# vector_mem_sequencer

File: config.mk
export PLATFORM = sky130hd
export DESIGN_NAME = vector_mem_sequencer
export DESIGN_NICKNAME = d
export VERILOG_FILES = /design/src/rtl/cpu_pkg.sv /design/src/rtl/vector_mem_sequencer.sv
export SDC_FILE = /design/constraint.sdc
export NUM_CORES = 1
export LEC_CHECK = 0
export CAP_MARGIN = 30
export CORE_MARGIN = 10
export CORE_UTILIZATION = 42
export CTS_CLUSTER_DIAMETER = 200
export CTS_CLUSTER_SIZE = 30
export DETAILED_ROUTE_END_ITERATION = 7
export HOLD_SLACK_MARGIN = 0.06
export PLACE_DENSITY_LB_ADDON = 0.3
export SLEW_MARGIN = 10
export SYNTH_ARGS = -nofsm -noshare
export SYNTH_HDL_FRONTEND = slang
export SYNTH_SLANG_ARGS = --single-unit
File: constraint.sdc
create_clock -name clock -period 7.2 [get_ports clock]
set_clock_uncertainty 0.05 [all_clocks]
set_input_delay 1.8 -clock clock [delete_from_list [all_inputs] [get_ports clock]]
set_output_delay 1.8 -clock clock [all_outputs]
set_load 0.02 [all_outputs]
File: src/rtl/cpu_pkg.sv
// Shared types and sizing for the memory-stage sequencer: FSM state encoding
// and default lane geometry.
package cpu_pkg;

  localparam int DEFAULT_DATA_WIDTH  = 8;
  localparam int DEFAULT_VECTOR_SIZE = 6;
  localparam int VECTOR_BITS         = DEFAULT_DATA_WIDTH * DEFAULT_VECTOR_SIZE;

  typedef enum logic [1:0] {
    IDLE,
    BEAT,
    DRAIN,
    DONE
  } memseq_state_t;

endpackage

File: src/rtl/vector_mem_sequencer.sv
// Memory-stage sequencer: turns one vector/scalar load or store into byte beats
// on a single-port byte-wide RAM with one-cycle synchronous read latency.
module vector_mem_sequencer
  import cpu_pkg::*;
#(
  parameter int DATA_WIDTH  = DEFAULT_DATA_WIDTH,
  parameter int VECTOR_SIZE = DEFAULT_VECTOR_SIZE,
  parameter int BEAT_WIDTH  = $clog2(VECTOR_SIZE) + 1
) (
  input  logic                              clock,
  input  logic                              reset,
  input  logic                              reqValid,
  input  logic                              reqWrite,
  input  logic                              reqScalar,
  input  logic [DATA_WIDTH-1:0]             reqAddress,
  input  logic [DATA_WIDTH*VECTOR_SIZE-1:0] reqWriteData,
  output logic                              busy,
  output logic                              done,
  output logic [DATA_WIDTH*VECTOR_SIZE-1:0] readData,
  output logic [DATA_WIDTH-1:0]             ramAddress,
  output logic                              ramWriteEnable,
  output logic [DATA_WIDTH-1:0]             ramWriteData,
  input  logic [DATA_WIDTH-1:0]             ramReadData
);

  localparam int                    VEC_W         = DATA_WIDTH * VECTOR_SIZE;
  localparam logic [BEAT_WIDTH-1:0] LAST_VEC_BEAT = BEAT_WIDTH'(VECTOR_SIZE - 1);

  memseq_state_t         state_q;
  logic [BEAT_WIDTH-1:0] beat_q;
  logic                  write_q;
  logic                  scalar_q;
  logic [VEC_W-1:0]      wdata_q;
  logic [VEC_W-1:0]      read_data_q;
  logic [VEC_W-1:0]      read_data_d;
  logic [DATA_WIDTH-1:0] ram_address_q;
  logic                  ram_we_q;
  logic [DATA_WIDTH-1:0] ram_wdata_q;
  logic                  busy_q;
  logic                  done_q;

  logic                  last_beat;
  logic [BEAT_WIDTH-1:0] next_beat;
  logic [DATA_WIDTH-1:0] next_lane_data;
  logic                  capture_en;
  logic [BEAT_WIDTH-1:0] capture_lane;

  assign last_beat = scalar_q ? (beat_q == '0) : (beat_q == LAST_VEC_BEAT);
  assign next_beat = beat_q + 1'b1;

  // Read data lags its address by one cycle, so beat i lands the byte of beat i-1.
  assign capture_en   = !write_q && ((state_q == BEAT && beat_q != '0) || state_q == DRAIN);
  assign capture_lane = (state_q == DRAIN) ? LAST_VEC_BEAT : beat_q - 1'b1;

  // Lane-select mux feeding the next beat's store byte.
  always_comb begin
    // NOTE: every always_comb output gets a default first, so no latch is inferred.
    next_lane_data = '0;
    for (int i = 0; i < VECTOR_SIZE; i++) begin
      if (next_beat == BEAT_WIDTH'(i)) next_lane_data = wdata_q[i*DATA_WIDTH +: DATA_WIDTH];
    end
  end

  // Lane-write demux into the load result; a scalar load clears the upper lanes.
  always_comb begin
    read_data_d = read_data_q;
    if (state_q == DRAIN && scalar_q) begin
      read_data_d = {{(VEC_W - DATA_WIDTH){1'b0}}, ramReadData};
    end else if (capture_en) begin
      for (int i = 0; i < VECTOR_SIZE; i++) begin
        if (capture_lane == BEAT_WIDTH'(i)) read_data_d[i*DATA_WIDTH +: DATA_WIDTH] = ramReadData;
      end
    end
  end

  always_ff @(posedge clock or posedge reset) begin
    // NOTE: all state, including latched request fields and readData, is reset and
    // updated with non-blocking assignments, so outputs are never X and
    // ramWriteEnable drops the instant reset rises.
    if (reset) begin
      state_q       <= IDLE;
      beat_q        <= '0;
      write_q       <= 1'b0;
      scalar_q      <= 1'b0;
      wdata_q       <= '0;
      read_data_q   <= '0;
      ram_address_q <= '0;
      ram_we_q      <= 1'b0;
      ram_wdata_q   <= '0;
      busy_q        <= 1'b0;
      done_q        <= 1'b0;
    end else begin
      read_data_q <= read_data_d;
      done_q      <= 1'b0;
      case (state_q)
        IDLE: begin
          if (reqValid) begin
            write_q       <= reqWrite;
            scalar_q      <= reqScalar;
            wdata_q       <= reqWriteData;
            beat_q        <= '0;
            ram_address_q <= reqAddress;
            ram_we_q      <= reqWrite;
            ram_wdata_q   <= reqWrite ? reqWriteData[DATA_WIDTH-1:0] : '0;
            busy_q        <= 1'b1;
            state_q       <= BEAT;
          end else begin
            ram_address_q <= '0;
            ram_we_q      <= 1'b0;
            ram_wdata_q   <= '0;
          end
        end
        BEAT: begin
          if (last_beat) begin
            ram_address_q <= '0;
            ram_we_q      <= 1'b0;
            ram_wdata_q   <= '0;
            if (write_q) begin
              done_q  <= 1'b1;
              state_q <= DONE;
            end else begin
              state_q <= DRAIN;
            end
          end else begin
            beat_q        <= next_beat;
            ram_address_q <= ram_address_q + 1'b1;
            ram_wdata_q   <= write_q ? next_lane_data : '0;
          end
        end
        DRAIN: begin
          done_q  <= 1'b1;
          state_q <= DONE;
        end
        DONE: begin
          busy_q  <= 1'b0;
          state_q <= IDLE;
        end
        default: begin
          busy_q  <= 1'b0;
          state_q <= IDLE;
        end
      endcase
    end
  end

  assign busy           = busy_q;
  assign done           = done_q;
  assign readData       = read_data_q;
  assign ramAddress     = ram_address_q;
  assign ramWriteEnable = ram_we_q;
  assign ramWriteData   = ram_wdata_q;

endmodule
==> flow_metrics.env <==
# physical design summary
export IMPL_fin_setup_tns_ps=0
export IMPL_max_freq_mhz=300
export IMPL_pin_count=136
export IMPL_dr_wl_met3_um=995
export IMPL_finalClockPeriodUsage=0.463
export IMPL_rows=43
export IMPL_synth_seq_cells=123
export IMPL_viasPerCell=5.42
export IMPL_logic_gate_count=390
export IMPL_swShare=0.377
export IMPL_dp_hpwl_um=11900
export IMPL_synthSimpleGateAreaFrac=0.121
export IMPL_dp_cells=851
export IMPL_crit_arrival_ps=1480
export IMPL_fillCellCount=1137
export IMPL_holdPathStages=2
export IMPL_gr_total_overflow=0
export IMPL_top_area_frac=0.511
export IMPL_synth_area_um2=6020
export IMPL_status="finished clean"
export IMPL_cp_required_ps=5350
export IMPL_yosysTopAreaCell="dfrtp_1"
export IMPL_avgSynthCellArea_um2=10.6
export IMPL_edf_count=0
export IMPL_route_met2_wl_um=7750
==> per-stage QoR <==
| step | power (mW) | area (um2) | hold slack, ps |
|---|---|---|---|
| detailed placement | 2.96 | 7470 | 418 |
| global placement | 2.88 | 7450 | 410 |
| floorplan | 2.33 | 6020 | 420 |
| global route | 4.03 | 8080 | 446 |
| finish | 3.78 | 8080 | 423 |
| CTS | 3.81 | 8050 | 430 |
==> state kept, by name (all words and copies together), names as in the netlist <==
signal and cells:
write_q 1, ramWriteData 8, beat_q 4, ramWriteEnable 1, scalar_q 1, busy 1, wdata_q 48, readData 48
state_q 2, ramAddress 8, done 1
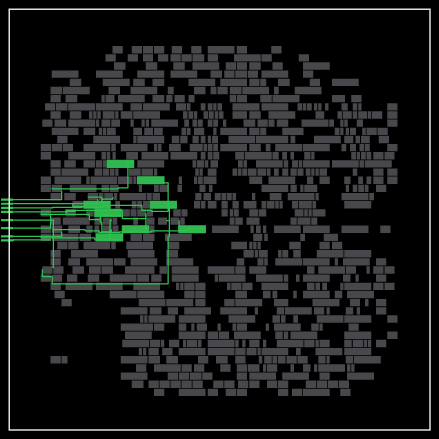
**Above:** vector_mem_sequencer (I/O nets highlighted).
Scale: 3 px per um.
Green is ramWriteData, direction output, edge west, end cells 8, buffers 8, wire 515 um.

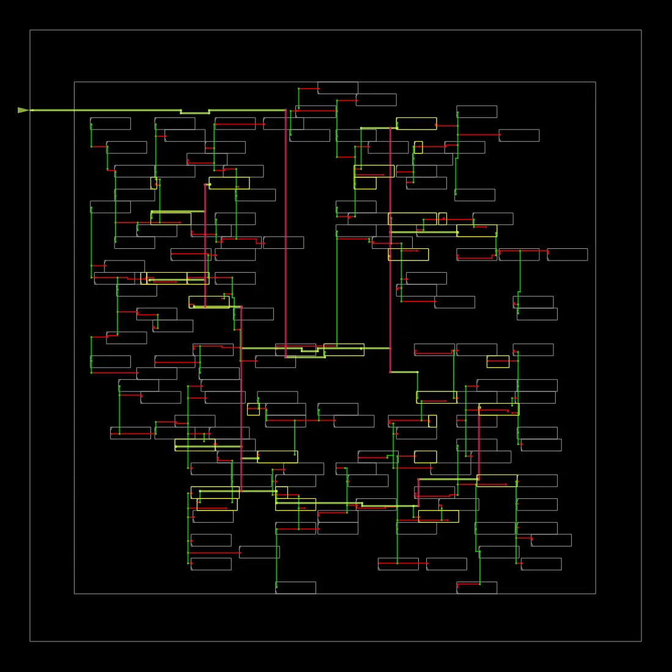
**Above:** vector_mem_sequencer (the clock network).
Clock buffer cells: 23
Num CTS Buffers: 17
clk sink count: 123
Seq Cell Count: 123
clock network power: 0.833 mW


# uart_rx_fifo_flat

**uart_rx_fifo_flat: the clock network**

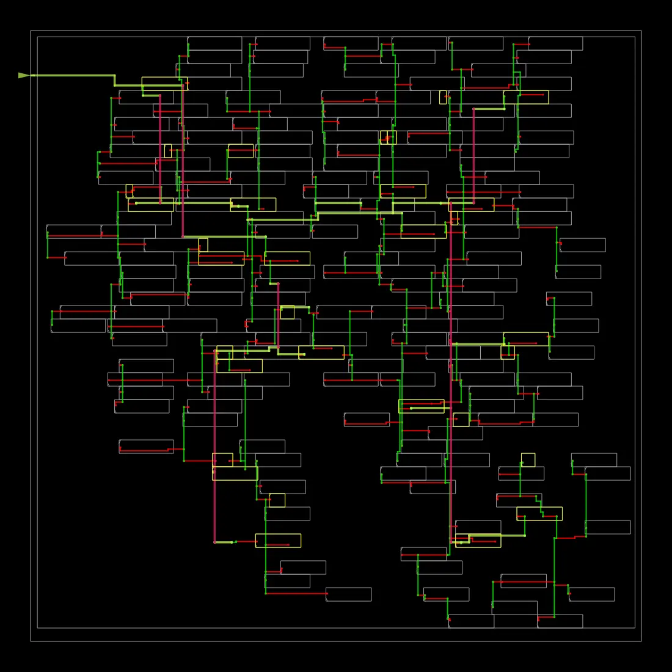
**uart_rx_fifo_flat: metal 2**

Scale: 4 px per um.
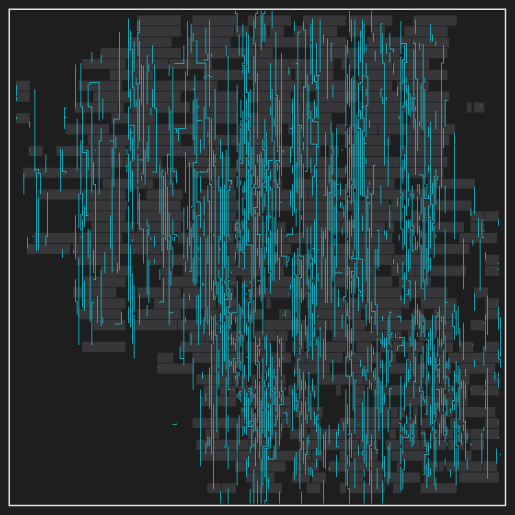
<file path="src/rtl/uart_pkg.sv">
// Shared types and constants for the UART receive path.
package uart_pkg;

    typedef logic [7:0] byte_t;

    localparam int DROP_CNT_W = 16;

    // Head-register control: EMPTY means no byte is presented on the output.
    typedef enum logic {
        EMPTY = 1'b0,
        HOLD  = 1'b1
    } head_state_t;

endpackage

</file>
<file path="src/rtl/uart_rx_fifo_if.sv">
// Byte streams into and out of the UART receive FIFO.
interface uart_rx_fifo_if;
    import uart_pkg::*;

    // Valid/ready: a byte moves on a rising edge where valid && ready are both high;
    // the source holds data stable while valid && !ready, and valid never waits on ready.
    byte_t in_data;
    logic  in_valid;
    logic  in_ready;
    byte_t out_data;
    logic  out_valid;
    logic  out_ready;

    // master: UART byte source plus downstream consumer; slave: the FIFO.
    modport master (
        output in_data, in_valid, out_ready,
        input  in_ready, out_data, out_valid
    );

    modport slave (
        input  in_data, in_valid, out_ready,
        output in_ready, out_data, out_valid
    );

endinterface

</file>
<file path="src/rtl/fifo_ram.sv">
// DEPTH x 8 storage: synchronous write, asynchronous read, no reset.
module fifo_ram
    import uart_pkg::*;
#(
    parameter int DEPTH = 16
) (
    input  logic                     clk,
    input  logic                     we,
    input  logic [$clog2(DEPTH)-1:0] waddr,
    input  byte_t                    wdata,
    input  logic [$clog2(DEPTH)-1:0] raddr,
    output byte_t                    rdata
);

    byte_t mem [DEPTH];

    always_ff @(posedge clk) begin
        if (we) mem[waddr] <= wdata;
    end

    assign rdata = mem[raddr];

endmodule

</file>
<file path="src/rtl/uart_rx_fifo.sv">
// First-word-fall-through byte FIFO behind the UART receiver, with overflow accounting.
module uart_rx_fifo
    import uart_pkg::*;
#(
    parameter int DEPTH          = 16,
    parameter int AF_LEVEL       = DEPTH - 2,
    parameter bit DROP_WHEN_FULL = 1'b1
) (
    input  logic                       clk,
    input  logic                       reset,
    input  logic                       flush,
    input  logic                       clear_overflow,
    uart_rx_fifo_if.slave              bus,
    output logic [$clog2(DEPTH+1)-1:0] count,
    output logic                       almost_full,
    output logic                       overflow,
    output logic [DROP_CNT_W-1:0]      drop_count,
    output head_state_t                fsm_state
);

    localparam int AW = $clog2(DEPTH);
    localparam int CW = $clog2(DEPTH + 1);

    logic [AW-1:0] rd_ptr;
    logic [AW-1:0] wr_ptr;
    byte_t         head;
    byte_t         ram_rdata;
    head_state_t   state_next;

    logic full, push, pop, drop;
    logic ram_empty, ram_we, head_from_in, head_from_ram;

    // The head byte lives in its own register; count includes it, so the RAM
    // holds count-1 bytes while HOLD and the RAM read port always points at the next byte.
    always_comb begin
        full          = (count == CW'(DEPTH));
        push          = bus.in_valid && !full;
        pop           = (fsm_state == HOLD) && bus.out_ready;
        drop          = DROP_WHEN_FULL && bus.in_valid && full;
        ram_empty     = (count <= CW'(1));
        head_from_in  = push && ((fsm_state == EMPTY) || (pop && ram_empty));
        head_from_ram = pop && !ram_empty;
        ram_we        = push && !head_from_in && !flush;

        state_next = fsm_state;
        case (fsm_state)
            EMPTY:   if (push) state_next = HOLD;
            HOLD:    if (pop && (count == CW'(1)) && !push) state_next = EMPTY;
            default: state_next = EMPTY;
        endcase
        if (flush) state_next = EMPTY;
    end

    always_ff @(posedge clk or negedge reset) begin
        if (!reset) fsm_state <= EMPTY;
        else        fsm_state <= state_next;
    end

    always_ff @(posedge clk or negedge reset) begin
        if (!reset) begin
            rd_ptr <= '0;
            wr_ptr <= '0;
            count  <= '0;
            head   <= '0;
        end else if (flush) begin
            rd_ptr <= '0;
            wr_ptr <= '0;
            count  <= '0;
        end else begin
            if (ram_we)        wr_ptr <= wr_ptr + AW'(1);
            if (head_from_ram) rd_ptr <= rd_ptr + AW'(1);
            if (head_from_in)       head <= bus.in_data;
            else if (head_from_ram) head <= ram_rdata;
            if (push && !pop)      count <= count + CW'(1);
            else if (!push && pop) count <= count - CW'(1);
        end
    end

    // Clearing wins over a drop in the same cycle; flush leaves the accounting alone.
    always_ff @(posedge clk or negedge reset) begin
        if (!reset) begin
            overflow   <= 1'b0;
            drop_count <= '0;
        end else if (clear_overflow) begin
            overflow   <= 1'b0;
            drop_count <= '0;
        end else if (drop) begin
            overflow <= 1'b1;
            if (drop_count != '1) drop_count <= drop_count + DROP_CNT_W'(1);
        end
    end

    fifo_ram #(.DEPTH(DEPTH)) u_ram (
        .clk   (clk),
        .we    (ram_we),
        .waddr (wr_ptr),
        .wdata (bus.in_data),
        .raddr (rd_ptr),
        .rdata (ram_rdata)
    );

    assign bus.in_ready  = DROP_WHEN_FULL ? 1'b1 : !full;
    assign bus.out_valid = (fsm_state == HOLD);
    assign bus.out_data  = head;
    assign almost_full   = (count >= CW'(AF_LEVEL));

endmodule
</file>
<file path="src/flat_wrapper.sv">
// flat-port wrapper written by rule: the top's interface ports become plain ports
module uart_rx_fifo_flat import uart_pkg::*;
#(
    parameter int DEPTH          = 16,
    parameter int AF_LEVEL       = DEPTH - 2,
    parameter bit DROP_WHEN_FULL = 1'b1
)
  (clk, reset, flush, clear_overflow, count, almost_full, overflow, drop_count, fsm_state, bus_in_data, bus_in_valid, bus_out_ready, bus_in_ready, bus_out_data, bus_out_valid);
  uart_rx_fifo_if bus_i ();
  input  logic clk;
  input  logic reset;
  input  logic flush;
  input  logic clear_overflow;
  output logic [$clog2(DEPTH+1)-1:0] count;
  output logic almost_full;
  output logic overflow;
  output logic [DROP_CNT_W-1:0] drop_count;
  output head_state_t fsm_state;
  input wire logic [$bits(bus_i.in_data)-1:0] bus_in_data;
  input wire logic [$bits(bus_i.in_valid)-1:0] bus_in_valid;
  input wire logic [$bits(bus_i.out_ready)-1:0] bus_out_ready;
  output wire logic [$bits(bus_i.in_ready)-1:0] bus_in_ready;
  output wire logic [$bits(bus_i.out_data)-1:0] bus_out_data;
  output wire logic [$bits(bus_i.out_valid)-1:0] bus_out_valid;
  assign bus_i.in_data = bus_in_data;
  assign bus_i.in_valid = bus_in_valid;
  assign bus_i.out_ready = bus_out_ready;
  assign bus_in_ready = bus_i.in_ready;
  assign bus_out_data = bus_i.out_data;
  assign bus_out_valid = bus_i.out_valid;
  uart_rx_fifo #(.DEPTH(DEPTH), .AF_LEVEL(AF_LEVEL), .DROP_WHEN_FULL(DROP_WHEN_FULL)) u_core (.clk(clk), .reset(reset), .flush(flush), .clear_overflow(clear_overflow), .bus(bus_i), .count(count), .almost_full(almost_full), .overflow(overflow), .drop_count(drop_count), .fsm_state(fsm_state));
endmodule
</file>
<file path="config.mk">
export PLATFORM = sky130hd
export DESIGN_NAME = uart_rx_fifo_flat
export DESIGN_NICKNAME = d
export VERILOG_FILES = /design/src/rtl/uart_pkg.sv /design/src/rtl/uart_rx_fifo_if.sv /design/src/rtl/fifo_ram.sv /design/src/rtl/uart_rx_fifo.sv /design/src/flat_wrapper.sv
export SDC_FILE = /design/constraint.sdc
export NUM_CORES = 1
export LEC_CHECK = 0
export CAP_MARGIN = 20
export CORE_UTILIZATION = 50
export DETAILED_ROUTE_END_ITERATION = 7
export GPL_TIMING_DRIVEN = 0
export PLACE_DENSITY = 0.8
export SLEW_MARGIN = 10
export SYNTH_ARGS = -nofsm -noshare
export SYNTH_HDL_FRONTEND = slang
export SYNTH_SLANG_ARGS = --single-unit
</file>
<file path="constraint.sdc">
create_clock -name clk -period 4.9 [get_ports clk]
set_input_delay 0.735 -clock clk [delete_from_list [all_inputs] [get_ports clk]]
set_output_delay 0.735 -clock clk [all_outputs]
set_load 0.1 [all_outputs]
</file>
==> flow_metrics.env <==
# physical design summary
export IMPL_crit_type="register to output pin"
export IMPL_syn_num_nets=483
export IMPL_fin_crit_ps=3250
export IMPL_track_usage=0.217
export IMPL_htreeDepth=4
export IMPL_vdd_ir_drop_max_mv=0.251
export IMPL_area_growth_pct=16.6
export IMPL_die_w_um=124
export IMPL_rsz0062_at_grt="false"
export IMPL_path_delay_family="buffers and inverters"
export IMPL_synth_cell_types=62
export IMPL_grt_pass1_vias=4333
export IMPL_crit_chain="inv_1, ha_1, o211ai_1, nand2b_1, clkdlybuf4s50_1"
export IMPL_fp_util=0.511
export IMPL_ys_seq_frac=0.651
export IMPL_insertedDiodeCount=0
export IMPL_dr_wl_met3_um=1070
export IMPL_dp_hpwl_um=10000
export IMPL_nNonClkBuffers=68
export IMPL_status="finished clean"
export IMPL_rr_startpoint="u_core.count[1]"
export IMPL_worst_hold_slack_ps=272
export IMPL_layout_cells_non_filler=720
export IMPL_dp_cells=688
export IMPL_endpoint="almost_full"
About 'the clock network' of uart_rx_fifo_flat:
Final Skew: 17.1 ps
Num CTS Buffers: 17
clk sink count: 167
Seq Cell Count: 167

About 'metal 2' of uart_rx_fifo_flat:
486 nets have wire on it. The layer holds 50% of the routed length. The wires run mostly vertical.
M2 GR Usage: 0.355
final wirelength: 15,600 um
Vias: 4,448

[kinds of logic (layout without fill, tap and decap cells)]
kind of cell / Yosys count / count (layout) / share of synthesized area
DFF: 167 / 167 / 0.651
AOI/OAI and AO/OA: 79 / 79 / 0.0798
and+or+nand+nor: 120 / 120 / 0.0910
muxes: 44 / 44 / 0.125
xor gates and xnor gates: 3 / 3 / 0.00355
adders and majority gates: 11 / 11 / 0.0186
buffers and inverters: 33 / 111 / 0.0304
other: 1 / 1 / 0.000507

# matmul_sequencer

**matmul_sequencer: I/O nets highlighted**

Scale: 6 px per um.
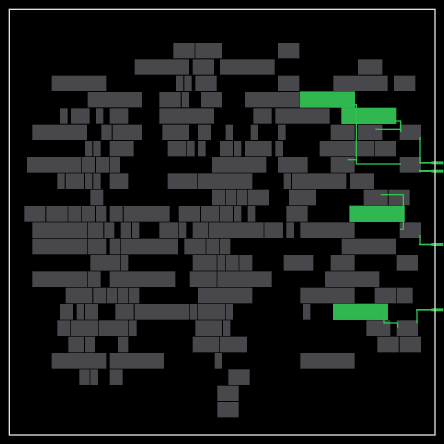
**matmul_sequencer: routed clock nets over the placement**

Scale: 6 px per um.
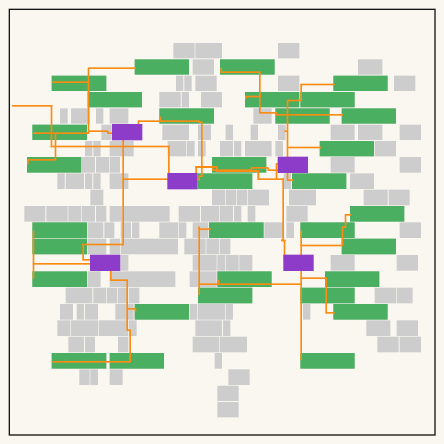
## src/rtl/matmul_sequencer.sv

```systemverilog
`default_nettype none
// ============================================================================
//  Module      : matmul_sequencer
//  Description : Address/strobe sequencer for an N x N matrix multiply
//                C = A * B. Issues operand reads in i/j/k order, pipelines
//                the MAC enable, accumulator clear and result write strobes.
//  Revision    : 1.0  initial release
// ============================================================================
module matmul_sequencer #(
  parameter int N_LOG2     = 2,
  parameter int START_HOLD = 10
) (
  input  logic                  clock,
  input  logic                  reset_n,
  input  logic                  start,
  input  logic                  abort,
  output logic                  rd_en,
  output logic [2*N_LOG2-1:0]   a_addr,
  output logic [2*N_LOG2-1:0]   b_addr,
  output logic                  acc_clr,
  output logic                  mac_en,
  output logic                  c_we,
  output logic [2*N_LOG2-1:0]   c_addr,
  output logic [1:0]            status,
  output logic                  done
);

  localparam int                  c_AW        = 2 * N_LOG2;
  localparam int                  c_HOLD_W    = 10;
  localparam logic [c_HOLD_W-1:0] c_HOLD_LAST = c_HOLD_W'(START_HOLD - 1);

  localparam logic [1:0] c_IDLE  = 2'd0;
  localparam logic [1:0] c_RUN   = 2'd1;
  localparam logic [1:0] c_DRAIN = 2'd2;
  localparam logic [1:0] c_DONE  = 2'd3;

  logic [1:0]          r_state;
  logic [1:0]          w_next_state;
  logic [c_HOLD_W-1:0] r_hold_cnt;
  logic [N_LOG2-1:0]   r_i;
  logic [N_LOG2-1:0]   r_j;
  logic [N_LOG2-1:0]   r_k;
  logic                r_drain_cnt;
  logic                r_mac_en;
  logic                r_acc_clr;
  logic                r_wb_pend;
  logic [c_AW-1:0]     r_wb_addr;
  logic                r_c_we;
  logic [c_AW-1:0]     r_c_addr;
  logic                r_done;

  logic                w_launch;
  logic                w_last_issue;
  logic                w_rd_en;
  logic                w_k_last;

  // Launch fires on the edge that sees start high for the START_HOLD-th time
  assign w_launch     = (r_state == c_IDLE) && start && !abort && (r_hold_cnt == c_HOLD_LAST);
  assign w_k_last     = &r_k;
  assign w_last_issue = w_k_last && (&r_j) && (&r_i);

  // State register
  always_ff @(posedge clock or negedge reset_n) begin
    if (!reset_n) begin
      r_state <= c_IDLE;
    end else begin
      r_state <= w_next_state;
    end
  end

  // Next-state logic; abort overrides every other transition
  always_comb begin
    w_next_state = r_state;
    case (r_state)
      c_IDLE: begin
        if (w_launch) begin
          w_next_state = c_RUN;
        end
      end
      c_RUN: begin
        if (abort) begin
          w_next_state = c_IDLE;
        end else if (w_last_issue) begin
          w_next_state = c_DRAIN;
        end
      end
      c_DRAIN: begin
        if (abort) begin
          w_next_state = c_IDLE;
        end else if (r_drain_cnt) begin
          w_next_state = c_DONE;
        end
      end
      default: begin
        if (abort || !start) begin
          w_next_state = c_IDLE;
        end
      end
    endcase
  end

  // Output decode from state; addresses are plain index concatenations
  always_comb begin
    status  = 2'b00;
    w_rd_en = 1'b0;
    case (r_state)
      c_RUN: begin
        status  = 2'b01;
        w_rd_en = 1'b1;
      end
      c_DRAIN: status = 2'b01;
      c_DONE:  status = 2'b11;
      default: status = 2'b00;
    endcase
  end

  assign rd_en   = w_rd_en;
  assign a_addr  = {r_i, r_k};
  assign b_addr  = {r_k, r_j};
  assign mac_en  = r_mac_en;
  assign acc_clr = r_acc_clr;
  assign c_we    = r_c_we;
  assign c_addr  = r_c_addr;
  assign done    = r_done;

  // Start-hold counter: counts consecutive high samples in IDLE, restarts on launch
  always_ff @(posedge clock or negedge reset_n) begin
    if (!reset_n) begin
      r_hold_cnt <= '0;
    end else if (r_state == c_IDLE) begin
      if (abort || !start || w_launch) begin
        r_hold_cnt <= '0;
      end else begin
        r_hold_cnt <= r_hold_cnt + 1'b1;
      end
    end
  end

  // Loop indices: k innermost, then j, then i; frozen on the final issue
  always_ff @(posedge clock or negedge reset_n) begin
    if (!reset_n) begin
      r_i <= '0;
      r_j <= '0;
      r_k <= '0;
    end else if (w_launch) begin
      r_i <= '0;
      r_j <= '0;
      r_k <= '0;
    end else if ((r_state == c_RUN) && !abort && !w_last_issue) begin
      r_k <= r_k + 1'b1;
      if (w_k_last) begin
        r_j <= r_j + 1'b1;
        if (&r_j) begin
          r_i <= r_i + 1'b1;
        end
      end
    end
  end

  // Drain timer: two cycles to let the last MAC and write retire
  always_ff @(posedge clock or negedge reset_n) begin
    if (!reset_n) begin
      r_drain_cnt <= 1'b0;
    end else if (r_state == c_DRAIN) begin
      r_drain_cnt <= ~r_drain_cnt;
    end else begin
      r_drain_cnt <= 1'b0;
    end
  end

  // Strobe pipeline: MAC one cycle after issue, write two cycles after k=N-1 issue
  always_ff @(posedge clock or negedge reset_n) begin
    if (!reset_n) begin
      r_mac_en  <= 1'b0;
      r_acc_clr <= 1'b0;
      r_wb_pend <= 1'b0;
      r_wb_addr <= '0;
      r_c_we    <= 1'b0;
      r_c_addr  <= '0;
    end else begin
      r_mac_en  <= w_rd_en && !abort;
      r_acc_clr <= w_rd_en && !abort && (r_k == '0);
      r_wb_pend <= w_rd_en && !abort && w_k_last;
      if (w_rd_en && w_k_last) begin
        r_wb_addr <= {r_i, r_j};
      end
      r_c_we <= r_wb_pend && !abort;
      if (r_wb_pend && !abort) begin
        r_c_addr <= r_wb_addr;
      end
    end
  end

  // Done pulse on the DRAIN->DONE transition only
  always_ff @(posedge clock or negedge reset_n) begin
    if (!reset_n) begin
      r_done <= 1'b0;
    end else begin
      r_done <= (r_state == c_DRAIN) && r_drain_cnt && !abort;
    end
  end

endmodule
`default_nettype wire

```

## config.mk

```make
export PLATFORM = sky130hd
export DESIGN_NAME = matmul_sequencer
export DESIGN_NICKNAME = d
export VERILOG_FILES = /design/src/rtl/matmul_sequencer.sv
export SDC_FILE = /design/constraint.sdc
export NUM_CORES = 1
export LEC_CHECK = 0
export CAP_MARGIN = 20
export CORE_MARGIN = 2
export CORE_UTILIZATION = 36
export DETAILED_ROUTE_END_ITERATION = 8
export SLEW_MARGIN = 20
export SYNTH_ARGS = -nofsm -noshare
export SYNTH_HDL_FRONTEND = slang
export SYNTH_SLANG_ARGS = --single-unit
```

## constraint.sdc

```tcl
create_clock -name clock -period 2.7 [get_ports clock]
set_clock_uncertainty 0.05 [all_clocks]
set_input_delay 0.54 -clock clock [delete_from_list [all_inputs] [get_ports clock]]
set_output_delay 0.54 -clock clock [all_outputs]
set_load 0.005 [all_outputs]
```

==> flow_metrics.env <==
# physical design summary
export IMPL_status="finished clean"
export IMPL_maxSlewHeadroom=0.713
export IMPL_worst_hold_slack_ps=392
export IMPL_reg2reg_to="r_state[1]"
export IMPL_dp_hpwl_um=2260
export IMPL_fin_crit_ps=2150
export IMPL_route_met2_wl_um=1560
export IMPL_power_mw=1.67
export IMPL_cts_setup_buffers=0
export IMPL_crit_chain="inv_1, ha_1, clkdlybuf4s50_1"
export IMPL_nNonClkBuffers=24
export IMPL_clk_transition_reported_paths_ps=70
export IMPL_design_area_um2=1990
export IMPL_ctsHoldBuffers=0
export IMPL_flop_count=32
export IMPL_regMostFlops="r_hold_cnt"
export IMPL_wl_met1_um=1320
export IMPL_fp_util=0.370
export IMPL_p_leak_nw=0.955
export IMPL_yosys_top_cells_count="dfrtp_1 (32), ha_1 (11), nor2_1 (11)"
export IMPL_max_clock_path_buffers=2
## Picture notes: 'I/O nets highlighted' of matmul_sequencer
Green is c_addr, direction output, edge east, end cells 4, buffers 4, wire 57.4 um.

## Picture notes: 'routed clock nets over the placement' of matmul_sequencer
Green is flip-flops, count 32. Purple is cells driving clock nets, count 5. Orange is clock wires, length 404 um.
There are 6 routed clock nets.
power share of the clock group: 0.265
Latency at later pin: 280 ps
clock network power: 0.444 mW

## layout by cell type, fill, tap and decap left out, types with 4 or more instances in the layout
cell | netlist | layout
clkbuf_8 | 0 | 5
dfrtp_1 | 32 | 32
nor2_1 | 11 | 11
nand2b_1 | 4 | 4
mux2_2 | 8 | 8
nand2_1 | 10 | 10
inv_1 | 8 | 8
clkdlybuf4s50_1 | 0 | 22
nor3_1 | 5 | 5
xnor2_1 | 5 | 5
ha_1 | 11 | 11
and3_1 | 5 | 5
## layer usage
metal,vias to the layer above,GRT usage
li1,548,-
met1,547,0.158
met2,22,0.240
met3,7,0.0356
met4,0,0.0377
met5,-,0

# hex_scan_driver_flat

**hex_scan_driver_flat: cells coloured by class**

Scale: 3 px per um. Fill, decap, tap and diode cells in grey.
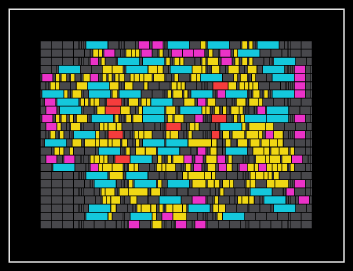
**hex_scan_driver_flat: the clock network**

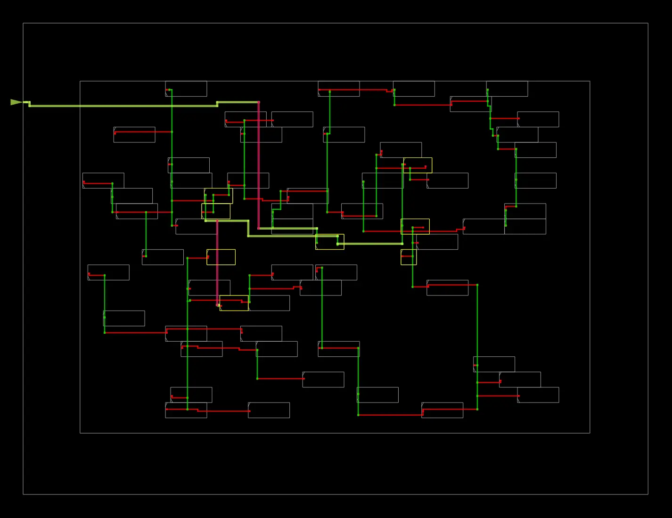
**hex_scan_driver_flat: metal 2**

Scale: 4 px per um.
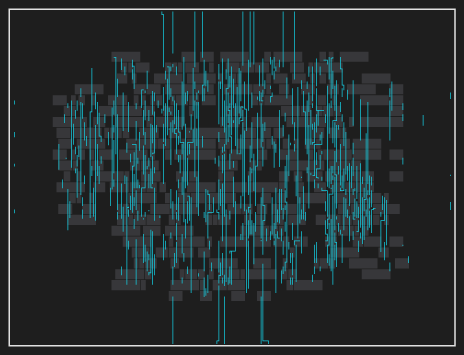
File: src/rtl/hex_scan_pkg.sv
// hex_scan_pkg: shared state encoding and parameter defaults for the hex scan driver
package hex_scan_pkg;
  localparam int DIGITS_DEF = 4;
  localparam int DWELL_DEF = 1024;
  typedef enum logic {IDLE, SCAN} state_e;
endpackage

File: src/rtl/hex_scan_driver_if.sv
// hex_scan_driver_if: load handshake and display outputs of the hex scan driver
interface hex_scan_driver_if
  import hex_scan_pkg::*;
#(parameter int DIGITS = DIGITS_DEF);
  logic load_valid;
  logic load_ready;
  logic [4*DIGITS-1:0] load_data;
  logic stop;
  logic [3:0] nibble;
  logic [DIGITS-1:0] digit_sel;
  logic frame_tick;
  logic active;
  modport master (output load_valid, load_data, stop, input load_ready, nibble, digit_sel, frame_tick, active);
  modport slave (input load_valid, load_data, stop, output load_ready, nibble, digit_sel, frame_tick, active);
endinterface

File: src/rtl/hex_scan_timer.sv
// hex_scan_timer: dwell counter, done high on the last cycle of every DWELL-cycle period
module hex_scan_timer
  import hex_scan_pkg::*;
#(parameter int DWELL = DWELL_DEF)
(
  input  logic clk,
  input  logic rst,
  input  logic clear,
  output logic done
);
  localparam int CW = DWELL > 1 ? $clog2(DWELL) : 1;
  logic [CW-1:0] cnt_q, cnt_d;
  assign done = cnt_q == CW'(DWELL - 1);
  assign cnt_d = (clear || done) ? '0 : cnt_q + 1'b1;
  always_ff @(posedge clk) begin
    if (rst) cnt_q <= '0;
    else cnt_q <= cnt_d;
  end
endmodule

File: src/rtl/hex_scan_driver.sv
// hex_scan_driver: multiplexed hex display scanner with double-buffered load.
// Define HEX_SCAN_BLANK_LEADING_ZEROS_EN to blank digits above the most significant nonzero one.
module hex_scan_driver
  import hex_scan_pkg::*;
#(
  parameter int DIGITS = DIGITS_DEF,
  parameter int DWELL = DWELL_DEF
)
(
  input logic clk,
  input logic rst,
  hex_scan_driver_if.slave bus
);
  localparam int IW = DIGITS > 1 ? $clog2(DIGITS) : 1;
  localparam int DW = 4 * DIGITS;
  state_e state_q, state_d;
  logic [IW-1:0] idx_q, idx_d;
  logic [DW-1:0] act_q, act_d, shd_q, shd_d;
  logic pend_q, pend_d, tick_q, tick_d;
  logic [3:0] nib_q, nib_d;
  logic [DIGITS-1:0] sel_q, sel_d, show;
  logic done, xfer, wrap;
`ifdef HEX_SCAN_BLANK_LEADING_ZEROS_EN
  logic [DIGITS:0] nz;
`endif
  hex_scan_timer #(.DWELL(DWELL)) u_timer (
    .clk   (clk),
    .rst   (rst),
    .clear (state_q == IDLE || bus.stop),
    .done  (done)
  );
  assign bus.load_ready = !pend_q && !bus.stop && !rst;
  assign xfer = bus.load_valid && bus.load_ready;
  assign wrap = state_q == SCAN && done && idx_q == IW'(DIGITS - 1);
  assign bus.nibble = nib_q;
  assign bus.digit_sel = sel_q;
  assign bus.frame_tick = tick_q;
  assign bus.active = state_q == SCAN;
  always_comb begin
    state_d = state_q;
    idx_d = idx_q;
    act_d = act_q;
    shd_d = shd_q;
    pend_d = pend_q;
    tick_d = 1'b0;
    if (bus.stop) begin
      state_d = IDLE;
      idx_d = '0;
      pend_d = 1'b0;
    end else if (state_q == IDLE) begin
      if (xfer) begin
        state_d = SCAN;
        act_d = bus.load_data;
      end
    end else begin
      if (done) idx_d = wrap ? '0 : idx_q + 1'b1;
      tick_d = wrap;
      if (wrap && pend_q) begin
        act_d = shd_q;
        pend_d = 1'b0;
      end
      // a load on the wrap edge only fills the shadow; it shows one frame later
      if (xfer) begin
        shd_d = bus.load_data;
        pend_d = 1'b1;
      end
    end
`ifdef HEX_SCAN_BLANK_LEADING_ZEROS_EN
    nz[DIGITS] = 1'b0;
    for (int k = DIGITS - 1; k >= 0; k--) nz[k] = nz[k+1] || (|act_d[4*k +: 4]);
    show = nz[DIGITS-1:0] | DIGITS'(1);
`else
    show = '1;
`endif
    nib_d = state_d == SCAN ? act_d[4*idx_d +: 4] : 4'h0;
    sel_d = state_d == SCAN ? (DIGITS'(1) << idx_d) & show : '0;
  end
  always_ff @(posedge clk) begin
    if (rst) begin
      state_q <= IDLE;
      idx_q <= '0;
      act_q <= '0;
      shd_q <= '0;
      pend_q <= 1'b0;
      tick_q <= 1'b0;
      nib_q <= '0;
      sel_q <= '0;
    end else begin
      state_q <= state_d;
      idx_q <= idx_d;
      act_q <= act_d;
      shd_q <= shd_d;
      pend_q <= pend_d;
      tick_q <= tick_d;
      nib_q <= nib_d;
      sel_q <= sel_d;
    end
  end
endmodule

File: src/flat_wrapper.sv
// flat-port wrapper written by rule: the top's interface ports become plain ports
module hex_scan_driver_flat import hex_scan_pkg::*;
#(
  parameter int DIGITS = DIGITS_DEF,
  parameter int DWELL = DWELL_DEF
)
  (clk, rst, bus_load_valid, bus_load_data, bus_stop, bus_load_ready, bus_nibble, bus_digit_sel, bus_frame_tick, bus_active);
  hex_scan_driver_if #(.DIGITS(DIGITS)) bus_i ();
  input logic clk;
  input logic rst;
  input wire logic [$bits(bus_i.load_valid)-1:0] bus_load_valid;
  input wire logic [$bits(bus_i.load_data)-1:0] bus_load_data;
  input wire logic [$bits(bus_i.stop)-1:0] bus_stop;
  output wire logic [$bits(bus_i.load_ready)-1:0] bus_load_ready;
  output wire logic [$bits(bus_i.nibble)-1:0] bus_nibble;
  output wire logic [$bits(bus_i.digit_sel)-1:0] bus_digit_sel;
  output wire logic [$bits(bus_i.frame_tick)-1:0] bus_frame_tick;
  output wire logic [$bits(bus_i.active)-1:0] bus_active;
  assign bus_i.load_valid = bus_load_valid;
  assign bus_i.load_data = bus_load_data;
  assign bus_i.stop = bus_stop;
  assign bus_load_ready = bus_i.load_ready;
  assign bus_nibble = bus_i.nibble;
  assign bus_digit_sel = bus_i.digit_sel;
  assign bus_frame_tick = bus_i.frame_tick;
  assign bus_active = bus_i.active;
  hex_scan_driver #(.DIGITS(DIGITS), .DWELL(DWELL)) u_core (.clk(clk), .rst(rst), .bus(bus_i));
endmodule
File: config.mk
export PLATFORM = sky130hd
export DESIGN_NAME = hex_scan_driver_flat
export DESIGN_NICKNAME = d
export VERILOG_FILES = /design/src/rtl/hex_scan_pkg.sv /design/src/rtl/hex_scan_driver_if.sv /design/src/rtl/hex_scan_timer.sv /design/src/rtl/hex_scan_driver.sv /design/src/flat_wrapper.sv
export SDC_FILE = /design/constraint.sdc
export NUM_CORES = 1
export LEC_CHECK = 0
export CAP_MARGIN = 15
export CORE_ASPECT_RATIO = 0.7
export CORE_MARGIN = 10
export CORE_UTILIZATION = 45
export CTS_BUF_LIST = sky130_fd_sc_hd__clkbuf_4 sky130_fd_sc_hd__clkbuf_8
export CTS_CLUSTER_DIAMETER = 80
export CTS_CLUSTER_SIZE = 28
export DETAILED_ROUTE_END_ITERATION = 8
export PLACE_DENSITY = 0.67
export SLEW_MARGIN = 25
export SYNTH_ARGS = -nofsm -noshare
export SYNTH_HDL_FRONTEND = slang
export SYNTH_SLANG_ARGS = --single-unit
File: constraint.sdc
create_clock -name clk -period 2.5 [get_ports clk]
set_input_delay 0.5 -clock clk [delete_from_list [all_inputs] [get_ports clk]]
set_output_delay 0.5 -clock clk [all_outputs]
set_load 0.005 [all_outputs]
==> flow_metrics.env <==
# physical design summary
export IMPL_seq_area_frac=0.351
export IMPL_worst_hold_slack_ps=462
export IMPL_inverters_excl_clock=9
export IMPL_comb_area_frac=0.438
export IMPL_dp_hpwl_um=4710
export IMPL_nets=368
export IMPL_end_kind="register"
export IMPL_reg_top3="u_core.act_q (16), u_core.shd_q (16), u_core.u_timer.cnt_q (10)"
export IMPL_syn_num_nets=332
export IMPL_yosys_stat_area_um2=2610
export IMPL_critical_path_startpoint="u_core.idx_q[1]"
export IMPL_die_w_um=111
export IMPL_postSynthCellCount=310
export IMPL_r2r_cells=6
export IMPL_rows=23
export IMPL_tap_cell_count=75
export IMPL_fp_util=0.461
export IMPL_area_growth_pct=20.1
export IMPL_grt_pass1_vias=2303
export IMPL_status="finished clean"
export IMPL_synth_area_um2=2610
export IMPL_drtAntennaViolNets=0
Notes on 'cells coloured by class' of hex_scan_driver_flat above:
Red is clock drivers and dummy loads, cells 8. Cyan is flops, cells 55. Magenta is other buffers and delay cells, cells 47. Yellow is all other logic, cells 237.
Core Area: 5670 um2
Core Util, Final: 0.553

Notes on 'the clock network' of hex_scan_driver_flat above:
Seq Cell Count: 55
Final Skew: 7.92 ps

Notes on 'metal 2' of hex_scan_driver_flat above:
The longest straight run is 37.7 um. 304 nets have wire on it. The layer holds 44% of the routed length.
final wirelength: 6600 um
M2 GR Usage: 0.227
Vias: 2,308

timing repair:
action | in CTS | in global routing
gates resized | 0 | 1
setup buffers | 0 | 0
setup endpoints to repair | 0 | 1
endpoints found under the hold margin | 0 | 0
cell usage in the layout, fill, tap and decap left out, types with 4 or more instances in the layout:
cell type,n
o21ai_1,4
inv_1,9
buf_4,17
mux2i_1,12
dfxtp_1,55
nor3_1,5
nand3_1,4
clkbuf_8,7
clkdlybuf4s50_1,29
nor3b_1,12
nor2_1,41
xor2_1,4
a21oi_1,24
nand2_1,49
o2bb2ai_1,11
o21ai_0,13

# fp_normalize32

## config.mk

```make
export PLATFORM = sky130hd
export DESIGN_NAME = fp_normalize32
export DESIGN_NICKNAME = d
export VERILOG_FILES = /design/src/rtl/fp_normalize32.sv
export SDC_FILE = /design/constraint.sdc
export NUM_CORES = 1
export LEC_CHECK = 0
export CELL_PAD_IN_SITES_DETAIL_PLACEMENT = 0
export CELL_PAD_IN_SITES_GLOBAL_PLACEMENT = 1
export CORE_ASPECT_RATIO = 1.25
export CORE_MARGIN = 4
export CORE_UTILIZATION = 47
export CTS_CLUSTER_SIZE = 14
export DETAILED_ROUTE_END_ITERATION = 12
export HOLD_SLACK_MARGIN = 0.03
export PLACE_DENSITY = 0.88
export SLEW_MARGIN = 0
export SYNTH_ARGS = -nofsm -noshare
export SYNTH_HDL_FRONTEND = slang
export SYNTH_SLANG_ARGS = --single-unit
```

## constraint.sdc

```tcl
create_clock -name clk -period 6.9 [get_ports clk]
set_clock_uncertainty 0.15 [all_clocks]
set_input_delay 1.38 -clock clk [delete_from_list [all_inputs] [get_ports clk]]
set_output_delay 1.38 -clock clk [all_outputs]
set_load 0.005 [all_outputs]
```

## src/rtl/fp_normalize32.sv

```systemverilog
// FP32 normalization stage: aligns the leading bit, adjusts the exponent, shifts denormals in
// and folds low-order bits into guard/sticky for the downstream rounder. Three ce-gated stages.
module fp_normalize32 (
  input  logic        clk,
  input  logic        rst_n,
  input  logic        ce,
  input  logic        vld_i,
  input  logic        sign_i,
  input  logic [9:0]  exp_i,
  input  logic [47:0] sig_i,
  input  logic        inf_i,
  input  logic        nan_i,
  output logic        vld_o,
  output logic [34:0] o,
  output logic        over_o,
  output logic        under_o
);

  typedef enum logic [2:0] {
    SEL_ZERO,
    SEL_NAN,
    SEL_INF,
    SEL_OVER,
    SEL_UNDER,
    SEL_NORM
  } sel_t;

  function automatic logic [5:0] clz48(input logic [47:0] v);
    clz48 = 6'd48;
    for (int i = 0; i < 48; i++)
      if (v[i]) clz48 = 6'(47 - i);
  endfunction

  // stage 1
  logic        s1_vld, s1_sign, s1_inf, s1_nan;
  logic [9:0]  s1_exp;
  logic [47:0] s1_sig;
  logic [5:0]  s1_lz;

  always_ff @(posedge clk or negedge rst_n) begin
    if (!rst_n) begin
      s1_vld  <= 1'b0;
      s1_sign <= 1'b0;
      s1_inf  <= 1'b0;
      s1_nan  <= 1'b0;
      s1_exp  <= '0;
      s1_sig  <= '0;
      s1_lz   <= '0;
    end else if (ce) begin
      s1_vld  <= vld_i;
      s1_sign <= sign_i;
      s1_inf  <= inf_i;
      s1_nan  <= nan_i;
      s1_exp  <= exp_i;
      s1_sig  <= sig_i;
      s1_lz   <= clz48(sig_i);
    end
  end

  // stage 2: exponent, shift amount/direction, case select
  logic signed [10:0] en_c, sh_c, sh_neg;
  logic [5:0]         amt_c;
  logic               right_c;
  sel_t               sel_c;

  always_comb begin
    en_c    = $signed({s1_exp[9], s1_exp}) + 11'sd1 - $signed({5'd0, s1_lz});
    sh_c    = (en_c >= 11'sd1) ? $signed({5'd0, s1_lz}) : $signed({s1_exp[9], s1_exp});
    sh_neg  = -sh_c;
    right_c = sh_c < 11'sd0;
    amt_c   = sh_c[5:0];
    if (right_c)
      amt_c = (sh_neg > 11'sd49) ? 6'd49 : sh_neg[5:0];
    sel_c = SEL_NORM;
    if (s1_nan)                  sel_c = SEL_NAN;
    else if (s1_inf)             sel_c = SEL_INF;
    else if (s1_lz == 6'd48)     sel_c = SEL_ZERO;
    else if (en_c >= 11'sd255)   sel_c = SEL_OVER;
    else if (en_c <= 11'sd0)     sel_c = SEL_UNDER;
  end

  logic        s2_vld, s2_sign, s2_right;
  logic [47:0] s2_sig;
  logic [7:0]  s2_efld;
  logic [5:0]  s2_amt;
  sel_t        s2_sel;

  always_ff @(posedge clk or negedge rst_n) begin
    if (!rst_n) begin
      s2_vld   <= 1'b0;
      s2_sign  <= 1'b0;
      s2_right <= 1'b0;
      s2_sig   <= '0;
      s2_efld  <= '0;
      s2_amt   <= '0;
      s2_sel   <= SEL_ZERO;
    end else if (ce) begin
      s2_vld   <= s1_vld;
      s2_sign  <= s1_sign;
      s2_right <= right_c;
      s2_sig   <= s1_sig;
      s2_efld  <= en_c[7:0];
      s2_amt   <= amt_c;
      s2_sel   <= sel_c;
    end
  end

  // stage 3: the low 49 bits of the window catch everything a right shift pushes out
  logic [96:0] wide_c;
  logic [47:0] s_c;
  logic        sticky_c;
  logic [34:0] o_c;
  logic        over_c, under_c;

  always_comb begin
    wide_c   = s2_right ? ({s2_sig, 49'd0} >> s2_amt) : {s2_sig << s2_amt, 49'd0};
    s_c      = wide_c[96:49];
    sticky_c = (|s_c[22:0]) | (|wide_c[48:0]);
    over_c   = 1'b0;
    under_c  = 1'b0;
    o_c      = {s2_sign, s2_efld, s_c[47:24], s_c[23], sticky_c};
    case (s2_sel)
      SEL_NAN:  o_c = {s2_sign, 8'hFF, 2'b11, 24'd0};
      SEL_INF:  o_c = {s2_sign, 8'hFF, 26'd0};
      SEL_ZERO: o_c = {s2_sign, 34'd0};
      SEL_OVER: begin
        o_c    = {s2_sign, 8'hFF, 26'd0};
        over_c = 1'b1;
      end
      SEL_UNDER: begin
        o_c     = {s2_sign, 8'h00, s_c[47:24], s_c[23], sticky_c};
        under_c = 1'b1;
      end
      default: ;
    endcase
  end

  always_ff @(posedge clk or negedge rst_n) begin
    if (!rst_n) begin
      vld_o   <= 1'b0;
      o       <= '0;
      over_o  <= 1'b0;
      under_o <= 1'b0;
    end else if (ce) begin
      vld_o   <= s2_vld;
      o       <= o_c;
      over_o  <= over_c;
      under_o <= under_c;
    end
  end

endmodule

```

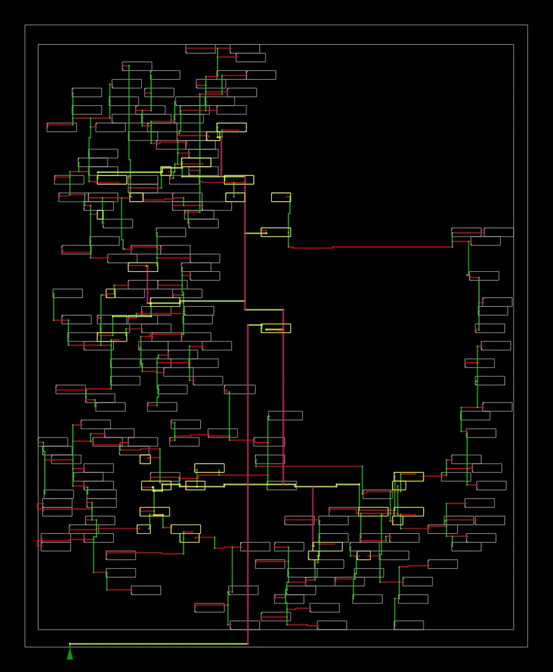
**Above:** fp_normalize32 (the clock network).
Latency at later pin: 450 ps
Seq Cell Count: 174
Num CTS Buffers: 17
clk sink count: 174

==> flow_metrics.env <==
# physical design summary
export IMPL_syn_num_nets=1417
export IMPL_reg2reg_to="s2_amt[3]"
export IMPL_layout_top_cell="dfrtp_1"
export IMPL_yosys_cells=1334
export IMPL_nNonClkBuffers=118
export IMPL_edf_count=0
export IMPL_cts_root_buf="clkbuf_16"
export IMPL_grt_most_used_layer="met2"
export IMPL_pwr_share_clk=0.214
export IMPL_drv_slew=0
export IMPL_drc_errors=0
export IMPL_status="finished clean"
export IMPL_grt_pass1_vias=10600
export IMPL_powerSeq_mw=1.41
export IMPL_dr_pass1_iters=5
export IMPL_comb_power_mw=2.22
export IMPL_die_w_um=157
export IMPL_dp_hpwl_um=28700
export IMPL_hold_viol=0
export IMPL_clk_power_mw=0.985
export IMPL_wl_um=38300
export IMPL_switching_power_mw=1.95
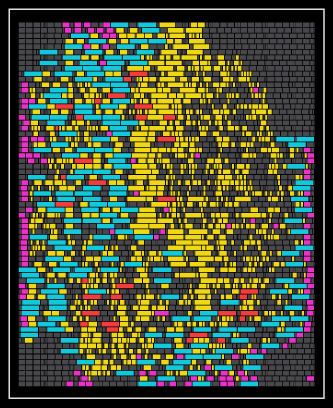
**Above:** fp_normalize32 (cells coloured by class).
Scale: 2 px per um. Fill, decap, tap and diode cells in grey.
Magenta is other buffers and delay cells, cells 118. Yellow is all other logic, cells 1,064. Cyan is flops, cells 174. Red is clock drivers and dummy loads, cells 32.
Core Util, Final: 0.546
row cnt: 67

-- synth_stat cells (24+ instances only) --
library cell,n
o22ai_1,42
mux2_2,144
nor3_1,24
nor2_1,118
inv_1,64
o21ai_0,55
dfrtp_1,174
nand3_1,29
nand2_1,125
mux4_2,62
a21oi_1,75
clkbuf_1,56
mux2i_1,58
-- cells by family (layout without fill, tap and decap cells) --
family,Yosys count,in the layout
compound gates,313,313
simple gates,375,375
buf+inv,164,218
flops,174,174
mux,281,281
fa+ha+maj,18,18
xor+xnor,9,9

# multiword_add_seq

**multiword_add_seq: metal 2**

Scale: 3 px per um.
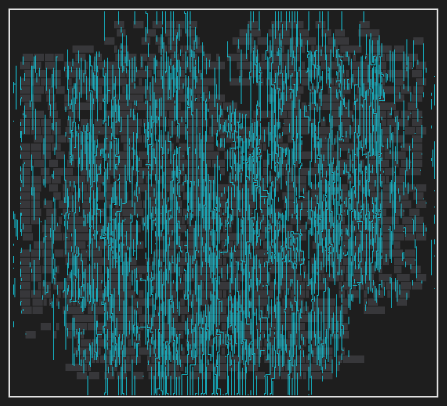
**multiword_add_seq: the clock network**

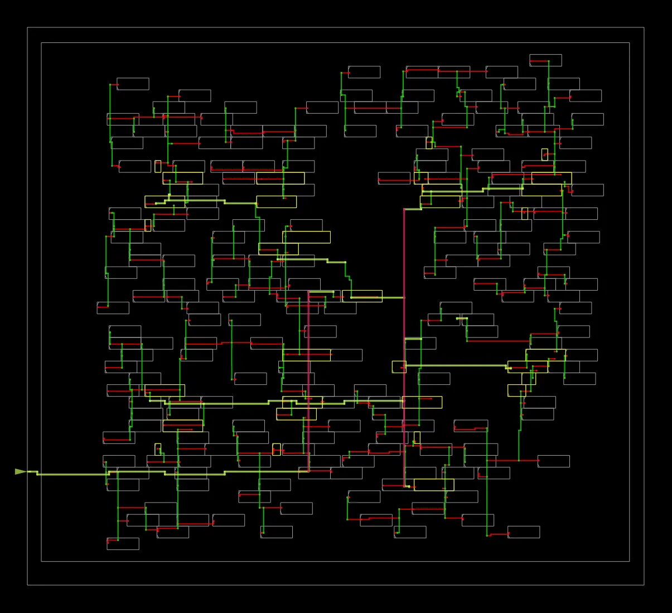
**multiword_add_seq: routed clock nets over the placement**

Scale: 3 px per um.
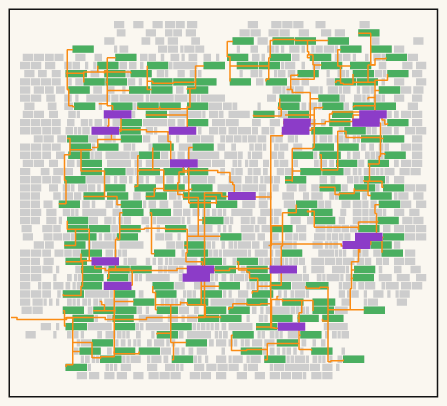
## src/rtl/multiword_add_seq.sv

```systemverilog
// Multi-word adder/subtractor that reuses one 16-bit adder slice over NSLICE cycles.
// It has a start/in_ready request handshake and an out_valid/out_ready result handshake.
module multiword_add_seq #(
    parameter int WIDTH = 64
) (
    input  logic             clk,
    input  logic             rst_n,
    input  logic             start,
    output logic             in_ready,
    input  logic [WIDTH-1:0] operand1,
    input  logic [WIDTH-1:0] operand2,
    input  logic             sub,
    output logic             out_valid,
    input  logic             out_ready,
    output logic [WIDTH-1:0] Result,
    output logic             Cout,
    output logic             Overflow,
    output logic             busy
);

    localparam int NSLICE = WIDTH / 16;
    localparam int KW     = (NSLICE > 1) ? $clog2(NSLICE) : 1;
    localparam logic [KW-1:0] K_LAST = KW'(NSLICE - 1);

    typedef enum logic [1:0] {
        IDLE = 2'd0,
        RUN  = 2'd1,
        DONE = 2'd2
    } state_t;

    state_t state;
    state_t state_next;

    logic [WIDTH-1:0] a_reg;
    logic [WIDTH-1:0] b_reg;
    logic             carry;
    logic [KW-1:0]    k;

    logic [KW+3:0]    base;
    logic [15:0]      a_slice;
    logic [15:0]      b_slice;
    logic [16:0]      slice_sum;
    logic [15:0]      s;
    logic             c;
    logic             last;
    logic             accept;

    // The single shared 16-bit slice adder; the slice is selected by k.
    assign base      = {k, 4'b0000};
    assign a_slice   = a_reg[base +: 16];
    assign b_slice   = b_reg[base +: 16];
    assign slice_sum = {1'b0, a_slice} + {1'b0, b_slice} + {16'd0, carry};
    assign s         = slice_sum[15:0];
    assign c         = slice_sum[16];
    assign last      = (k == K_LAST);
    assign accept    = start && in_ready;

    always_ff @(posedge clk) begin
        if (!rst_n) begin
            state <= IDLE;
        end else begin
            state <= state_next;
        end
    end

    always_comb begin
        state_next = state;
        case (state)
            IDLE: if (accept) state_next = RUN;
            RUN:  if (last) state_next = DONE;
            DONE: if (out_ready) state_next = DONE == state ? IDLE : state;
            default: state_next = IDLE;
        endcase
    end

    always_comb begin
        in_ready  = 1'b0;
        out_valid = 1'b0;
        busy      = 1'b0;
        case (state)
            IDLE: in_ready = 1'b1;
            RUN:  busy = 1'b1;
            DONE: begin
                out_valid = 1'b1;
                busy      = 1'b1;
            end
            default: ;
        endcase
    end

    // Subtraction is A + ~B + 1: the +1 enters through the initial carry.
    always_ff @(posedge clk) begin
        if (!rst_n) begin
            a_reg    <= '0;
            b_reg    <= '0;
            carry    <= 1'b0;
            k        <= '0;
            Result   <= '0;
            Cout     <= 1'b0;
            Overflow <= 1'b0;
        end else if (accept) begin
            a_reg <= operand1;
            b_reg <= sub ? ~operand2 : operand2;
            carry <= sub;
            k     <= '0;
        end else if (state == RUN) begin
            Result[base +: 16] <= s;
            carry              <= c;
            if (last) begin
                k        <= '0;
                Cout     <= c;
                Overflow <= (a_reg[WIDTH-1] == b_reg[WIDTH-1]) && (s[15] != a_reg[WIDTH-1]);
            end else begin
                k <= k + 1'b1;
            end
        end
    end

endmodule
```

## config.mk

```make
export PLATFORM = sky130hd
export DESIGN_NAME = multiword_add_seq
export DESIGN_NICKNAME = d
export VERILOG_FILES = /design/src/rtl/multiword_add_seq.sv
export SDC_FILE = /design/constraint.sdc
export NUM_CORES = 1
export LEC_CHECK = 0
export CORE_ASPECT_RATIO = 0.9
export CORE_MARGIN = 3
export CORE_UTILIZATION = 55
export CTS_BUF_LIST = sky130_fd_sc_hd__clkbuf_16
export DETAILED_ROUTE_END_ITERATION = 16
export PLACE_DENSITY = 0.86
export SYNTH_ARGS = -nofsm -noshare
export SYNTH_HDL_FRONTEND = slang
export SYNTH_SLANG_ARGS = --single-unit
export TNS_END_PERCENT = 1
```

## constraint.sdc

```tcl
create_clock -name clk -period 9.7 [get_ports clk]
set_input_delay 0.97 -clock clk [delete_from_list [all_inputs] [get_ports clk]]
set_output_delay 0.97 -clock clk [all_outputs]
set_load 0.1 [all_outputs]
```

==> flow_metrics.env <==
# physical design summary
export IMPL_status="finished clean"
export IMPL_rows=44
export IMPL_yosysWarnings=0
export IMPL_clk_transition_reported_paths_ps=70
export IMPL_grt_pass1_vias=7699
export IMPL_rsz0062_at_grt="false"
export IMPL_aoi_share=0.183
export IMPL_adder_share=0.0370
export IMPL_synthTopLogicFamily="AND-OR/OR-AND gates"
export IMPL_p_int_mw=1.75
export IMPL_top_area_frac=0.433
export IMPL_yosys_stat_area_um2=9190
export IMPL_io_buffer_count=201
export IMPL_holdPathStages=2
export IMPL_clock_latency_ps=430
export IMPL_hold_viol=0
export IMPL_gr_total_overflow=0
export IMPL_first_iter_violations=674
export IMPL_die_w_um=142
export IMPL_seqPwrFrac=0.363
export IMPL_synthFlopType="dfxtp_1"
export IMPL_cts_tree="done"
## Picture notes: 'metal 2' of multiword_add_seq
The layer holds 49% of the routed length. The wires run mostly vertical.
Vias: 8,054
final wirelength: 24,700 um
M2 GR Usage: 0.445

## Picture notes: 'the clock network' of multiword_add_seq
clock network power: 0.701 mW
clk sink count: 199

## Picture notes: 'routed clock nets over the placement' of multiword_add_seq
Purple is cells driving clock nets, count 17. Orange is clock wires, length 1,930 um. Green is flip-flops, count 199.
Position of the flops: widely spread.

==> layout make-up <==
class | instances | area (um2)
timing repair buffer | 209 | 2070
tap | 207 | 259
sequential | 199 | 3990
inverter | 12 | 47.5
clock inverter | 15 | 159
fill | 1173 | 4460
multi-input combinational | 708 | 4830
clock buffer | 17 | 425
==> metal layers <==
metal  wire length, um  vias to the layer above  global-route usage  part of all wire
li1                  -                     3839                   -                 -
met1             10200                     3812               0.372              0.41
met2             12100                      376               0.445              0.49
met3              2070                       27              0.0554             0.084
met4               368                        0              0.0598             0.015
met5                 0                        -                   0                 0

# id_ex_stage

File: config.mk
export PLATFORM = sky130hd
export DESIGN_NAME = id_ex_stage
export DESIGN_NICKNAME = d
export VERILOG_FILES = /design/src/rtl/id_ex_stage_pkg.sv /design/src/rtl/id_ex_stage_forward_unit.sv /design/src/rtl/id_ex_stage.sv
export SDC_FILE = /design/constraint.sdc
export NUM_CORES = 1
export LEC_CHECK = 0
export ABC_CLOCK_PERIOD_IN_PS = 8500
export CAP_MARGIN = 0
export CELL_PAD_IN_SITES_DETAIL_PLACEMENT = 1
export CELL_PAD_IN_SITES_GLOBAL_PLACEMENT = 1
export CORE_ASPECT_RATIO = 2
export CORE_MARGIN = 2
export CORE_UTILIZATION = 34
export DETAILED_ROUTE_END_ITERATION = 6
export GPL_TIMING_DRIVEN = 0
export PLACE_DENSITY_LB_ADDON = 0.1
export SLEW_MARGIN = 40
export SYNTH_ARGS = -nofsm -noshare
export SYNTH_HDL_FRONTEND = slang
export SYNTH_HIERARCHICAL = 1
export SYNTH_SLANG_ARGS = --single-unit
File: constraint.sdc
create_clock -name clock -period 8.5 [get_ports clock]
set_input_delay 1.7 -clock clock [delete_from_list [all_inputs] [get_ports clock]]
set_output_delay 1.7 -clock clock [all_outputs]
set_load 0.01 [all_outputs]
File: src/rtl/id_ex_stage_pkg.sv
// mips_defs: ALU op codes, id_ctrl bit positions and the zero-register specifier shared by the ID/EX slice
package mips_defs;
  localparam logic [3:0] ALU_ADD = 4'b0010;
  localparam logic [3:0] ALU_SUB = 4'b0110;
  localparam logic [3:0] ALU_SLT = 4'b0111;
  localparam int CTRL_REG_WRITE  = 3;
  localparam int CTRL_MEM_READ   = 2;
  localparam int CTRL_MEM_WRITE  = 1;
  localparam int CTRL_MEM_TO_REG = 0;
  localparam int REG_ZERO = 0;
endpackage

File: src/rtl/id_ex_stage_forward_unit.sv
// forward_unit: picks the freshest value of one source register from EX/MEM, MEM/WB or the register file
module forward_unit
  import mips_defs::*;
#(
  parameter int WIDTH   = 32,
  parameter int REGBITS = 5
) (
  input  logic [REGBITS-1:0] src,
  input  logic [WIDTH-1:0]   reg_data,
  input  logic               exmem_reg_write,
  input  logic [REGBITS-1:0] exmem_rd,
  input  logic [WIDTH-1:0]   exmem_result,
  input  logic               memwb_reg_write,
  input  logic [REGBITS-1:0] memwb_rd,
  input  logic [WIDTH-1:0]   memwb_data,
  output logic [WIDTH-1:0]   data
);
  logic exmem_hit, memwb_hit;
  assign exmem_hit = exmem_reg_write && exmem_rd != REGBITS'(REG_ZERO) && exmem_rd == src;
  assign memwb_hit = memwb_reg_write && memwb_rd != REGBITS'(REG_ZERO) && memwb_rd == src;
  assign data = exmem_hit ? exmem_result : memwb_hit ? memwb_data : reg_data;
endmodule

File: src/rtl/id_ex_stage.sv
// id_ex_stage: ID/EX pipeline register with load-use stall detection and operand forwarding
module id_ex_stage
  import mips_defs::*;
#(
  parameter int WIDTH   = 32,
  parameter int REGBITS = 5
) (
  input  logic               clock,
  input  logic               reset,
  input  logic               flush,
  input  logic               id_valid,
  input  logic [3:0]         id_alu_control,
  input  logic [3:0]         id_ctrl,
  input  logic               id_alu_src,
  input  logic [WIDTH-1:0]   id_rs_data,
  input  logic [WIDTH-1:0]   id_rt_data,
  input  logic [WIDTH-1:0]   id_imm,
  input  logic [REGBITS-1:0] id_rs,
  input  logic [REGBITS-1:0] id_rt,
  input  logic [REGBITS-1:0] id_rd,
  input  logic               exmem_reg_write,
  input  logic [REGBITS-1:0] exmem_rd,
  input  logic [WIDTH-1:0]   exmem_result,
  input  logic               memwb_reg_write,
  input  logic [REGBITS-1:0] memwb_rd,
  input  logic [WIDTH-1:0]   memwb_data,
  output logic               hazard_stall,
  output logic               ex_valid,
  output logic [3:0]         ex_alu_control,
  output logic [3:0]         ex_ctrl,
  output logic [REGBITS-1:0] ex_rd,
  output logic [WIDTH-1:0]   ex_input_a,
  output logic [WIDTH-1:0]   ex_input_b,
  output logic [WIDTH-1:0]   ex_store_data
);
  typedef struct packed {
    logic               valid;
    logic [3:0]         alu_control;
    logic [3:0]         ctrl;
    logic               alu_src;
    logic [WIDTH-1:0]   rs_data;
    logic [WIDTH-1:0]   rt_data;
    logic [WIDTH-1:0]   imm;
    logic [REGBITS-1:0] rs;
    logic [REGBITS-1:0] rt;
    logic [REGBITS-1:0] rd;
  } ex_t;
  ex_t ex_q, ex_d;
  logic bubble;
  logic [WIDTH-1:0] fwd_a, fwd_b;
  assign hazard_stall = !flush && id_valid && ex_q.valid && ex_q.ctrl[CTRL_MEM_READ] &&
                        ex_q.rd != REGBITS'(REG_ZERO) && (ex_q.rd == id_rs || ex_q.rd == id_rt);
  assign bubble = flush || hazard_stall || !id_valid;
  // A bubble clears the whole slot, so stale specifiers can never match a forwarding source.
  always_comb begin
    ex_d = bubble ? '0 : '{valid: 1'b1, alu_control: id_alu_control, ctrl: id_ctrl,
                           alu_src: id_alu_src, rs_data: id_rs_data, rt_data: id_rt_data,
                           imm: id_imm, rs: id_rs, rt: id_rt, rd: id_rd};
  end
  always_ff @(posedge clock or posedge reset) begin
    if (reset) ex_q <= '0;
    else ex_q <= ex_d;
  end
  forward_unit #(.WIDTH(WIDTH), .REGBITS(REGBITS)) u_fwd_a (
    .src(ex_q.rs), .reg_data(ex_q.rs_data),
    .exmem_reg_write(exmem_reg_write), .exmem_rd(exmem_rd), .exmem_result(exmem_result),
    .memwb_reg_write(memwb_reg_write), .memwb_rd(memwb_rd), .memwb_data(memwb_data),
    .data(fwd_a)
  );
  forward_unit #(.WIDTH(WIDTH), .REGBITS(REGBITS)) u_fwd_b (
    .src(ex_q.rt), .reg_data(ex_q.rt_data),
    .exmem_reg_write(exmem_reg_write), .exmem_rd(exmem_rd), .exmem_result(exmem_result),
    .memwb_reg_write(memwb_reg_write), .memwb_rd(memwb_rd), .memwb_data(memwb_data),
    .data(fwd_b)
  );
  assign ex_valid       = ex_q.valid;
  assign ex_alu_control = ex_q.alu_control;
  assign ex_ctrl        = ex_q.ctrl;
  assign ex_rd          = ex_q.rd;
  assign ex_input_a     = ex_q.valid ? fwd_a : '0;
  assign ex_input_b     = ex_q.valid ? (ex_q.alu_src ? ex_q.imm : fwd_b) : '0;
  assign ex_store_data  = ex_q.valid ? fwd_b : '0;
endmodule

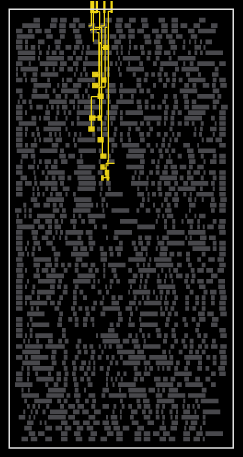
**Above:** id_ex_stage (I/O nets highlighted).
Scale: 2 px per um.
Yellow is memwb_rd, direction input, edge north, end cells 14, buffers 5, wire 359 um.

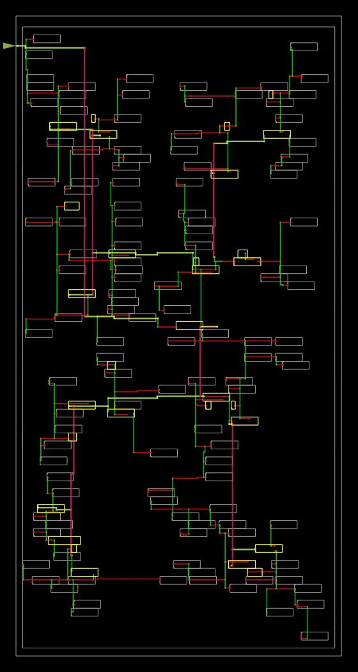
**Above:** id_ex_stage (the clock network).
Final Skew: 8.55 ps
Latency at later pin: 430 ps
clk sink count: 121
clock network power: 0.676 mW

==> flow_metrics.env <==
# physical design summary
export IMPL_avgSynthCellArea_um2=8.25
export IMPL_ys_seq_frac=0.387
export IMPL_die_w_um=111
export IMPL_max_freq_mhz=147
export IMPL_cts_tree="done"
export IMPL_rrSetupSlack_ps=6420
export IMPL_insertedDiodeCount=5
export IMPL_vdd_ir_drop_max_mv=0.143
export IMPL_synth_area_um2=7830
export IMPL_ctsHoldBuffers=0
export IMPL_viasPerCell=5.57
export IMPL_endpoint="ex_input_b[9]"
export IMPL_fin_crit_ps=6800
export IMPL_tightest_slew_ps=778
export IMPL_seq_area_frac=0.255
export IMPL_aoi_share=0.200
export IMPL_hold_end="ex_q[21]"
export IMPL_htreeDepth=4
export IMPL_hold_viol=0
export IMPL_fin_setup_tns_ps=0
export IMPL_maxSlewHeadroom=0.478
export IMPL_status="finished clean"
export IMPL_gr_total_overflow=0
export IMPL_xor_share=0.0291
export IMPL_syn_num_nets=1149
export IMPL_yosysMostFrequentCell="nand2_1"
export IMPL_pwr_share_clk=0.408
export IMPL_cts_resized=0
export IMPL_logic_gate_count=694
-- worst max-delay path, stage by stage --
cell	delay (ps)
clkdlybuf4s50_1	530
nor4_1	590
o21a_1	380
buf_1	440
o31ai_1	160
a31oi_1	420
mux2i_1	130
nor2b_1	160
clkdlybuf4s50_1	570
-- metal layers --
metal | track usage | vias up | part of all wire
met2 | 0.546 | 323 | 0.56
met1 | 0.293 | 4228 | 0.35
met5 | 0 | - | 0
met4 | 0.159 | 0 | 0.048
li1 | - | 4122 | -
met3 | 0.0496 | 93 | 0.045

# mem_access_ctrl

**mem_access_ctrl: routed clock nets over the placement**

Scale: 8 px per um.
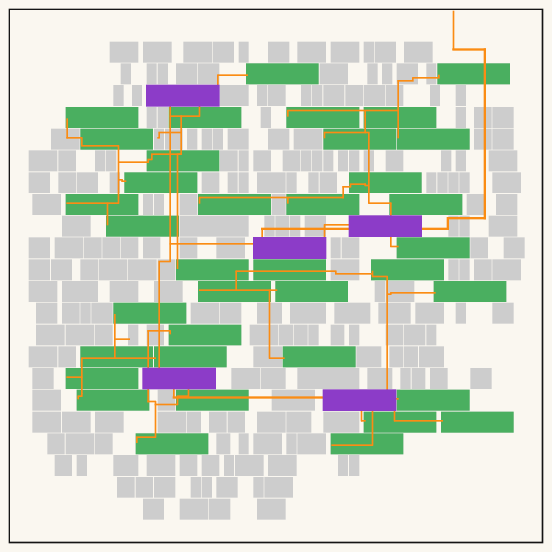
**mem_access_ctrl: the clock network**

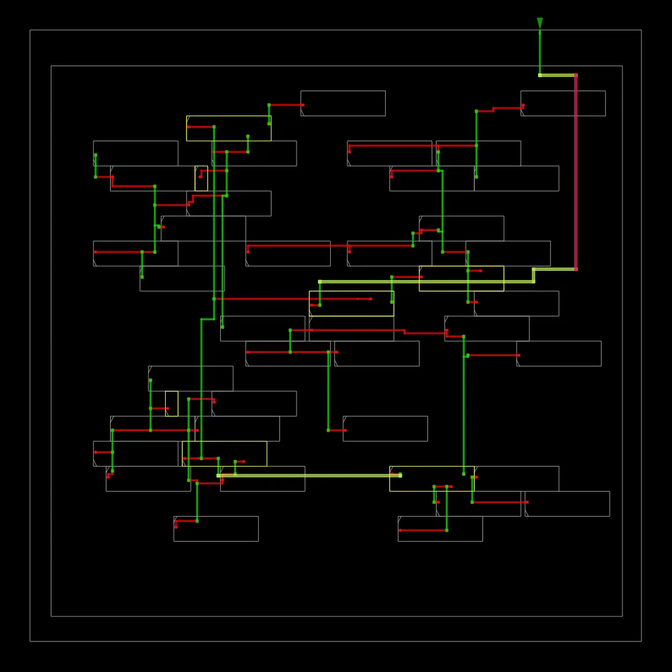
--- src/rtl/mem_access_ctrl.sv ---
// mem_access_ctrl
// Single-outstanding memory access controller between a processor request
// port and a RAM with a read-ready handshake. Each request is a write
// (one-cycle RAM write strobe) or a read (strobe held until the RAM reports
// ready or the wait budget runs out). The result is presented on the
// response port until the processor consumes it.
//
// Handshake semantics (both ports): a transfer happens on a posedge where
// the producer's valid and the consumer's ready are both 1. reqReady is 1
// only in IDLE, so a request is taken exactly on an IDLE posedge with
// reqValid=1. respValid is 1 only in RESP, and the response is consumed on
// a RESP posedge with respReady=1. Requests and respReady seen in any other
// state have no effect, and the response is never bypassed into a new
// request in the same cycle.
//
// Ports
//   clk, clr            clock; asynchronous active-high reset
//   reqValid/reqReady   request handshake
//   reqWrite            1 = write, 0 = read
//   reqIndirect         read uses indirect addressing
//   reqAddr, reqData    access address and write data
//   respValid/respReady response handshake
//   respData, respError read result (0 for writes/timeouts), timeout flag
//   ramWriteEnable, ramReadEnable, ramIndirect, ramAddr, ramWriteData
//                       RAM control strobes, address and write data
//   ramDataReady, ramReadData  RAM read completion and data
//   dbg_state           current FSM state (IDLE=0, WR=1, RD=2, CAP=3, RESP=4)

module mem_access_ctrl #(
  parameter int width   = 8,
  parameter int length  = 8,
  parameter int TIMEOUT = 15
) (
  input  logic              clk,
  input  logic              clr,
  input  logic              reqValid,
  input  logic              reqWrite,
  input  logic              reqIndirect,
  input  logic [length-1:0] reqAddr,
  input  logic [width-1:0]  reqData,
  output logic              reqReady,
  output logic              respValid,
  input  logic              respReady,
  output logic [width-1:0]  respData,
  output logic              respError,
  output logic              ramWriteEnable,
  output logic              ramReadEnable,
  output logic              ramIndirect,
  output logic [length-1:0] ramAddr,
  output logic [width-1:0]  ramWriteData,
  input  logic              ramDataReady,
  input  logic [width-1:0]  ramReadData,
  output logic [2:0]        dbg_state
);

  typedef enum logic [2:0] {
    IDLE = 3'd0,
    WR   = 3'd1,
    RD   = 3'd2,
    CAP  = 3'd3,
    RESP = 3'd4
  } state_t;

  // Last RD cycle index before the access is abandoned.
  localparam logic [7:0] LAST_WAIT = 8'(TIMEOUT - 1);

  state_t             state, state_n;
  logic [7:0]         cnt, cnt_n;
  logic               lat_ind, lat_ind_n;
  logic [length-1:0]  lat_addr, lat_addr_n;
  logic [width-1:0]   lat_data, lat_data_n;
  logic [width-1:0]   rsp_data, rsp_data_n;
  logic               rsp_err, rsp_err_n;

  always_ff @(posedge clk or posedge clr) begin
    if (clr) begin
      state    <= IDLE;
      cnt      <= '0;
      lat_ind  <= 1'b0;
      lat_addr <= '0;
      lat_data <= '0;
      rsp_data <= '0;
      rsp_err  <= 1'b0;
    end else begin
      state    <= state_n;
      cnt      <= cnt_n;
      lat_ind  <= lat_ind_n;
      lat_addr <= lat_addr_n;
      lat_data <= lat_data_n;
      rsp_data <= rsp_data_n;
      rsp_err  <= rsp_err_n;
    end
  end

  always_comb begin
    state_n    = state;
    cnt_n      = cnt;
    lat_ind_n  = lat_ind;
    lat_addr_n = lat_addr;
    lat_data_n = lat_data;
    rsp_data_n = rsp_data;
    rsp_err_n  = rsp_err;

    unique case (state)
      IDLE: begin
        if (reqValid) begin
          lat_ind_n  = reqIndirect;
          lat_addr_n = reqAddr;
          lat_data_n = reqData;
          cnt_n      = '0;
          state_n    = reqWrite ? WR : RD;
        end
      end
      WR: begin
        rsp_data_n = '0;
        rsp_err_n  = 1'b0;
        state_n    = RESP;
      end
      RD: begin
        cnt_n = cnt + 8'd1;
        // Data ready takes priority over an expiring wait budget.
        if (ramDataReady) begin
          state_n = CAP;
        end else if (cnt == LAST_WAIT) begin
          rsp_data_n = '0;
          rsp_err_n  = 1'b1;
          state_n    = RESP;
        end
      end
      CAP: begin
        rsp_data_n = ramReadData;
        rsp_err_n  = 1'b0;
        state_n    = RESP;
      end
      RESP: begin
        if (respReady) state_n = IDLE;
      end
      default: state_n = IDLE;
    endcase
  end

  // Outputs decode the registered state only, so an asserted clr (which
  // forces state to IDLE asynchronously) drops every strobe at once.
  logic access;
  assign access = (state == WR) || (state == RD) || (state == CAP);

  assign reqReady       = (state == IDLE) && !clr;
  assign respValid      = (state == RESP);
  assign respData       = (state == RESP) ? rsp_data : '0;
  assign respError      = (state == RESP) && rsp_err;
  assign ramWriteEnable = (state == WR);
  assign ramReadEnable  = (state == RD);
  assign ramIndirect    = access && lat_ind;
  assign ramAddr        = access ? lat_addr : '0;
  assign ramWriteData   = access ? lat_data : '0;
  assign dbg_state      = state;

endmodule

--- config.mk ---
export PLATFORM = sky130hd
export DESIGN_NAME = mem_access_ctrl
export DESIGN_NICKNAME = d
export VERILOG_FILES = /design/src/rtl/mem_access_ctrl.sv
export SDC_FILE = /design/constraint.sdc
export NUM_CORES = 1
export LEC_CHECK = 0
export CAP_MARGIN = 5
export CORE_MARGIN = 2
export CORE_UTILIZATION = 49
export CTS_BUF_LIST = sky130_fd_sc_hd__clkbuf_16
export CTS_CLUSTER_DIAMETER = 30
export DETAILED_ROUTE_END_ITERATION = 16
export HOLD_SLACK_MARGIN = 0.06
export PLACE_DENSITY = 0.9
export SYNTH_ARGS = -nofsm -noshare
export SYNTH_HDL_FRONTEND = slang
export SYNTH_SLANG_ARGS = --single-unit
--- constraint.sdc ---
create_clock -name clk -period 5.1 [get_ports clk]
set_input_delay 1.53 -clock clk [delete_from_list [all_inputs] [get_ports clk]]
set_output_delay 1.53 -clock clk [all_outputs]
set_load 0.1 [all_outputs]
==> flow_metrics.env <==
# physical design summary
export IMPL_status="finished clean"
export IMPL_gr_total_overflow=0
export IMPL_seq_area_frac=0.356
export IMPL_worstHoldPathType="register to register"
export IMPL_worstPathMaxFanout=2
export IMPL_grt_pass1_vias=1539
export IMPL_edf_count=0
export IMPL_setup_ws_ps=1130
export IMPL_tightest_slew_ps=976
export IMPL_cp_start_kind="primary input"
export IMPL_synth_area_um2=1910
export IMPL_grt_pass1_wl_um=7380
export IMPL_globalRouteMet3Util=0.0625
export IMPL_path_delay_family="buffers and inverters"
export IMPL_post_place_ws_ps=1140
## Picture notes: 'routed clock nets over the placement' of mem_access_ctrl
Green is flip-flops, count 37. Purple is cells driving clock nets, count 5. Orange is clock wires, length 440 um.
There are 6 routed clock nets.
Final Skew: 4.44 ps
Latency at later pin: 270 ps

## Picture notes: 'the clock network' of mem_access_ctrl
Clock buffer cells: 5
clk sink count: 37
Num CTS Buffers: 5
Seq Cell Count: 37

==> worst register-to-register path: stages, from the launching register on <==
cell,delay [ps]
dfrtp_1,610
or3b_1,670
a21oi_2,450
a2bb2oi_1,240
==> state kept, by name, indices dropped and copies added, names as in the netlist <==
name,count
dbg_state,3
rsp_err,1
lat_addr,8
lat_ind,1
lat_data,8
rsp_data,8
cnt,8
==> cells by family (layout without fill, tap and decap cells) <==
kind of cell             after synthesis  in the layout
multiplexers                           7              7
buffers and inverters                 19             76
AND/OR/NAND/NOR                      113            113
adder cells (fa/ha/maj)                2              2
AND-OR/OR-AND                         24             24
flip-flops                            37             37

# pix_packer

**pix_packer: routed clock nets over the placement**

Scale: 4 px per um.
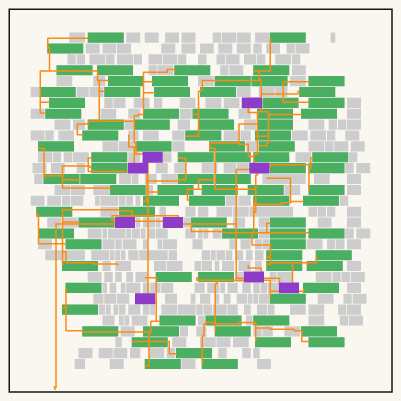
===== config.mk =====
export PLATFORM = sky130hd
export DESIGN_NAME = pix_packer
export DESIGN_NICKNAME = d
export VERILOG_FILES = /design/src/rtl/pix_packer.sv
export SDC_FILE = /design/constraint.sdc
export NUM_CORES = 1
export LEC_CHECK = 0
export CAP_MARGIN = 20
export CORE_MARGIN = 5
export CORE_UTILIZATION = 58
export CTS_CLUSTER_SIZE = 12
export DETAILED_ROUTE_END_ITERATION = 7
export HOLD_SLACK_MARGIN = 0.08
export PLACE_DENSITY = 0.85
export SETUP_SLACK_MARGIN = 0.1
export SKIP_CTS_REPAIR_TIMING = 1
export SYNTH_ARGS = -nofsm -noshare
export SYNTH_HDL_FRONTEND = slang
export SYNTH_SLANG_ARGS = --single-unit

===== constraint.sdc =====
create_clock -name clk -period 3.2 [get_ports clk]
set_input_delay 0.32 -clock clk [delete_from_list [all_inputs] [get_ports clk]]
set_output_delay 0.32 -clock clk [all_outputs]
set_load 0.005 [all_outputs]

===== src/rtl/pix_packer.sv =====
// pix_packer: packs a raster 8-bit pixel stream 4-per-word into memory, then kicks the accelerator and waits for it.
// Ports: clk, reset (async, active-low); start; pix_in/pix_valid/pix_ready handshake;
// addr/dataW/en/we memory write port; acc_start pulse / acc_finish level; finish.
// Optional PIX_PACKER_SOFCHK_EN adds sof input and sticky frame_err output.
module pix_packer #(
  parameter int WORDS_PER_ROW = 88,
  parameter int ROWS = 288,
  parameter int BASE_ADDR = 0
) (
  input  logic        clk,
  input  logic        reset,
  input  logic        start,
  input  logic [7:0]  pix_in,
  input  logic        pix_valid,
  output logic        pix_ready,
  output logic [15:0] addr,
  output logic [31:0] dataW,
  output logic        en,
  output logic        we,
  output logic        acc_start,
  input  logic        acc_finish,
  output logic        finish
`ifdef PIX_PACKER_SOFCHK_EN
  ,
  input  logic        sof,
  output logic        frame_err
`endif
);
  localparam logic [14:0] LAST_WORD = 15'(WORDS_PER_ROW * ROWS - 1);
  typedef enum logic [2:0] {IDLE, FILL, FLUSH, KICK, WAIT, DONE} state_t;
  state_t      state_q, state_d;
  logic [1:0]  idx_q, idx_d;
  logic [14:0] cnt_q, cnt_d, waddr_q, waddr_d;
  logic [23:0] pbuf_q, pbuf_d;
  logic [31:0] wdata_q, wdata_d;
  logic        wr_q, wr_d;
`ifdef PIX_PACKER_SOFCHK_EN
  logic        err_q, err_d;
  assign frame_err = err_q;
`endif
  always_ff @(posedge clk or negedge reset)
    if (!reset) begin
      state_q <= IDLE;
      idx_q   <= '0;
      cnt_q   <= '0;
      waddr_q <= '0;
      pbuf_q  <= '0;
      wdata_q <= '0;
      wr_q    <= 1'b0;
`ifdef PIX_PACKER_SOFCHK_EN
      err_q   <= 1'b0;
`endif
    end else begin
      state_q <= state_d;
      idx_q   <= idx_d;
      cnt_q   <= cnt_d;
      waddr_q <= waddr_d;
      pbuf_q  <= pbuf_d;
      wdata_q <= wdata_d;
      wr_q    <= wr_d;
`ifdef PIX_PACKER_SOFCHK_EN
      err_q   <= err_d;
`endif
    end
  // wr_q marks the one-cycle write slot following completion of a word; it is
  // the only source of memory requests, so en/we stay low outside that slot.
  always_comb begin
    state_d = state_q;
    idx_d   = idx_q;
    cnt_d   = cnt_q;
    waddr_d = waddr_q;
    pbuf_d  = pbuf_q;
    wdata_d = wdata_q;
    wr_d    = 1'b0;
`ifdef PIX_PACKER_SOFCHK_EN
    err_d   = err_q;
`endif
    case (state_q)
      IDLE, DONE: if (start) begin
        state_d = FILL;
        idx_d   = '0;
        cnt_d   = '0;
        pbuf_d  = '0;
`ifdef PIX_PACKER_SOFCHK_EN
        err_d   = 1'b0;
`endif
      end
      FILL: if (pix_valid) begin
`ifdef PIX_PACKER_SOFCHK_EN
        if (sof && (cnt_q != '0 || idx_q != '0)) begin
          pbuf_d = {16'h0, pix_in};
          idx_d  = 2'd1;
          cnt_d  = '0;
          err_d  = 1'b1;
        end else
`endif
        if (idx_q == 2'd3) begin
          wdata_d = {pix_in, pbuf_q};
          waddr_d = cnt_q;
          wr_d    = 1'b1;
          cnt_d   = cnt_q + 15'd1;
          idx_d   = '0;
          state_d = cnt_q == LAST_WORD ? FLUSH : FILL;
        end else begin
          pbuf_d[8*idx_q +: 8] = pix_in;
          idx_d = idx_q + 2'd1;
        end
      end
      FLUSH:   state_d = KICK;
      KICK:    state_d = WAIT;
      WAIT:    state_d = acc_finish ? DONE : WAIT;
      default: state_d = IDLE;
    endcase
  end
  assign pix_ready = state_q == FILL;
  assign en        = wr_q;
  assign we        = wr_q;
  assign addr      = wr_q ? 16'(BASE_ADDR) + {1'b0, waddr_q} : '0;
  assign dataW     = wr_q ? wdata_q : '0;
  assign acc_start = state_q == KICK;
  assign finish    = state_q == DONE;
endmodule


==> flow_metrics.env <==
# physical design summary
export IMPL_status="finished clean"
export IMPL_die_w_um=95.3
export IMPL_fin_worst_skew_ps=10.2
export IMPL_top_layer="met4"
export IMPL_globalRouteMet3Util=0.0300
export IMPL_area_growth_pct=22.1
export IMPL_finalClockPeriodUsage=0.786
export IMPL_p_comb_frac=0.257
export IMPL_synth_seq_cells=92
export IMPL_gr_total_overflow=0
export IMPL_fillCellCount=495
export IMPL_post_place_ws_ps=708
export IMPL_edf_count=0
export IMPL_end_kind="output pin"
export IMPL_ys_seq_frac=0.546
export IMPL_rsz0062_at_grt="false"
export IMPL_cp_start_kind="register"
export IMPL_cp_buffers_inverters=3
Notes on 'routed clock nets over the placement' of pix_packer above:
Purple is cells driving clock nets, count 9. Green is flip-flops, count 92. Orange is clock wires, length 1,010 um.
Position of the flops: widely spread. There are 10 routed clock nets.

cell type report:
class,count,area (um2),share of cell area
sequential,92,2300,0.447
inverter,9,33.8,0.00656
clock buffer,9,124,0.0240
clock inverter,6,96.3,0.0187
timing repair buffer,68,703,0.136
tap,99,124,0.0240
multi-input combinational,231,1770,0.343
logic make-up after synthesis:
logic type / after synthesis
simple gates: 114
mux: 50
flops: 92
other cells: 1
xor+xnor: 2
compound gates: 59
buf+inv: 30
fa+ha+maj: 5
sequential cells by signal (all words and copies together) (netlist names):
register	flops
cnt_q	15
en	1
idx_q	2
pbuf_q	24
state_q	3
waddr_q	15
wdata_q	32

# queue_ctrl

**queue_ctrl: routed clock nets over the placement**

Scale: 10 px per um.
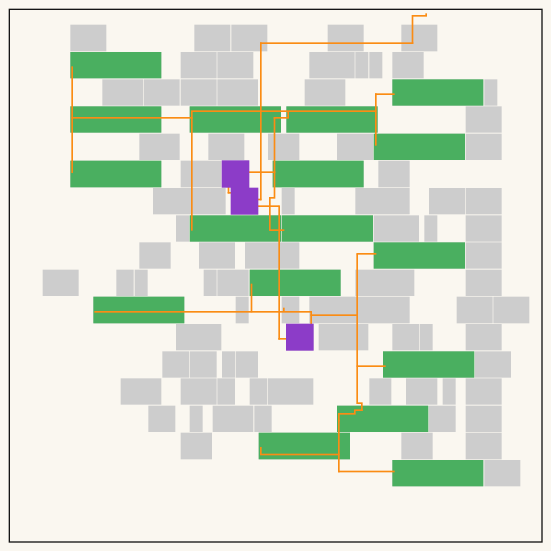
**queue_ctrl: metal 2**

Scale: 10 px per um.
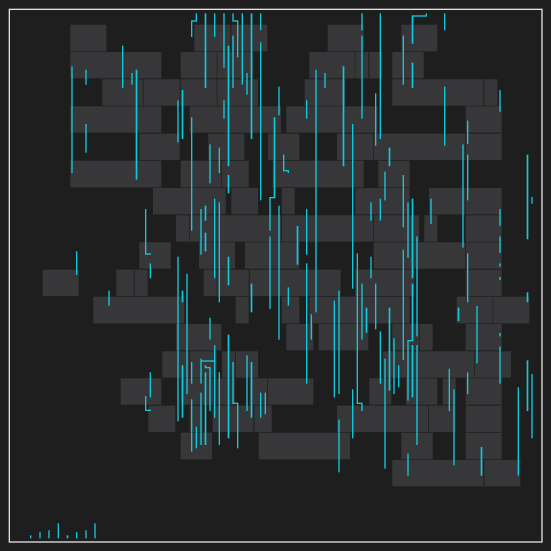
**queue_ctrl: cells coloured by class**

Scale: 8 px per um. Fill, decap, tap and diode cells in grey.
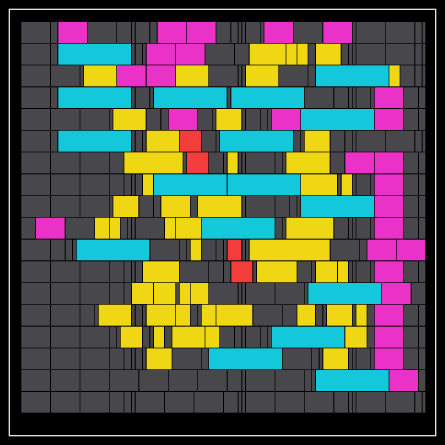
**config.mk**
```make
export PLATFORM = sky130hd
export DESIGN_NAME = queue_ctrl
export DESIGN_NICKNAME = d
export VERILOG_FILES = /design/src/rtl/queue_ctrl.sv
export SDC_FILE = /design/constraint.sdc
export NUM_CORES = 1
export LEC_CHECK = 0
export CORE_UTILIZATION = 35
export DETAILED_ROUTE_END_ITERATION = 8
export GPL_TIMING_DRIVEN = 0
export PLACE_DENSITY = 0.67
export REMOVE_ABC_BUFFERS = 1
export SYNTH_ARGS = -nofsm -noshare
export SYNTH_HDL_FRONTEND = slang
export SYNTH_SLANG_ARGS = --single-unit
```
**constraint.sdc**
```tcl
create_clock -name clk -period 3.37 [get_ports clk]
set_clock_uncertainty 0.2 [all_clocks]
set_input_delay 0.5055 -clock clk [delete_from_list [all_inputs] [get_ports clk]]
set_output_delay 0.5055 -clock clk [all_outputs]
set_load 0.02 [all_outputs]
```
**src/rtl/queue_ctrl.sv**
```systemverilog
// Circular-FIFO controller for a queue whose storage lives in an external register file.
// Optional build macro QUEUE_EDGE_DETECT_EN turns enq/deq into edge-detected button inputs.
module queue_ctrl #(
  parameter int dataWidth = 4,
  parameter int addressN  = 3
) (
  input  logic                 clk,
  input  logic                 rst,
  input  logic                 enq,
  input  logic                 deq,
  input  logic [dataWidth-1:0] in,
  output logic [dataWidth-1:0] out,
  output logic                 out_valid,
  output logic                 full,
  output logic                 empty,
  output logic [addressN:0]    count,
  output logic                 ovf,
  output logic                 udf,
  output logic [addressN-1:0]  rf_wa,
  output logic [dataWidth-1:0] rf_wd,
  output logic                 rf_we,
  output logic [addressN-1:0]  rf_ra0,
  input  logic [dataWidth-1:0] rf_rd0
);

  localparam int DEPTH = 2 ** addressN;
  localparam logic [addressN:0]   DEPTH_C = (addressN + 1)'(DEPTH);
  localparam logic [addressN-1:0] PTR_ONE = {{(addressN - 1){1'b0}}, 1'b1};
  localparam logic [addressN:0]   CNT_ONE = {{addressN{1'b0}}, 1'b1};

  logic [addressN-1:0]  head_q, head_d, tail_q, tail_d;
  logic [addressN:0]    count_q, count_d;
  logic [dataWidth-1:0] out_q, out_d;
  logic                 out_valid_q, out_valid_d;
  logic                 ovf_q, ovf_d, udf_q, udf_d;
  logic                 e_s, d_s, full_s, empty_s, enq_acc_s, deq_acc_s;

`ifdef QUEUE_EDGE_DETECT_EN
  logic prev_enq_q, prev_deq_q;

  // Previous button levels, so a held button yields a single request.
  always_ff @(posedge clk or posedge rst) begin
    if (rst) begin
      prev_enq_q <= 1'b0;
      prev_deq_q <= 1'b0;
    end else begin
      prev_enq_q <= enq;
      prev_deq_q <= deq;
    end
  end

  assign e_s = enq & ~prev_enq_q;
  assign d_s = deq & ~prev_deq_q;
`else
  assign e_s = enq;
  assign d_s = deq;
`endif

  assign full_s    = (count_q == DEPTH_C);
  assign empty_s   = (count_q == '0);
  // A full queue still takes a write when the same edge frees the head slot.
  assign enq_acc_s = e_s & (~full_s | d_s);
  assign deq_acc_s = d_s & ~empty_s;

  // Next-state for pointers, occupancy, dequeued data and sticky error flags.
  always_comb begin
    head_d      = head_q;
    tail_d      = tail_q;
    count_d     = count_q;
    out_d       = out_q;
    out_valid_d = 1'b0;
    ovf_d       = ovf_q;
    udf_d       = udf_q;

    if (enq_acc_s) begin
      tail_d = tail_q + PTR_ONE;
    end else begin
      tail_d = tail_q;
    end

    if (deq_acc_s) begin
      head_d      = head_q + PTR_ONE;
      out_d       = rf_rd0;
      out_valid_d = 1'b1;
    end else begin
      head_d      = head_q;
      out_d       = out_q;
      out_valid_d = 1'b0;
    end

    case ({enq_acc_s, deq_acc_s})
      2'b10:   count_d = count_q + CNT_ONE;
      2'b01:   count_d = count_q - CNT_ONE;
      default: count_d = count_q;
    endcase

    if (e_s & full_s & ~d_s) begin
      ovf_d = 1'b1;
    end else begin
      ovf_d = ovf_q;
    end

    if (d_s & empty_s) begin
      udf_d = 1'b1;
    end else begin
      udf_d = udf_q;
    end
  end

  // State registers; reset discards queue contents logically.
  always_ff @(posedge clk or posedge rst) begin
    if (rst) begin
      head_q      <= '0;
      tail_q      <= '0;
      count_q     <= '0;
      out_q       <= '0;
      out_valid_q <= 1'b0;
      ovf_q       <= 1'b0;
      udf_q       <= 1'b0;
    end else begin
      head_q      <= head_d;
      tail_q      <= tail_d;
      count_q     <= count_d;
      out_q       <= out_d;
      out_valid_q <= out_valid_d;
      ovf_q       <= ovf_d;
      udf_q       <= udf_d;
    end
  end

  assign out       = out_q;
  assign out_valid = out_valid_q;
  assign full      = full_s;
  assign empty     = empty_s;
  assign count     = count_q;
  assign ovf       = ovf_q;
  assign udf       = udf_q;
  assign rf_wa     = tail_q;
  assign rf_wd     = in;
  assign rf_we     = enq_acc_s;
  assign rf_ra0    = head_q;

endmodule

```
==> flow_metrics.env <==
# physical design summary
export IMPL_biggestCellCategory="sequential cells"
export IMPL_worst_path_max_delay_cell="or4b_4"
export IMPL_swShare=0.406
export IMPL_dpl_cell_area_um2=1180
export IMPL_grt_max_degree=18
export IMPL_synth_area_um2=915
export IMPL_hold_end="udf"
export IMPL_clk_transition_reported_paths_ps=100
export IMPL_wl_per_cell_um=12.3
export IMPL_ctsHoldBuffers=0
export IMPL_top_layer="met3"
export IMPL_grt_most_used_layer="met1"
export IMPL_worstHoldPathType="register to register"
export IMPL_status="finished, violations left"
export IMPL_fp_util=0.369
export IMPL_gr_total_overflow=0
export IMPL_failed_checks="design-rule violations"
export IMPL_maxCapViolCount=0
export IMPL_buffer_area_frac=0.224
export IMPL_fillCellCount=251
export IMPL_holdPathStages=1
export IMPL_setup_ws_ps=235
export IMPL_dr_pass1_iters=5
export IMPL_grt_antenna_before_repair=0
export IMPL_xor_share=0.0575
export IMPL_clock_latency_ps=280
export IMPL_synth_cell_types=29
export IMPL_drc_errors=2
export IMPL_comb_power_mw=0.619
About 'routed clock nets over the placement' of queue_ctrl:
Orange is clock wires, length 211 um. Green is flip-flops, count 17. Purple is cells driving clock nets, count 3.
There are 4 routed clock nets.

About 'metal 2' of queue_ctrl:
The longest straight run is 24.1 um. The layer holds 45% of the routed length. The wires run mostly vertical. The layer carries 717 um of wire.
final wirelength: 1590 um
Vias: 617
M2 GR Usage: 0.177

About 'cells coloured by class' of queue_ctrl:
Yellow is all other logic, cells 51. Magenta is other buffers and delay cells, cells 27. Cyan is flops, cells 17. Red is clock drivers and dummy loads, cells 4.

cells by family after synthesis:
logic type      after synthesis
flops                        17
buf+inv                      16
compound gates               11
simple gates                 10
mux                           8
xor+xnor                      6
fa+ha+maj                     6
cells in the mapped netlist (all sizes together):
cell / n
o21ai: 2
nor2: 2
dfrtp: 17
nand2: 1
o41ai: 1
xor2: 2
nand4: 1
o211ai: 2
a21oi: 2
ha: 5
a21o: 1
fa: 1
mux2: 7
mux2i: 1
buf: 6
nor4: 1
or4b: 2
a31o: 1
nor3b: 2
o311ai: 1
inv: 10
nand3: 1
xnor2: 4
a2111o: 1

# uart_bus_master_flat

<file path="config.mk">
export PLATFORM = sky130hd
export DESIGN_NAME = uart_bus_master_flat
export DESIGN_NICKNAME = d
export VERILOG_FILES = /design/src/rtl/uart_bus_master_if.sv /design/src/rtl/uart_bus_master.sv /design/src/flat_wrapper.sv
export SDC_FILE = /design/constraint.sdc
export NUM_CORES = 1
export LEC_CHECK = 0
export ABC_AREA = 1
export CAP_MARGIN = 15
export CORE_UTILIZATION = 30
export DETAILED_ROUTE_END_ITERATION = 8
export SKIP_LAST_GASP = 1
export SLEW_MARGIN = 20
export SYNTH_ARGS = -nofsm -noshare
export SYNTH_HDL_FRONTEND = slang
export SYNTH_SLANG_ARGS = --single-unit
</file>
<file path="constraint.sdc">
create_clock -name clk -period 5.5 [get_ports clk]
set_input_delay 1.375 -clock clk [delete_from_list [all_inputs] [get_ports clk]]
set_output_delay 1.375 -clock clk [all_outputs]
set_load 0.02 [all_outputs]
</file>
<file path="src/rtl/uart_bus_master_if.sv">
// Data-memory bus port of the UART bus master: arbitration handshake plus
// single-word read/write strobes, address and data.
interface uart_bus_master_if;
    logic        bus_req;
    logic        bus_gnt;
    logic        MemRd;
    logic        MemWr;
    logic [31:0] Addr;
    logic [31:0] WrData;
    logic [31:0] RdData;

    modport master (
        output bus_req, MemRd, MemWr, Addr, WrData,
        input  bus_gnt, RdData
    );

    modport slave (
        input  bus_req, MemRd, MemWr, Addr, WrData,
        output bus_gnt, RdData
    );
endinterface

</file>
<file path="src/rtl/uart_bus_master.sv">
// UART-driven bus initiator: receives 'W'/'R' commands with a big-endian
// address (and write data), performs one word access on the data-memory bus
// after winning arbitration, and replies 'K', the read word, 'E' or '?'.
module uart_bus_master #(
    parameter int CLKS_PER_BIT  = 7292,
    parameter int FRAME_TIMEOUT = 1000000
) (
    input  logic clk,
    input  logic rst,
    input  logic RxSerial,
    output logic TxSerial,
    output logic busy,
    uart_bus_master_if.master bus
);
    localparam int CW = $clog2(CLKS_PER_BIT);
    localparam int TW = $clog2(FRAME_TIMEOUT);
    localparam logic [CW-1:0] BIT_LAST  = CW'(CLKS_PER_BIT - 1);
    localparam logic [CW-1:0] HALF_LAST = CW'(CLKS_PER_BIT / 2 - 1);
    localparam logic [TW-1:0] TO_LAST   = TW'(FRAME_TIMEOUT - 1);

    typedef enum logic [1:0] {RX_IDLE, RX_START, RX_DATA, RX_STOP} rxState_t;
    typedef enum logic [2:0] {S_IDLE, S_ADDR, S_DATA, S_REQ, S_ACCESS, S_RESP} state_t;

    // receiver state
    logic [1:0]    rxSync;
    logic          rxPrev;
    rxState_t      rxState;
    logic [CW-1:0] rxCnt;
    logic [2:0]    rxBit;
    logic [7:0]    rxShift;
    logic          rxValid;
    logic          rxErr;

    // transmitter state
    logic          txActive;
    logic [CW-1:0] txCnt;
    logic [3:0]    txBit;
    logic [9:0]    txShift;
    logic          txTake;

    // command state
    state_t        state;
    logic          isWrite;
    logic [1:0]    byteCnt;
    logic [TW-1:0] toCnt;
    logic [31:0]   respBuf;
    logic [2:0]    respLeft;

    wire rxS = rxSync[1];

    // Synchronise the line, qualify the start bit at half-bit, sample data and stop at bit centres.
    always_ff @(posedge clk or negedge rst) begin
        if (!rst) begin
            rxSync  <= 2'b11;
            rxPrev  <= 1'b1;
            rxState <= RX_IDLE;
            rxCnt   <= '0;
            rxBit   <= '0;
            rxShift <= '0;
            rxValid <= 1'b0;
            rxErr   <= 1'b0;
        end else begin
            rxSync  <= {rxSync[0], RxSerial};
            rxPrev  <= rxS;
            rxValid <= 1'b0;
            rxErr   <= 1'b0;
            case (rxState)
                RX_IDLE: begin
                    rxCnt <= '0;
                    if (rxPrev && !rxS) rxState <= RX_START;
                end
                RX_START: begin
                    if (rxCnt == HALF_LAST) begin
                        rxCnt   <= '0;
                        rxBit   <= '0;
                        rxState <= rxS ? RX_IDLE : RX_DATA;
                    end else begin
                        rxCnt <= rxCnt + 1'b1;
                    end
                end
                RX_DATA: begin
                    if (rxCnt == BIT_LAST) begin
                        rxCnt   <= '0;
                        rxShift <= {rxS, rxShift[7:1]};
                        rxBit   <= rxBit + 1'b1;
                        if (rxBit == 3'd7) rxState <= RX_STOP;
                    end else begin
                        rxCnt <= rxCnt + 1'b1;
                    end
                end
                RX_STOP: begin
                    if (rxCnt == BIT_LAST) begin
                        rxCnt   <= '0;
                        rxValid <= rxS;
                        rxErr   <= !rxS;
                        rxState <= RX_IDLE;
                    end else begin
                        rxCnt <= rxCnt + 1'b1;
                    end
                end
                default: rxState <= RX_IDLE;
            endcase
        end
    end

    // A new frame is loaded either from idle or on the last clock of the
    // previous stop bit, so queued reply bytes go out with no gap.
    wire txLast = txActive && (txBit == 4'd9) && (txCnt == BIT_LAST);
    assign txTake   = (state == S_RESP) && (respLeft != 3'd0) && (!txActive || txLast);
    assign TxSerial = txActive ? txShift[0] : 1'b1;
    assign busy     = (state != S_IDLE);

    // Shift out start, 8 data bits LSB first and stop, one bit per CLKS_PER_BIT clocks.
    always_ff @(posedge clk or negedge rst) begin
        if (!rst) begin
            txActive <= 1'b0;
            txCnt    <= '0;
            txBit    <= '0;
            txShift  <= 10'h3FF;
        end else if (txTake) begin
            txActive <= 1'b1;
            txCnt    <= '0;
            txBit    <= '0;
            txShift  <= {1'b1, respBuf[31:24], 1'b0};
        end else if (txActive) begin
            if (txCnt == BIT_LAST) begin
                txCnt <= '0;
                if (txBit == 4'd9) begin
                    txActive <= 1'b0;
                end else begin
                    txBit   <= txBit + 1'b1;
                    txShift <= {1'b1, txShift[9:1]};
                end
            end else begin
                txCnt <= txCnt + 1'b1;
            end
        end
    end

    // Command decoder, bus access sequencing and reply queueing.
    always_ff @(posedge clk or negedge rst) begin
        if (!rst) begin
            state       <= S_IDLE;
            isWrite     <= 1'b0;
            byteCnt     <= '0;
            toCnt       <= '0;
            respBuf     <= '0;
            respLeft    <= '0;
            bus.bus_req <= 1'b0;
            bus.MemRd   <= 1'b0;
            bus.MemWr   <= 1'b0;
            bus.Addr    <= '0;
            bus.WrData  <= '0;
        end else begin
            bus.MemRd <= 1'b0;
            bus.MemWr <= 1'b0;
            case (state)
                S_IDLE: begin
                    byteCnt <= '0;
                    toCnt   <= '0;
                    if (rxErr) begin
                        respBuf  <= {8'h45, 24'h0};
                        respLeft <= 3'd1;
                        state    <= S_RESP;
                    end else if (rxValid) begin
                        if (rxShift == 8'h57 || rxShift == 8'h52) begin
                            isWrite <= (rxShift == 8'h57);
                            state   <= S_ADDR;
                        end else begin
                            respBuf  <= {8'h3F, 24'h0};
                            respLeft <= 3'd1;
                            state    <= S_RESP;
                        end
                    end
                end
                S_ADDR, S_DATA: begin
                    if (rxErr) begin
                        respBuf  <= {8'h45, 24'h0};
                        respLeft <= 3'd1;
                        state    <= S_RESP;
                    end else if (rxValid) begin
                        toCnt   <= '0;
                        byteCnt <= byteCnt + 1'b1;
                        if (state == S_ADDR) bus.Addr   <= {bus.Addr[23:0], rxShift};
                        else                 bus.WrData <= {bus.WrData[23:0], rxShift};
                        if (byteCnt == 2'd3) begin
                            if (state == S_ADDR && rxShift[1:0] != 2'b00) begin
                                respBuf  <= {8'h45, 24'h0};
                                respLeft <= 3'd1;
                                state    <= S_RESP;
                            end else if (state == S_ADDR && isWrite) begin
                                state <= S_DATA;
                            end else begin
                                bus.bus_req <= 1'b1;
                                state       <= S_REQ;
                            end
                        end
                    end else if (toCnt == TO_LAST) begin
                        state <= S_IDLE;
                    end else begin
                        toCnt <= toCnt + 1'b1;
                    end
                end
                S_REQ: begin
                    if (bus.bus_gnt) begin
                        bus.MemWr <= isWrite;
                        bus.MemRd <= !isWrite;
                        state     <= S_ACCESS;
                    end
                end
                S_ACCESS: begin
                    bus.bus_req <= 1'b0;
                    respBuf     <= isWrite ? {8'h4B, 24'h0} : bus.RdData;
                    respLeft    <= isWrite ? 3'd1 : 3'd4;
                    state       <= S_RESP;
                end
                S_RESP: begin
                    if (txTake) begin
                        respBuf  <= {respBuf[23:0], 8'h00};
                        respLeft <= respLeft - 1'b1;
                    end else if (respLeft == 3'd0 && !txActive) begin
                        state <= S_IDLE;
                    end
                end
                default: state <= S_IDLE;
            endcase
        end
    end
endmodule

</file>
<file path="src/flat_wrapper.sv">
// flat-port wrapper written by rule: the top's interface ports become plain ports
module uart_bus_master_flat 
#(
    parameter int CLKS_PER_BIT  = 7292,
    parameter int FRAME_TIMEOUT = 1000000
)
  (clk, rst, RxSerial, TxSerial, busy, bus_bus_req, bus_MemRd, bus_MemWr, bus_Addr, bus_WrData, bus_bus_gnt, bus_RdData);
  uart_bus_master_if bus_i ();
  input  logic clk;
  input  logic rst;
  input  logic RxSerial;
  output logic TxSerial;
  output logic busy;
  output wire logic [$bits(bus_i.bus_req)-1:0] bus_bus_req;
  output wire logic [$bits(bus_i.MemRd)-1:0] bus_MemRd;
  output wire logic [$bits(bus_i.MemWr)-1:0] bus_MemWr;
  output wire logic [$bits(bus_i.Addr)-1:0] bus_Addr;
  output wire logic [$bits(bus_i.WrData)-1:0] bus_WrData;
  input wire logic [$bits(bus_i.bus_gnt)-1:0] bus_bus_gnt;
  input wire logic [$bits(bus_i.RdData)-1:0] bus_RdData;
  assign bus_bus_req = bus_i.bus_req;
  assign bus_MemRd = bus_i.MemRd;
  assign bus_MemWr = bus_i.MemWr;
  assign bus_Addr = bus_i.Addr;
  assign bus_WrData = bus_i.WrData;
  assign bus_i.bus_gnt = bus_bus_gnt;
  assign bus_i.RdData = bus_RdData;
  uart_bus_master #(.CLKS_PER_BIT(CLKS_PER_BIT), .FRAME_TIMEOUT(FRAME_TIMEOUT)) u_core (.clk(clk), .rst(rst), .RxSerial(RxSerial), .TxSerial(TxSerial), .busy(busy), .bus(bus_i));
endmodule
</file>
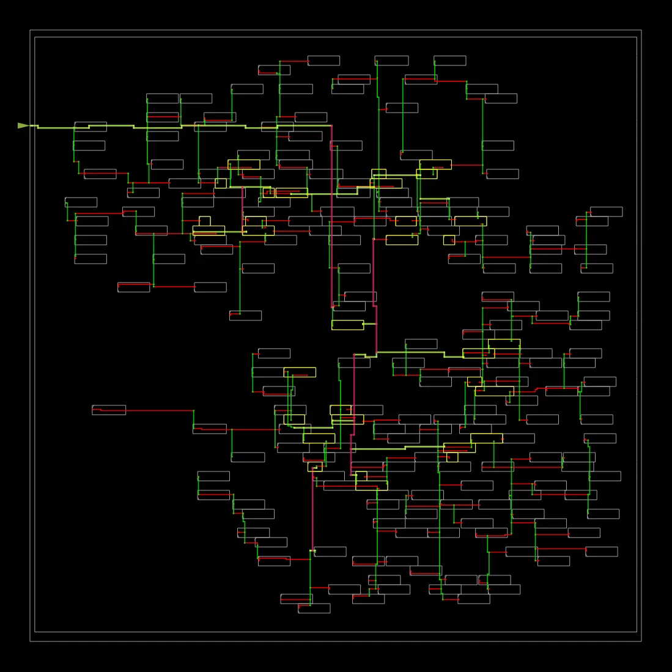
**Above:** uart_bus_master_flat (the clock network).
Latency at later pin: 440 ps
Clock buffer cells: 17

==> flow_metrics.env <==
# physical design summary
export IMPL_status="finished clean"
export IMPL_drc_errors=0
export IMPL_fillCellCount=3064
export IMPL_p_int_mw=2.14
export IMPL_powerSeq_mw=1.43
export IMPL_min_from="u_core.rxSync[0]"
export IMPL_cts_sinks=186
export IMPL_worstHoldPathType="register to register"
export IMPL_flop_count=186
export IMPL_wl_per_cell_um=13.1
export IMPL_fp_util=0.306
export IMPL_cp_start_kind="register"
export IMPL_cts_resized=0
export IMPL_reg2reg_to="u_core.respBuf[24]"
export IMPL_synth_cell_types=37
cells by family after synthesis:
group / count (synthesis) / synth area share
xor+xnor: 31 / 0.0298
compound gates: 98 / 0.0646
buf+inv: 126 / 0.0574
simple gates: 673 / 0.314
flops: 186 / 0.513
fa+ha+maj: 15 / 0.0206
stage by stage:
stage	cells	power, mW	hold slack (ps)	area (um2)	util
after CTS	1620	2.95	373	11100	0.374
after floorplan	1129	1.57	345	9100	-
final	1620	2.90	372	11100	0.374
after detailed placement	1588	1.66	361	10500	0.353
after global placement	1588	1.65	366	10500	0.353
after global routing	1620	3.04	381	11100	0.374

# data_bus_transmit

File: config.mk
export PLATFORM = sky130hd
export DESIGN_NAME = data_bus_transmit
export DESIGN_NICKNAME = d
export VERILOG_FILES = /design/src/rtl/data_bus_transmit.sv
export SDC_FILE = /design/constraint.sdc
export NUM_CORES = 1
export LEC_CHECK = 0
export CAP_MARGIN = 20
export CORE_UTILIZATION = 62
export DETAILED_ROUTE_END_ITERATION = 6
export GPL_TIMING_DRIVEN = 0
export PLACE_DENSITY = 0.85
export SLEW_MARGIN = 20
export SYNTH_ARGS = -nofsm -noshare
export SYNTH_HDL_FRONTEND = slang
export SYNTH_SLANG_ARGS = --single-unit
File: constraint.sdc
create_clock -name clk -period 6 [get_ports clk]
set_input_delay 0.6 -clock clk [delete_from_list [all_inputs] [get_ports clk]]
set_output_delay 0.6 -clock clk [all_outputs]
set_load 0.03 [all_outputs]
File: src/rtl/data_bus_transmit.sv
// Lane transmit path: emits SLOS, Gen3/Gen4 ordered sets or transport data on two byte lanes.
// Outputs describe the byte currently on the lanes; the next byte is computed from the next state/count.
module data_bus_transmit #(
  parameter int          SLOS_BYTES = 256,
  parameter int          PRBS_BYTES = 32,
  parameter logic [10:0] G4_SEED_L0 = 11'h7FF,
  parameter logic [10:0] G4_SEED_L1 = 11'h0FF
) (
  input  logic       clk,
  input  logic       rst,
  input  logic       lane_tx_on,
  input  logic [3:0] d_sel,
  input  logic [7:0] transport_layer_data_in,
  input  logic       tx_valid,
  output logic       tx_ready,
  output logic [7:0] lane_0_tx,
  output logic [7:0] lane_1_tx,
  output logic       data_os,
  output logic       os_sent
);

  typedef enum logic [2:0] {IDLE, SLOS, G3TS, G4HDR, G4PRBS, G4TS, DATA} state_t;

  state_t      state, state_n;
  logic [1:0]  kind, kind_n;
  logic [8:0]  cnt, cnt_n;
  logic [10:0] lfsr0, lfsr0_n, lfsr1, lfsr1_n;
  logic [7:0]  lane0_n, lane1_n;
  logic        data_os_n, os_sent_n, tx_ready_n, start;
  logic [63:0] g3_l0, g3_l1;
  logic [31:0] g4_w;

  function automatic logic [7:0] prbs_byte(input logic [10:0] s);
    logic [10:0] t;
    logic [7:0]  b;
    t = s;
    b = '0;
    for (int i = 0; i < 8; i++) begin
      b[7-i] = t[10];
      t = {t[9:0], t[10] ^ t[8]};
    end
    return b;
  endfunction

  function automatic logic [10:0] prbs_adv(input logic [10:0] s);
    logic [10:0] t;
    t = s;
    for (int i = 0; i < 8; i++) t = {t[9:0], t[10] ^ t[8]};
    return t;
  endfunction

  // Index of the final byte of a frame; G4HDR is the head of the TS1 frame
  function automatic logic [8:0] last_idx(input state_t s);
    case (s)
      SLOS:          last_idx = 9'(SLOS_BYTES);
      G3TS:          last_idx = 9'd7;
      G4HDR, G4PRBS: last_idx = 9'(PRBS_BYTES + 3);
      G4TS:          last_idx = 9'd3;
      default:       last_idx = 9'd0;
    endcase
  endfunction

  always_comb begin
    state_n    = state;
    kind_n     = kind;
    cnt_n      = (cnt >= last_idx(state)) ? cnt : cnt + 9'd1;
    lfsr0_n    = lfsr0;
    lfsr1_n    = lfsr1;
    lane0_n    = 8'h00;
    lane1_n    = 8'h00;
    data_os_n  = 1'b0;
    start      = 1'b0;
    g3_l0      = '0;
    g3_l1      = '0;
    g4_w       = '0;
    if (state == G4HDR && cnt == 9'd3) state_n = G4PRBS;
    case (state)
      IDLE:    start = 1'b1;
      DATA:    if (d_sel != 4'd8) state_n = IDLE;
      default: start = os_sent;
    endcase
    if (start) begin
      cnt_n  = '0;
      kind_n = d_sel[1:0];
      case (d_sel)
        4'd0, 4'd1:       begin state_n = SLOS; lfsr0_n = 11'h400; end
        4'd2, 4'd3:       state_n = G3TS;
        4'd4:             begin state_n = G4HDR; lfsr0_n = G4_SEED_L0; lfsr1_n = G4_SEED_L1; end
        4'd5, 4'd6, 4'd7: state_n = G4TS;
        4'd8:             state_n = DATA;
        default:          state_n = IDLE;
      endcase
    end
    case (state_n)
      SLOS: begin
        if (cnt_n == 9'd0) lane0_n = 8'h40;
        else begin
          lane0_n = prbs_byte(lfsr0);
          lfsr0_n = prbs_adv(lfsr0);
        end
        if (kind_n[0]) lane0_n = ~lane0_n;
        lane1_n = lane0_n;
      end
      G3TS: begin
        g3_l0   = {48'h0100_0000_0400, kind_n[0] ? 8'h64 : 8'h98, 8'hF2};
        g3_l1   = g3_l0 | 64'h0001_0000_0000_0000;
        lane0_n = g3_l0[{3'd7 - cnt_n[2:0], 3'b000} +: 8];
        lane1_n = g3_l1[{3'd7 - cnt_n[2:0], 3'b000} +: 8];
      end
      G4HDR, G4TS: begin
        if (state_n == G4HDR)   g4_w = 32'h7E02_D0F0;
        else if (kind_n == 2'd1) g4_w = 32'h7E04_B0F0;
        else if (kind_n == 2'd2) g4_w = 32'h7E06_90F0;
        else                     g4_w = 32'h7E0F_0F00;
        lane0_n = g4_w[{2'd3 - cnt_n[1:0], 3'b000} +: 8];
        lane1_n = lane0_n;
      end
      G4PRBS: begin
        lane0_n = prbs_byte(lfsr0);
        lane1_n = prbs_byte(lfsr1);
        lfsr0_n = prbs_adv(lfsr0);
        lfsr1_n = prbs_adv(lfsr1);
      end
      default: ;
    endcase
    // A byte accepted on the last DATA cycle still drains even when leaving DATA
    if (state == DATA && tx_valid && tx_ready) begin
      lane0_n   = transport_layer_data_in;
      data_os_n = 1'b1;
    end
    os_sent_n  = (state_n inside {SLOS, G3TS, G4PRBS, G4TS}) && (cnt_n == last_idx(state_n));
    tx_ready_n = (state_n == DATA);
  end

  always_ff @(posedge clk or negedge rst) begin
    if (!rst) begin
      state <= IDLE; kind <= '0; cnt <= '0;
      lfsr0 <= 11'h400; lfsr1 <= G4_SEED_L1;
      lane_0_tx <= '0; lane_1_tx <= '0; data_os <= 1'b0; os_sent <= 1'b0; tx_ready <= 1'b0;
    end else if (!lane_tx_on) begin
      state <= IDLE; kind <= '0; cnt <= '0;
      lfsr0 <= 11'h400; lfsr1 <= G4_SEED_L1;
      lane_0_tx <= '0; lane_1_tx <= '0; data_os <= 1'b0; os_sent <= 1'b0; tx_ready <= 1'b0;
    end else begin
      state <= state_n; kind <= kind_n; cnt <= cnt_n;
      lfsr0 <= lfsr0_n; lfsr1 <= lfsr1_n;
      lane_0_tx <= lane0_n; lane_1_tx <= lane1_n;
      data_os <= data_os_n; os_sent <= os_sent_n; tx_ready <= tx_ready_n;
    end
  end

endmodule

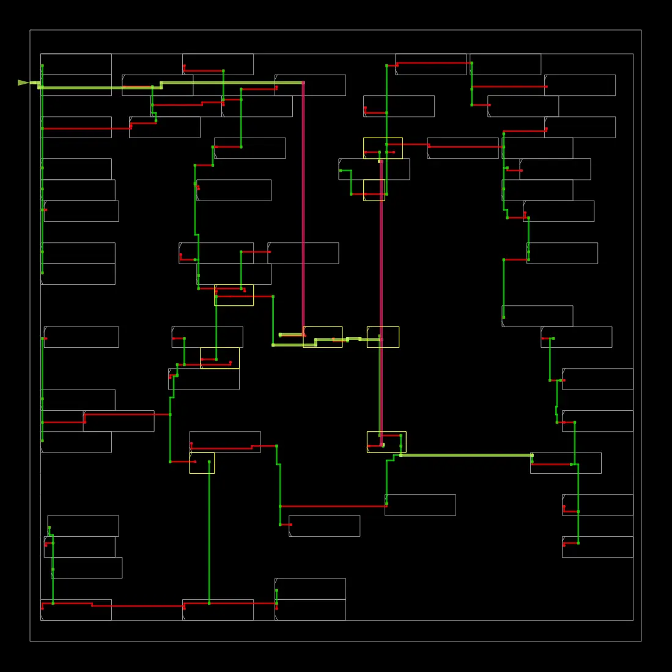
**Above:** data_bus_transmit (the clock network).
Num CTS Buffers: 5
Clock buffer cells: 5
Final Skew: 5.09 ps

==> flow_metrics.env <==
# physical design summary
export IMPL_fp_util=0.656
export IMPL_seq_area_um2=1390
export IMPL_synth_area_top_cells="dfrtp_1 (31%), dfstp_2 (6.4%), nor2_1 (5.0%)"
export IMPL_pin_count=35
export IMPL_core_area_um2=5640
export IMPL_die_w_um=79.3
export IMPL_vdd_ir_drop_max_mv=0.321
export IMPL_syn_num_nets=450
export IMPL_seqPwrFrac=0.223
export IMPL_globalRouteMet3Util=0.0575
export IMPL_rrSetupSlack_ps=1670
export IMPL_clk_power_mw=0.222
export IMPL_p_leak_nw=1.68
export IMPL_use_met1=0.505
export IMPL_status="finished clean"
export IMPL_maxSlewHeadroom=0.451
export IMPL_ctsHoldBuffers=0
==> flip-flops by register name (all words and copies together), names as in the netlist <==
name / flops
state: 3
data_os: 1
os_sent: 1
cnt: 9
kind: 2
tx_ready: 1
lfsr0: 11
lane_1_tx: 8
lfsr1: 11
lane_0_tx: 8
==> layout make-up <==
cell class | instances | share of cell area
multi-input cells | 338 | 0.515
flip-flops and latches | 55 | 0.328
repair buffers | 34 | 0.0800
plain buffers | 25 | 0.0240
well taps | 72 | 0.0213
clock buffers | 5 | 0.0163
inverters | 9 | 0.00800
clock inverters | 3 | 0.00652


==> notes/layouts.md <==
Pictures saved along the way, in no particular order.

Cells coloured by class.
picture 1
Scale: 4 px per um. Fill, decap, tap and diode cells in grey.
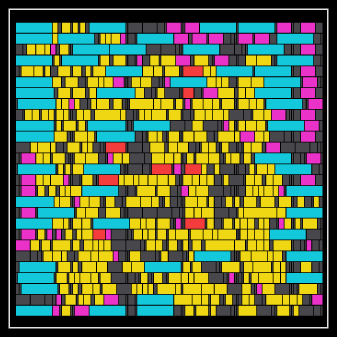
picture 2
Scale: 4 px per um. Fill, decap, tap and diode cells in grey.
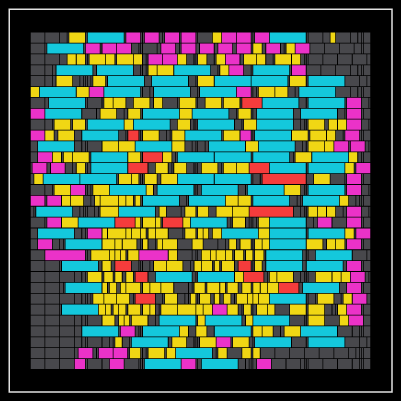
picture 3
Scale: 3 px per um. Fill, decap, tap and diode cells in grey.
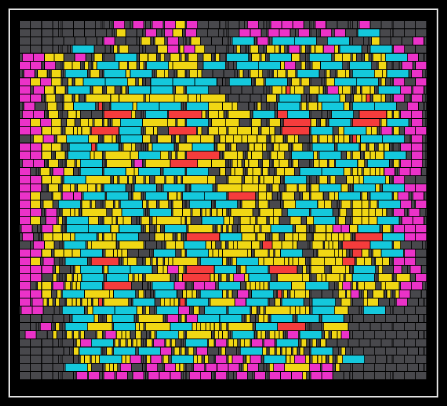
picture 4
Scale: 2 px per um. Fill, decap, tap and diode cells in grey.
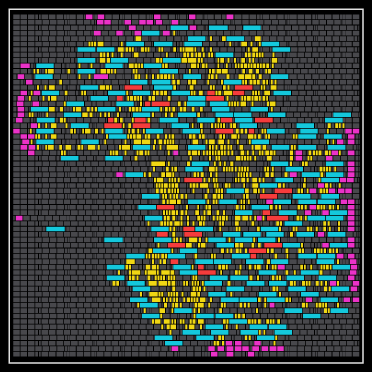
picture 5
Scale: 3 px per um. Fill, decap, tap and diode cells in grey.
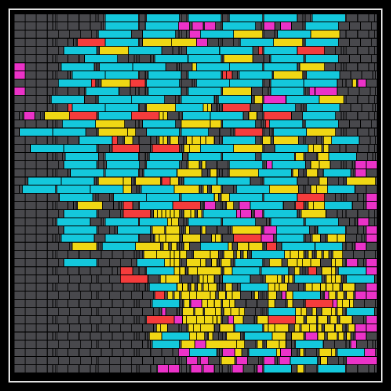
picture 6
Scale: 2 px per um. Fill, decap, tap and diode cells in grey.
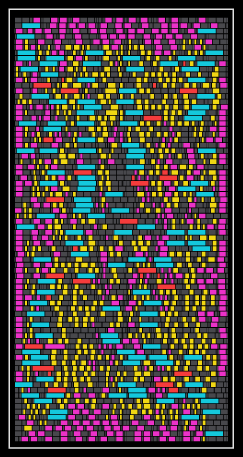
multiword_add_seq: picture 3
uart_rx_fifo_flat: picture 5
id_ex_stage: picture 6
data_bus_transmit: picture 1
pix_packer: picture 2
uart_bus_master_flat: picture 4


==> notes/layouts.md <==
Pictures saved along the way, in no particular order.

The clock network.
panel A
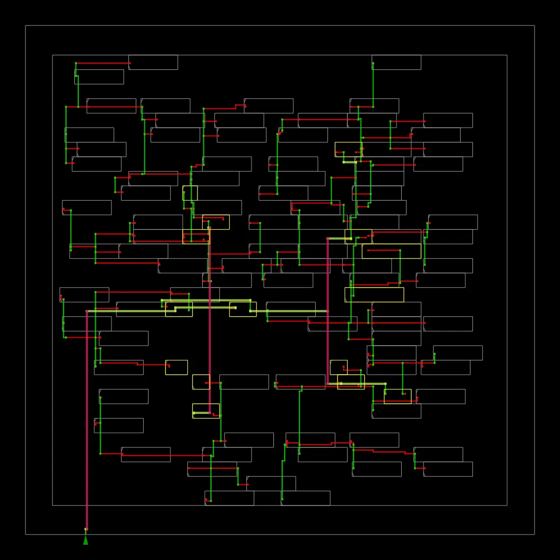
panel B
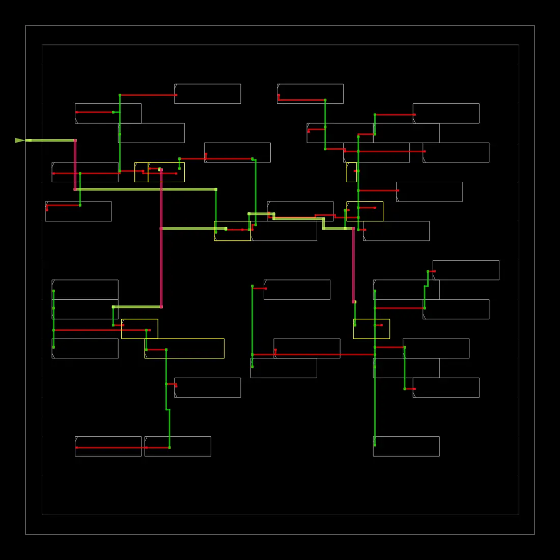
panel C
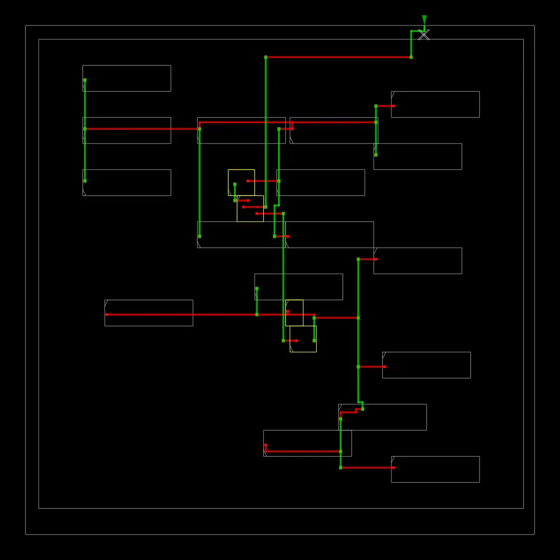
Of these, fewest clock buffers: panel C
queue_ctrl -> panel C
matmul_sequencer -> panel B
pix_packer -> panel A

Power is estimated from default activity; no workload was simulated.
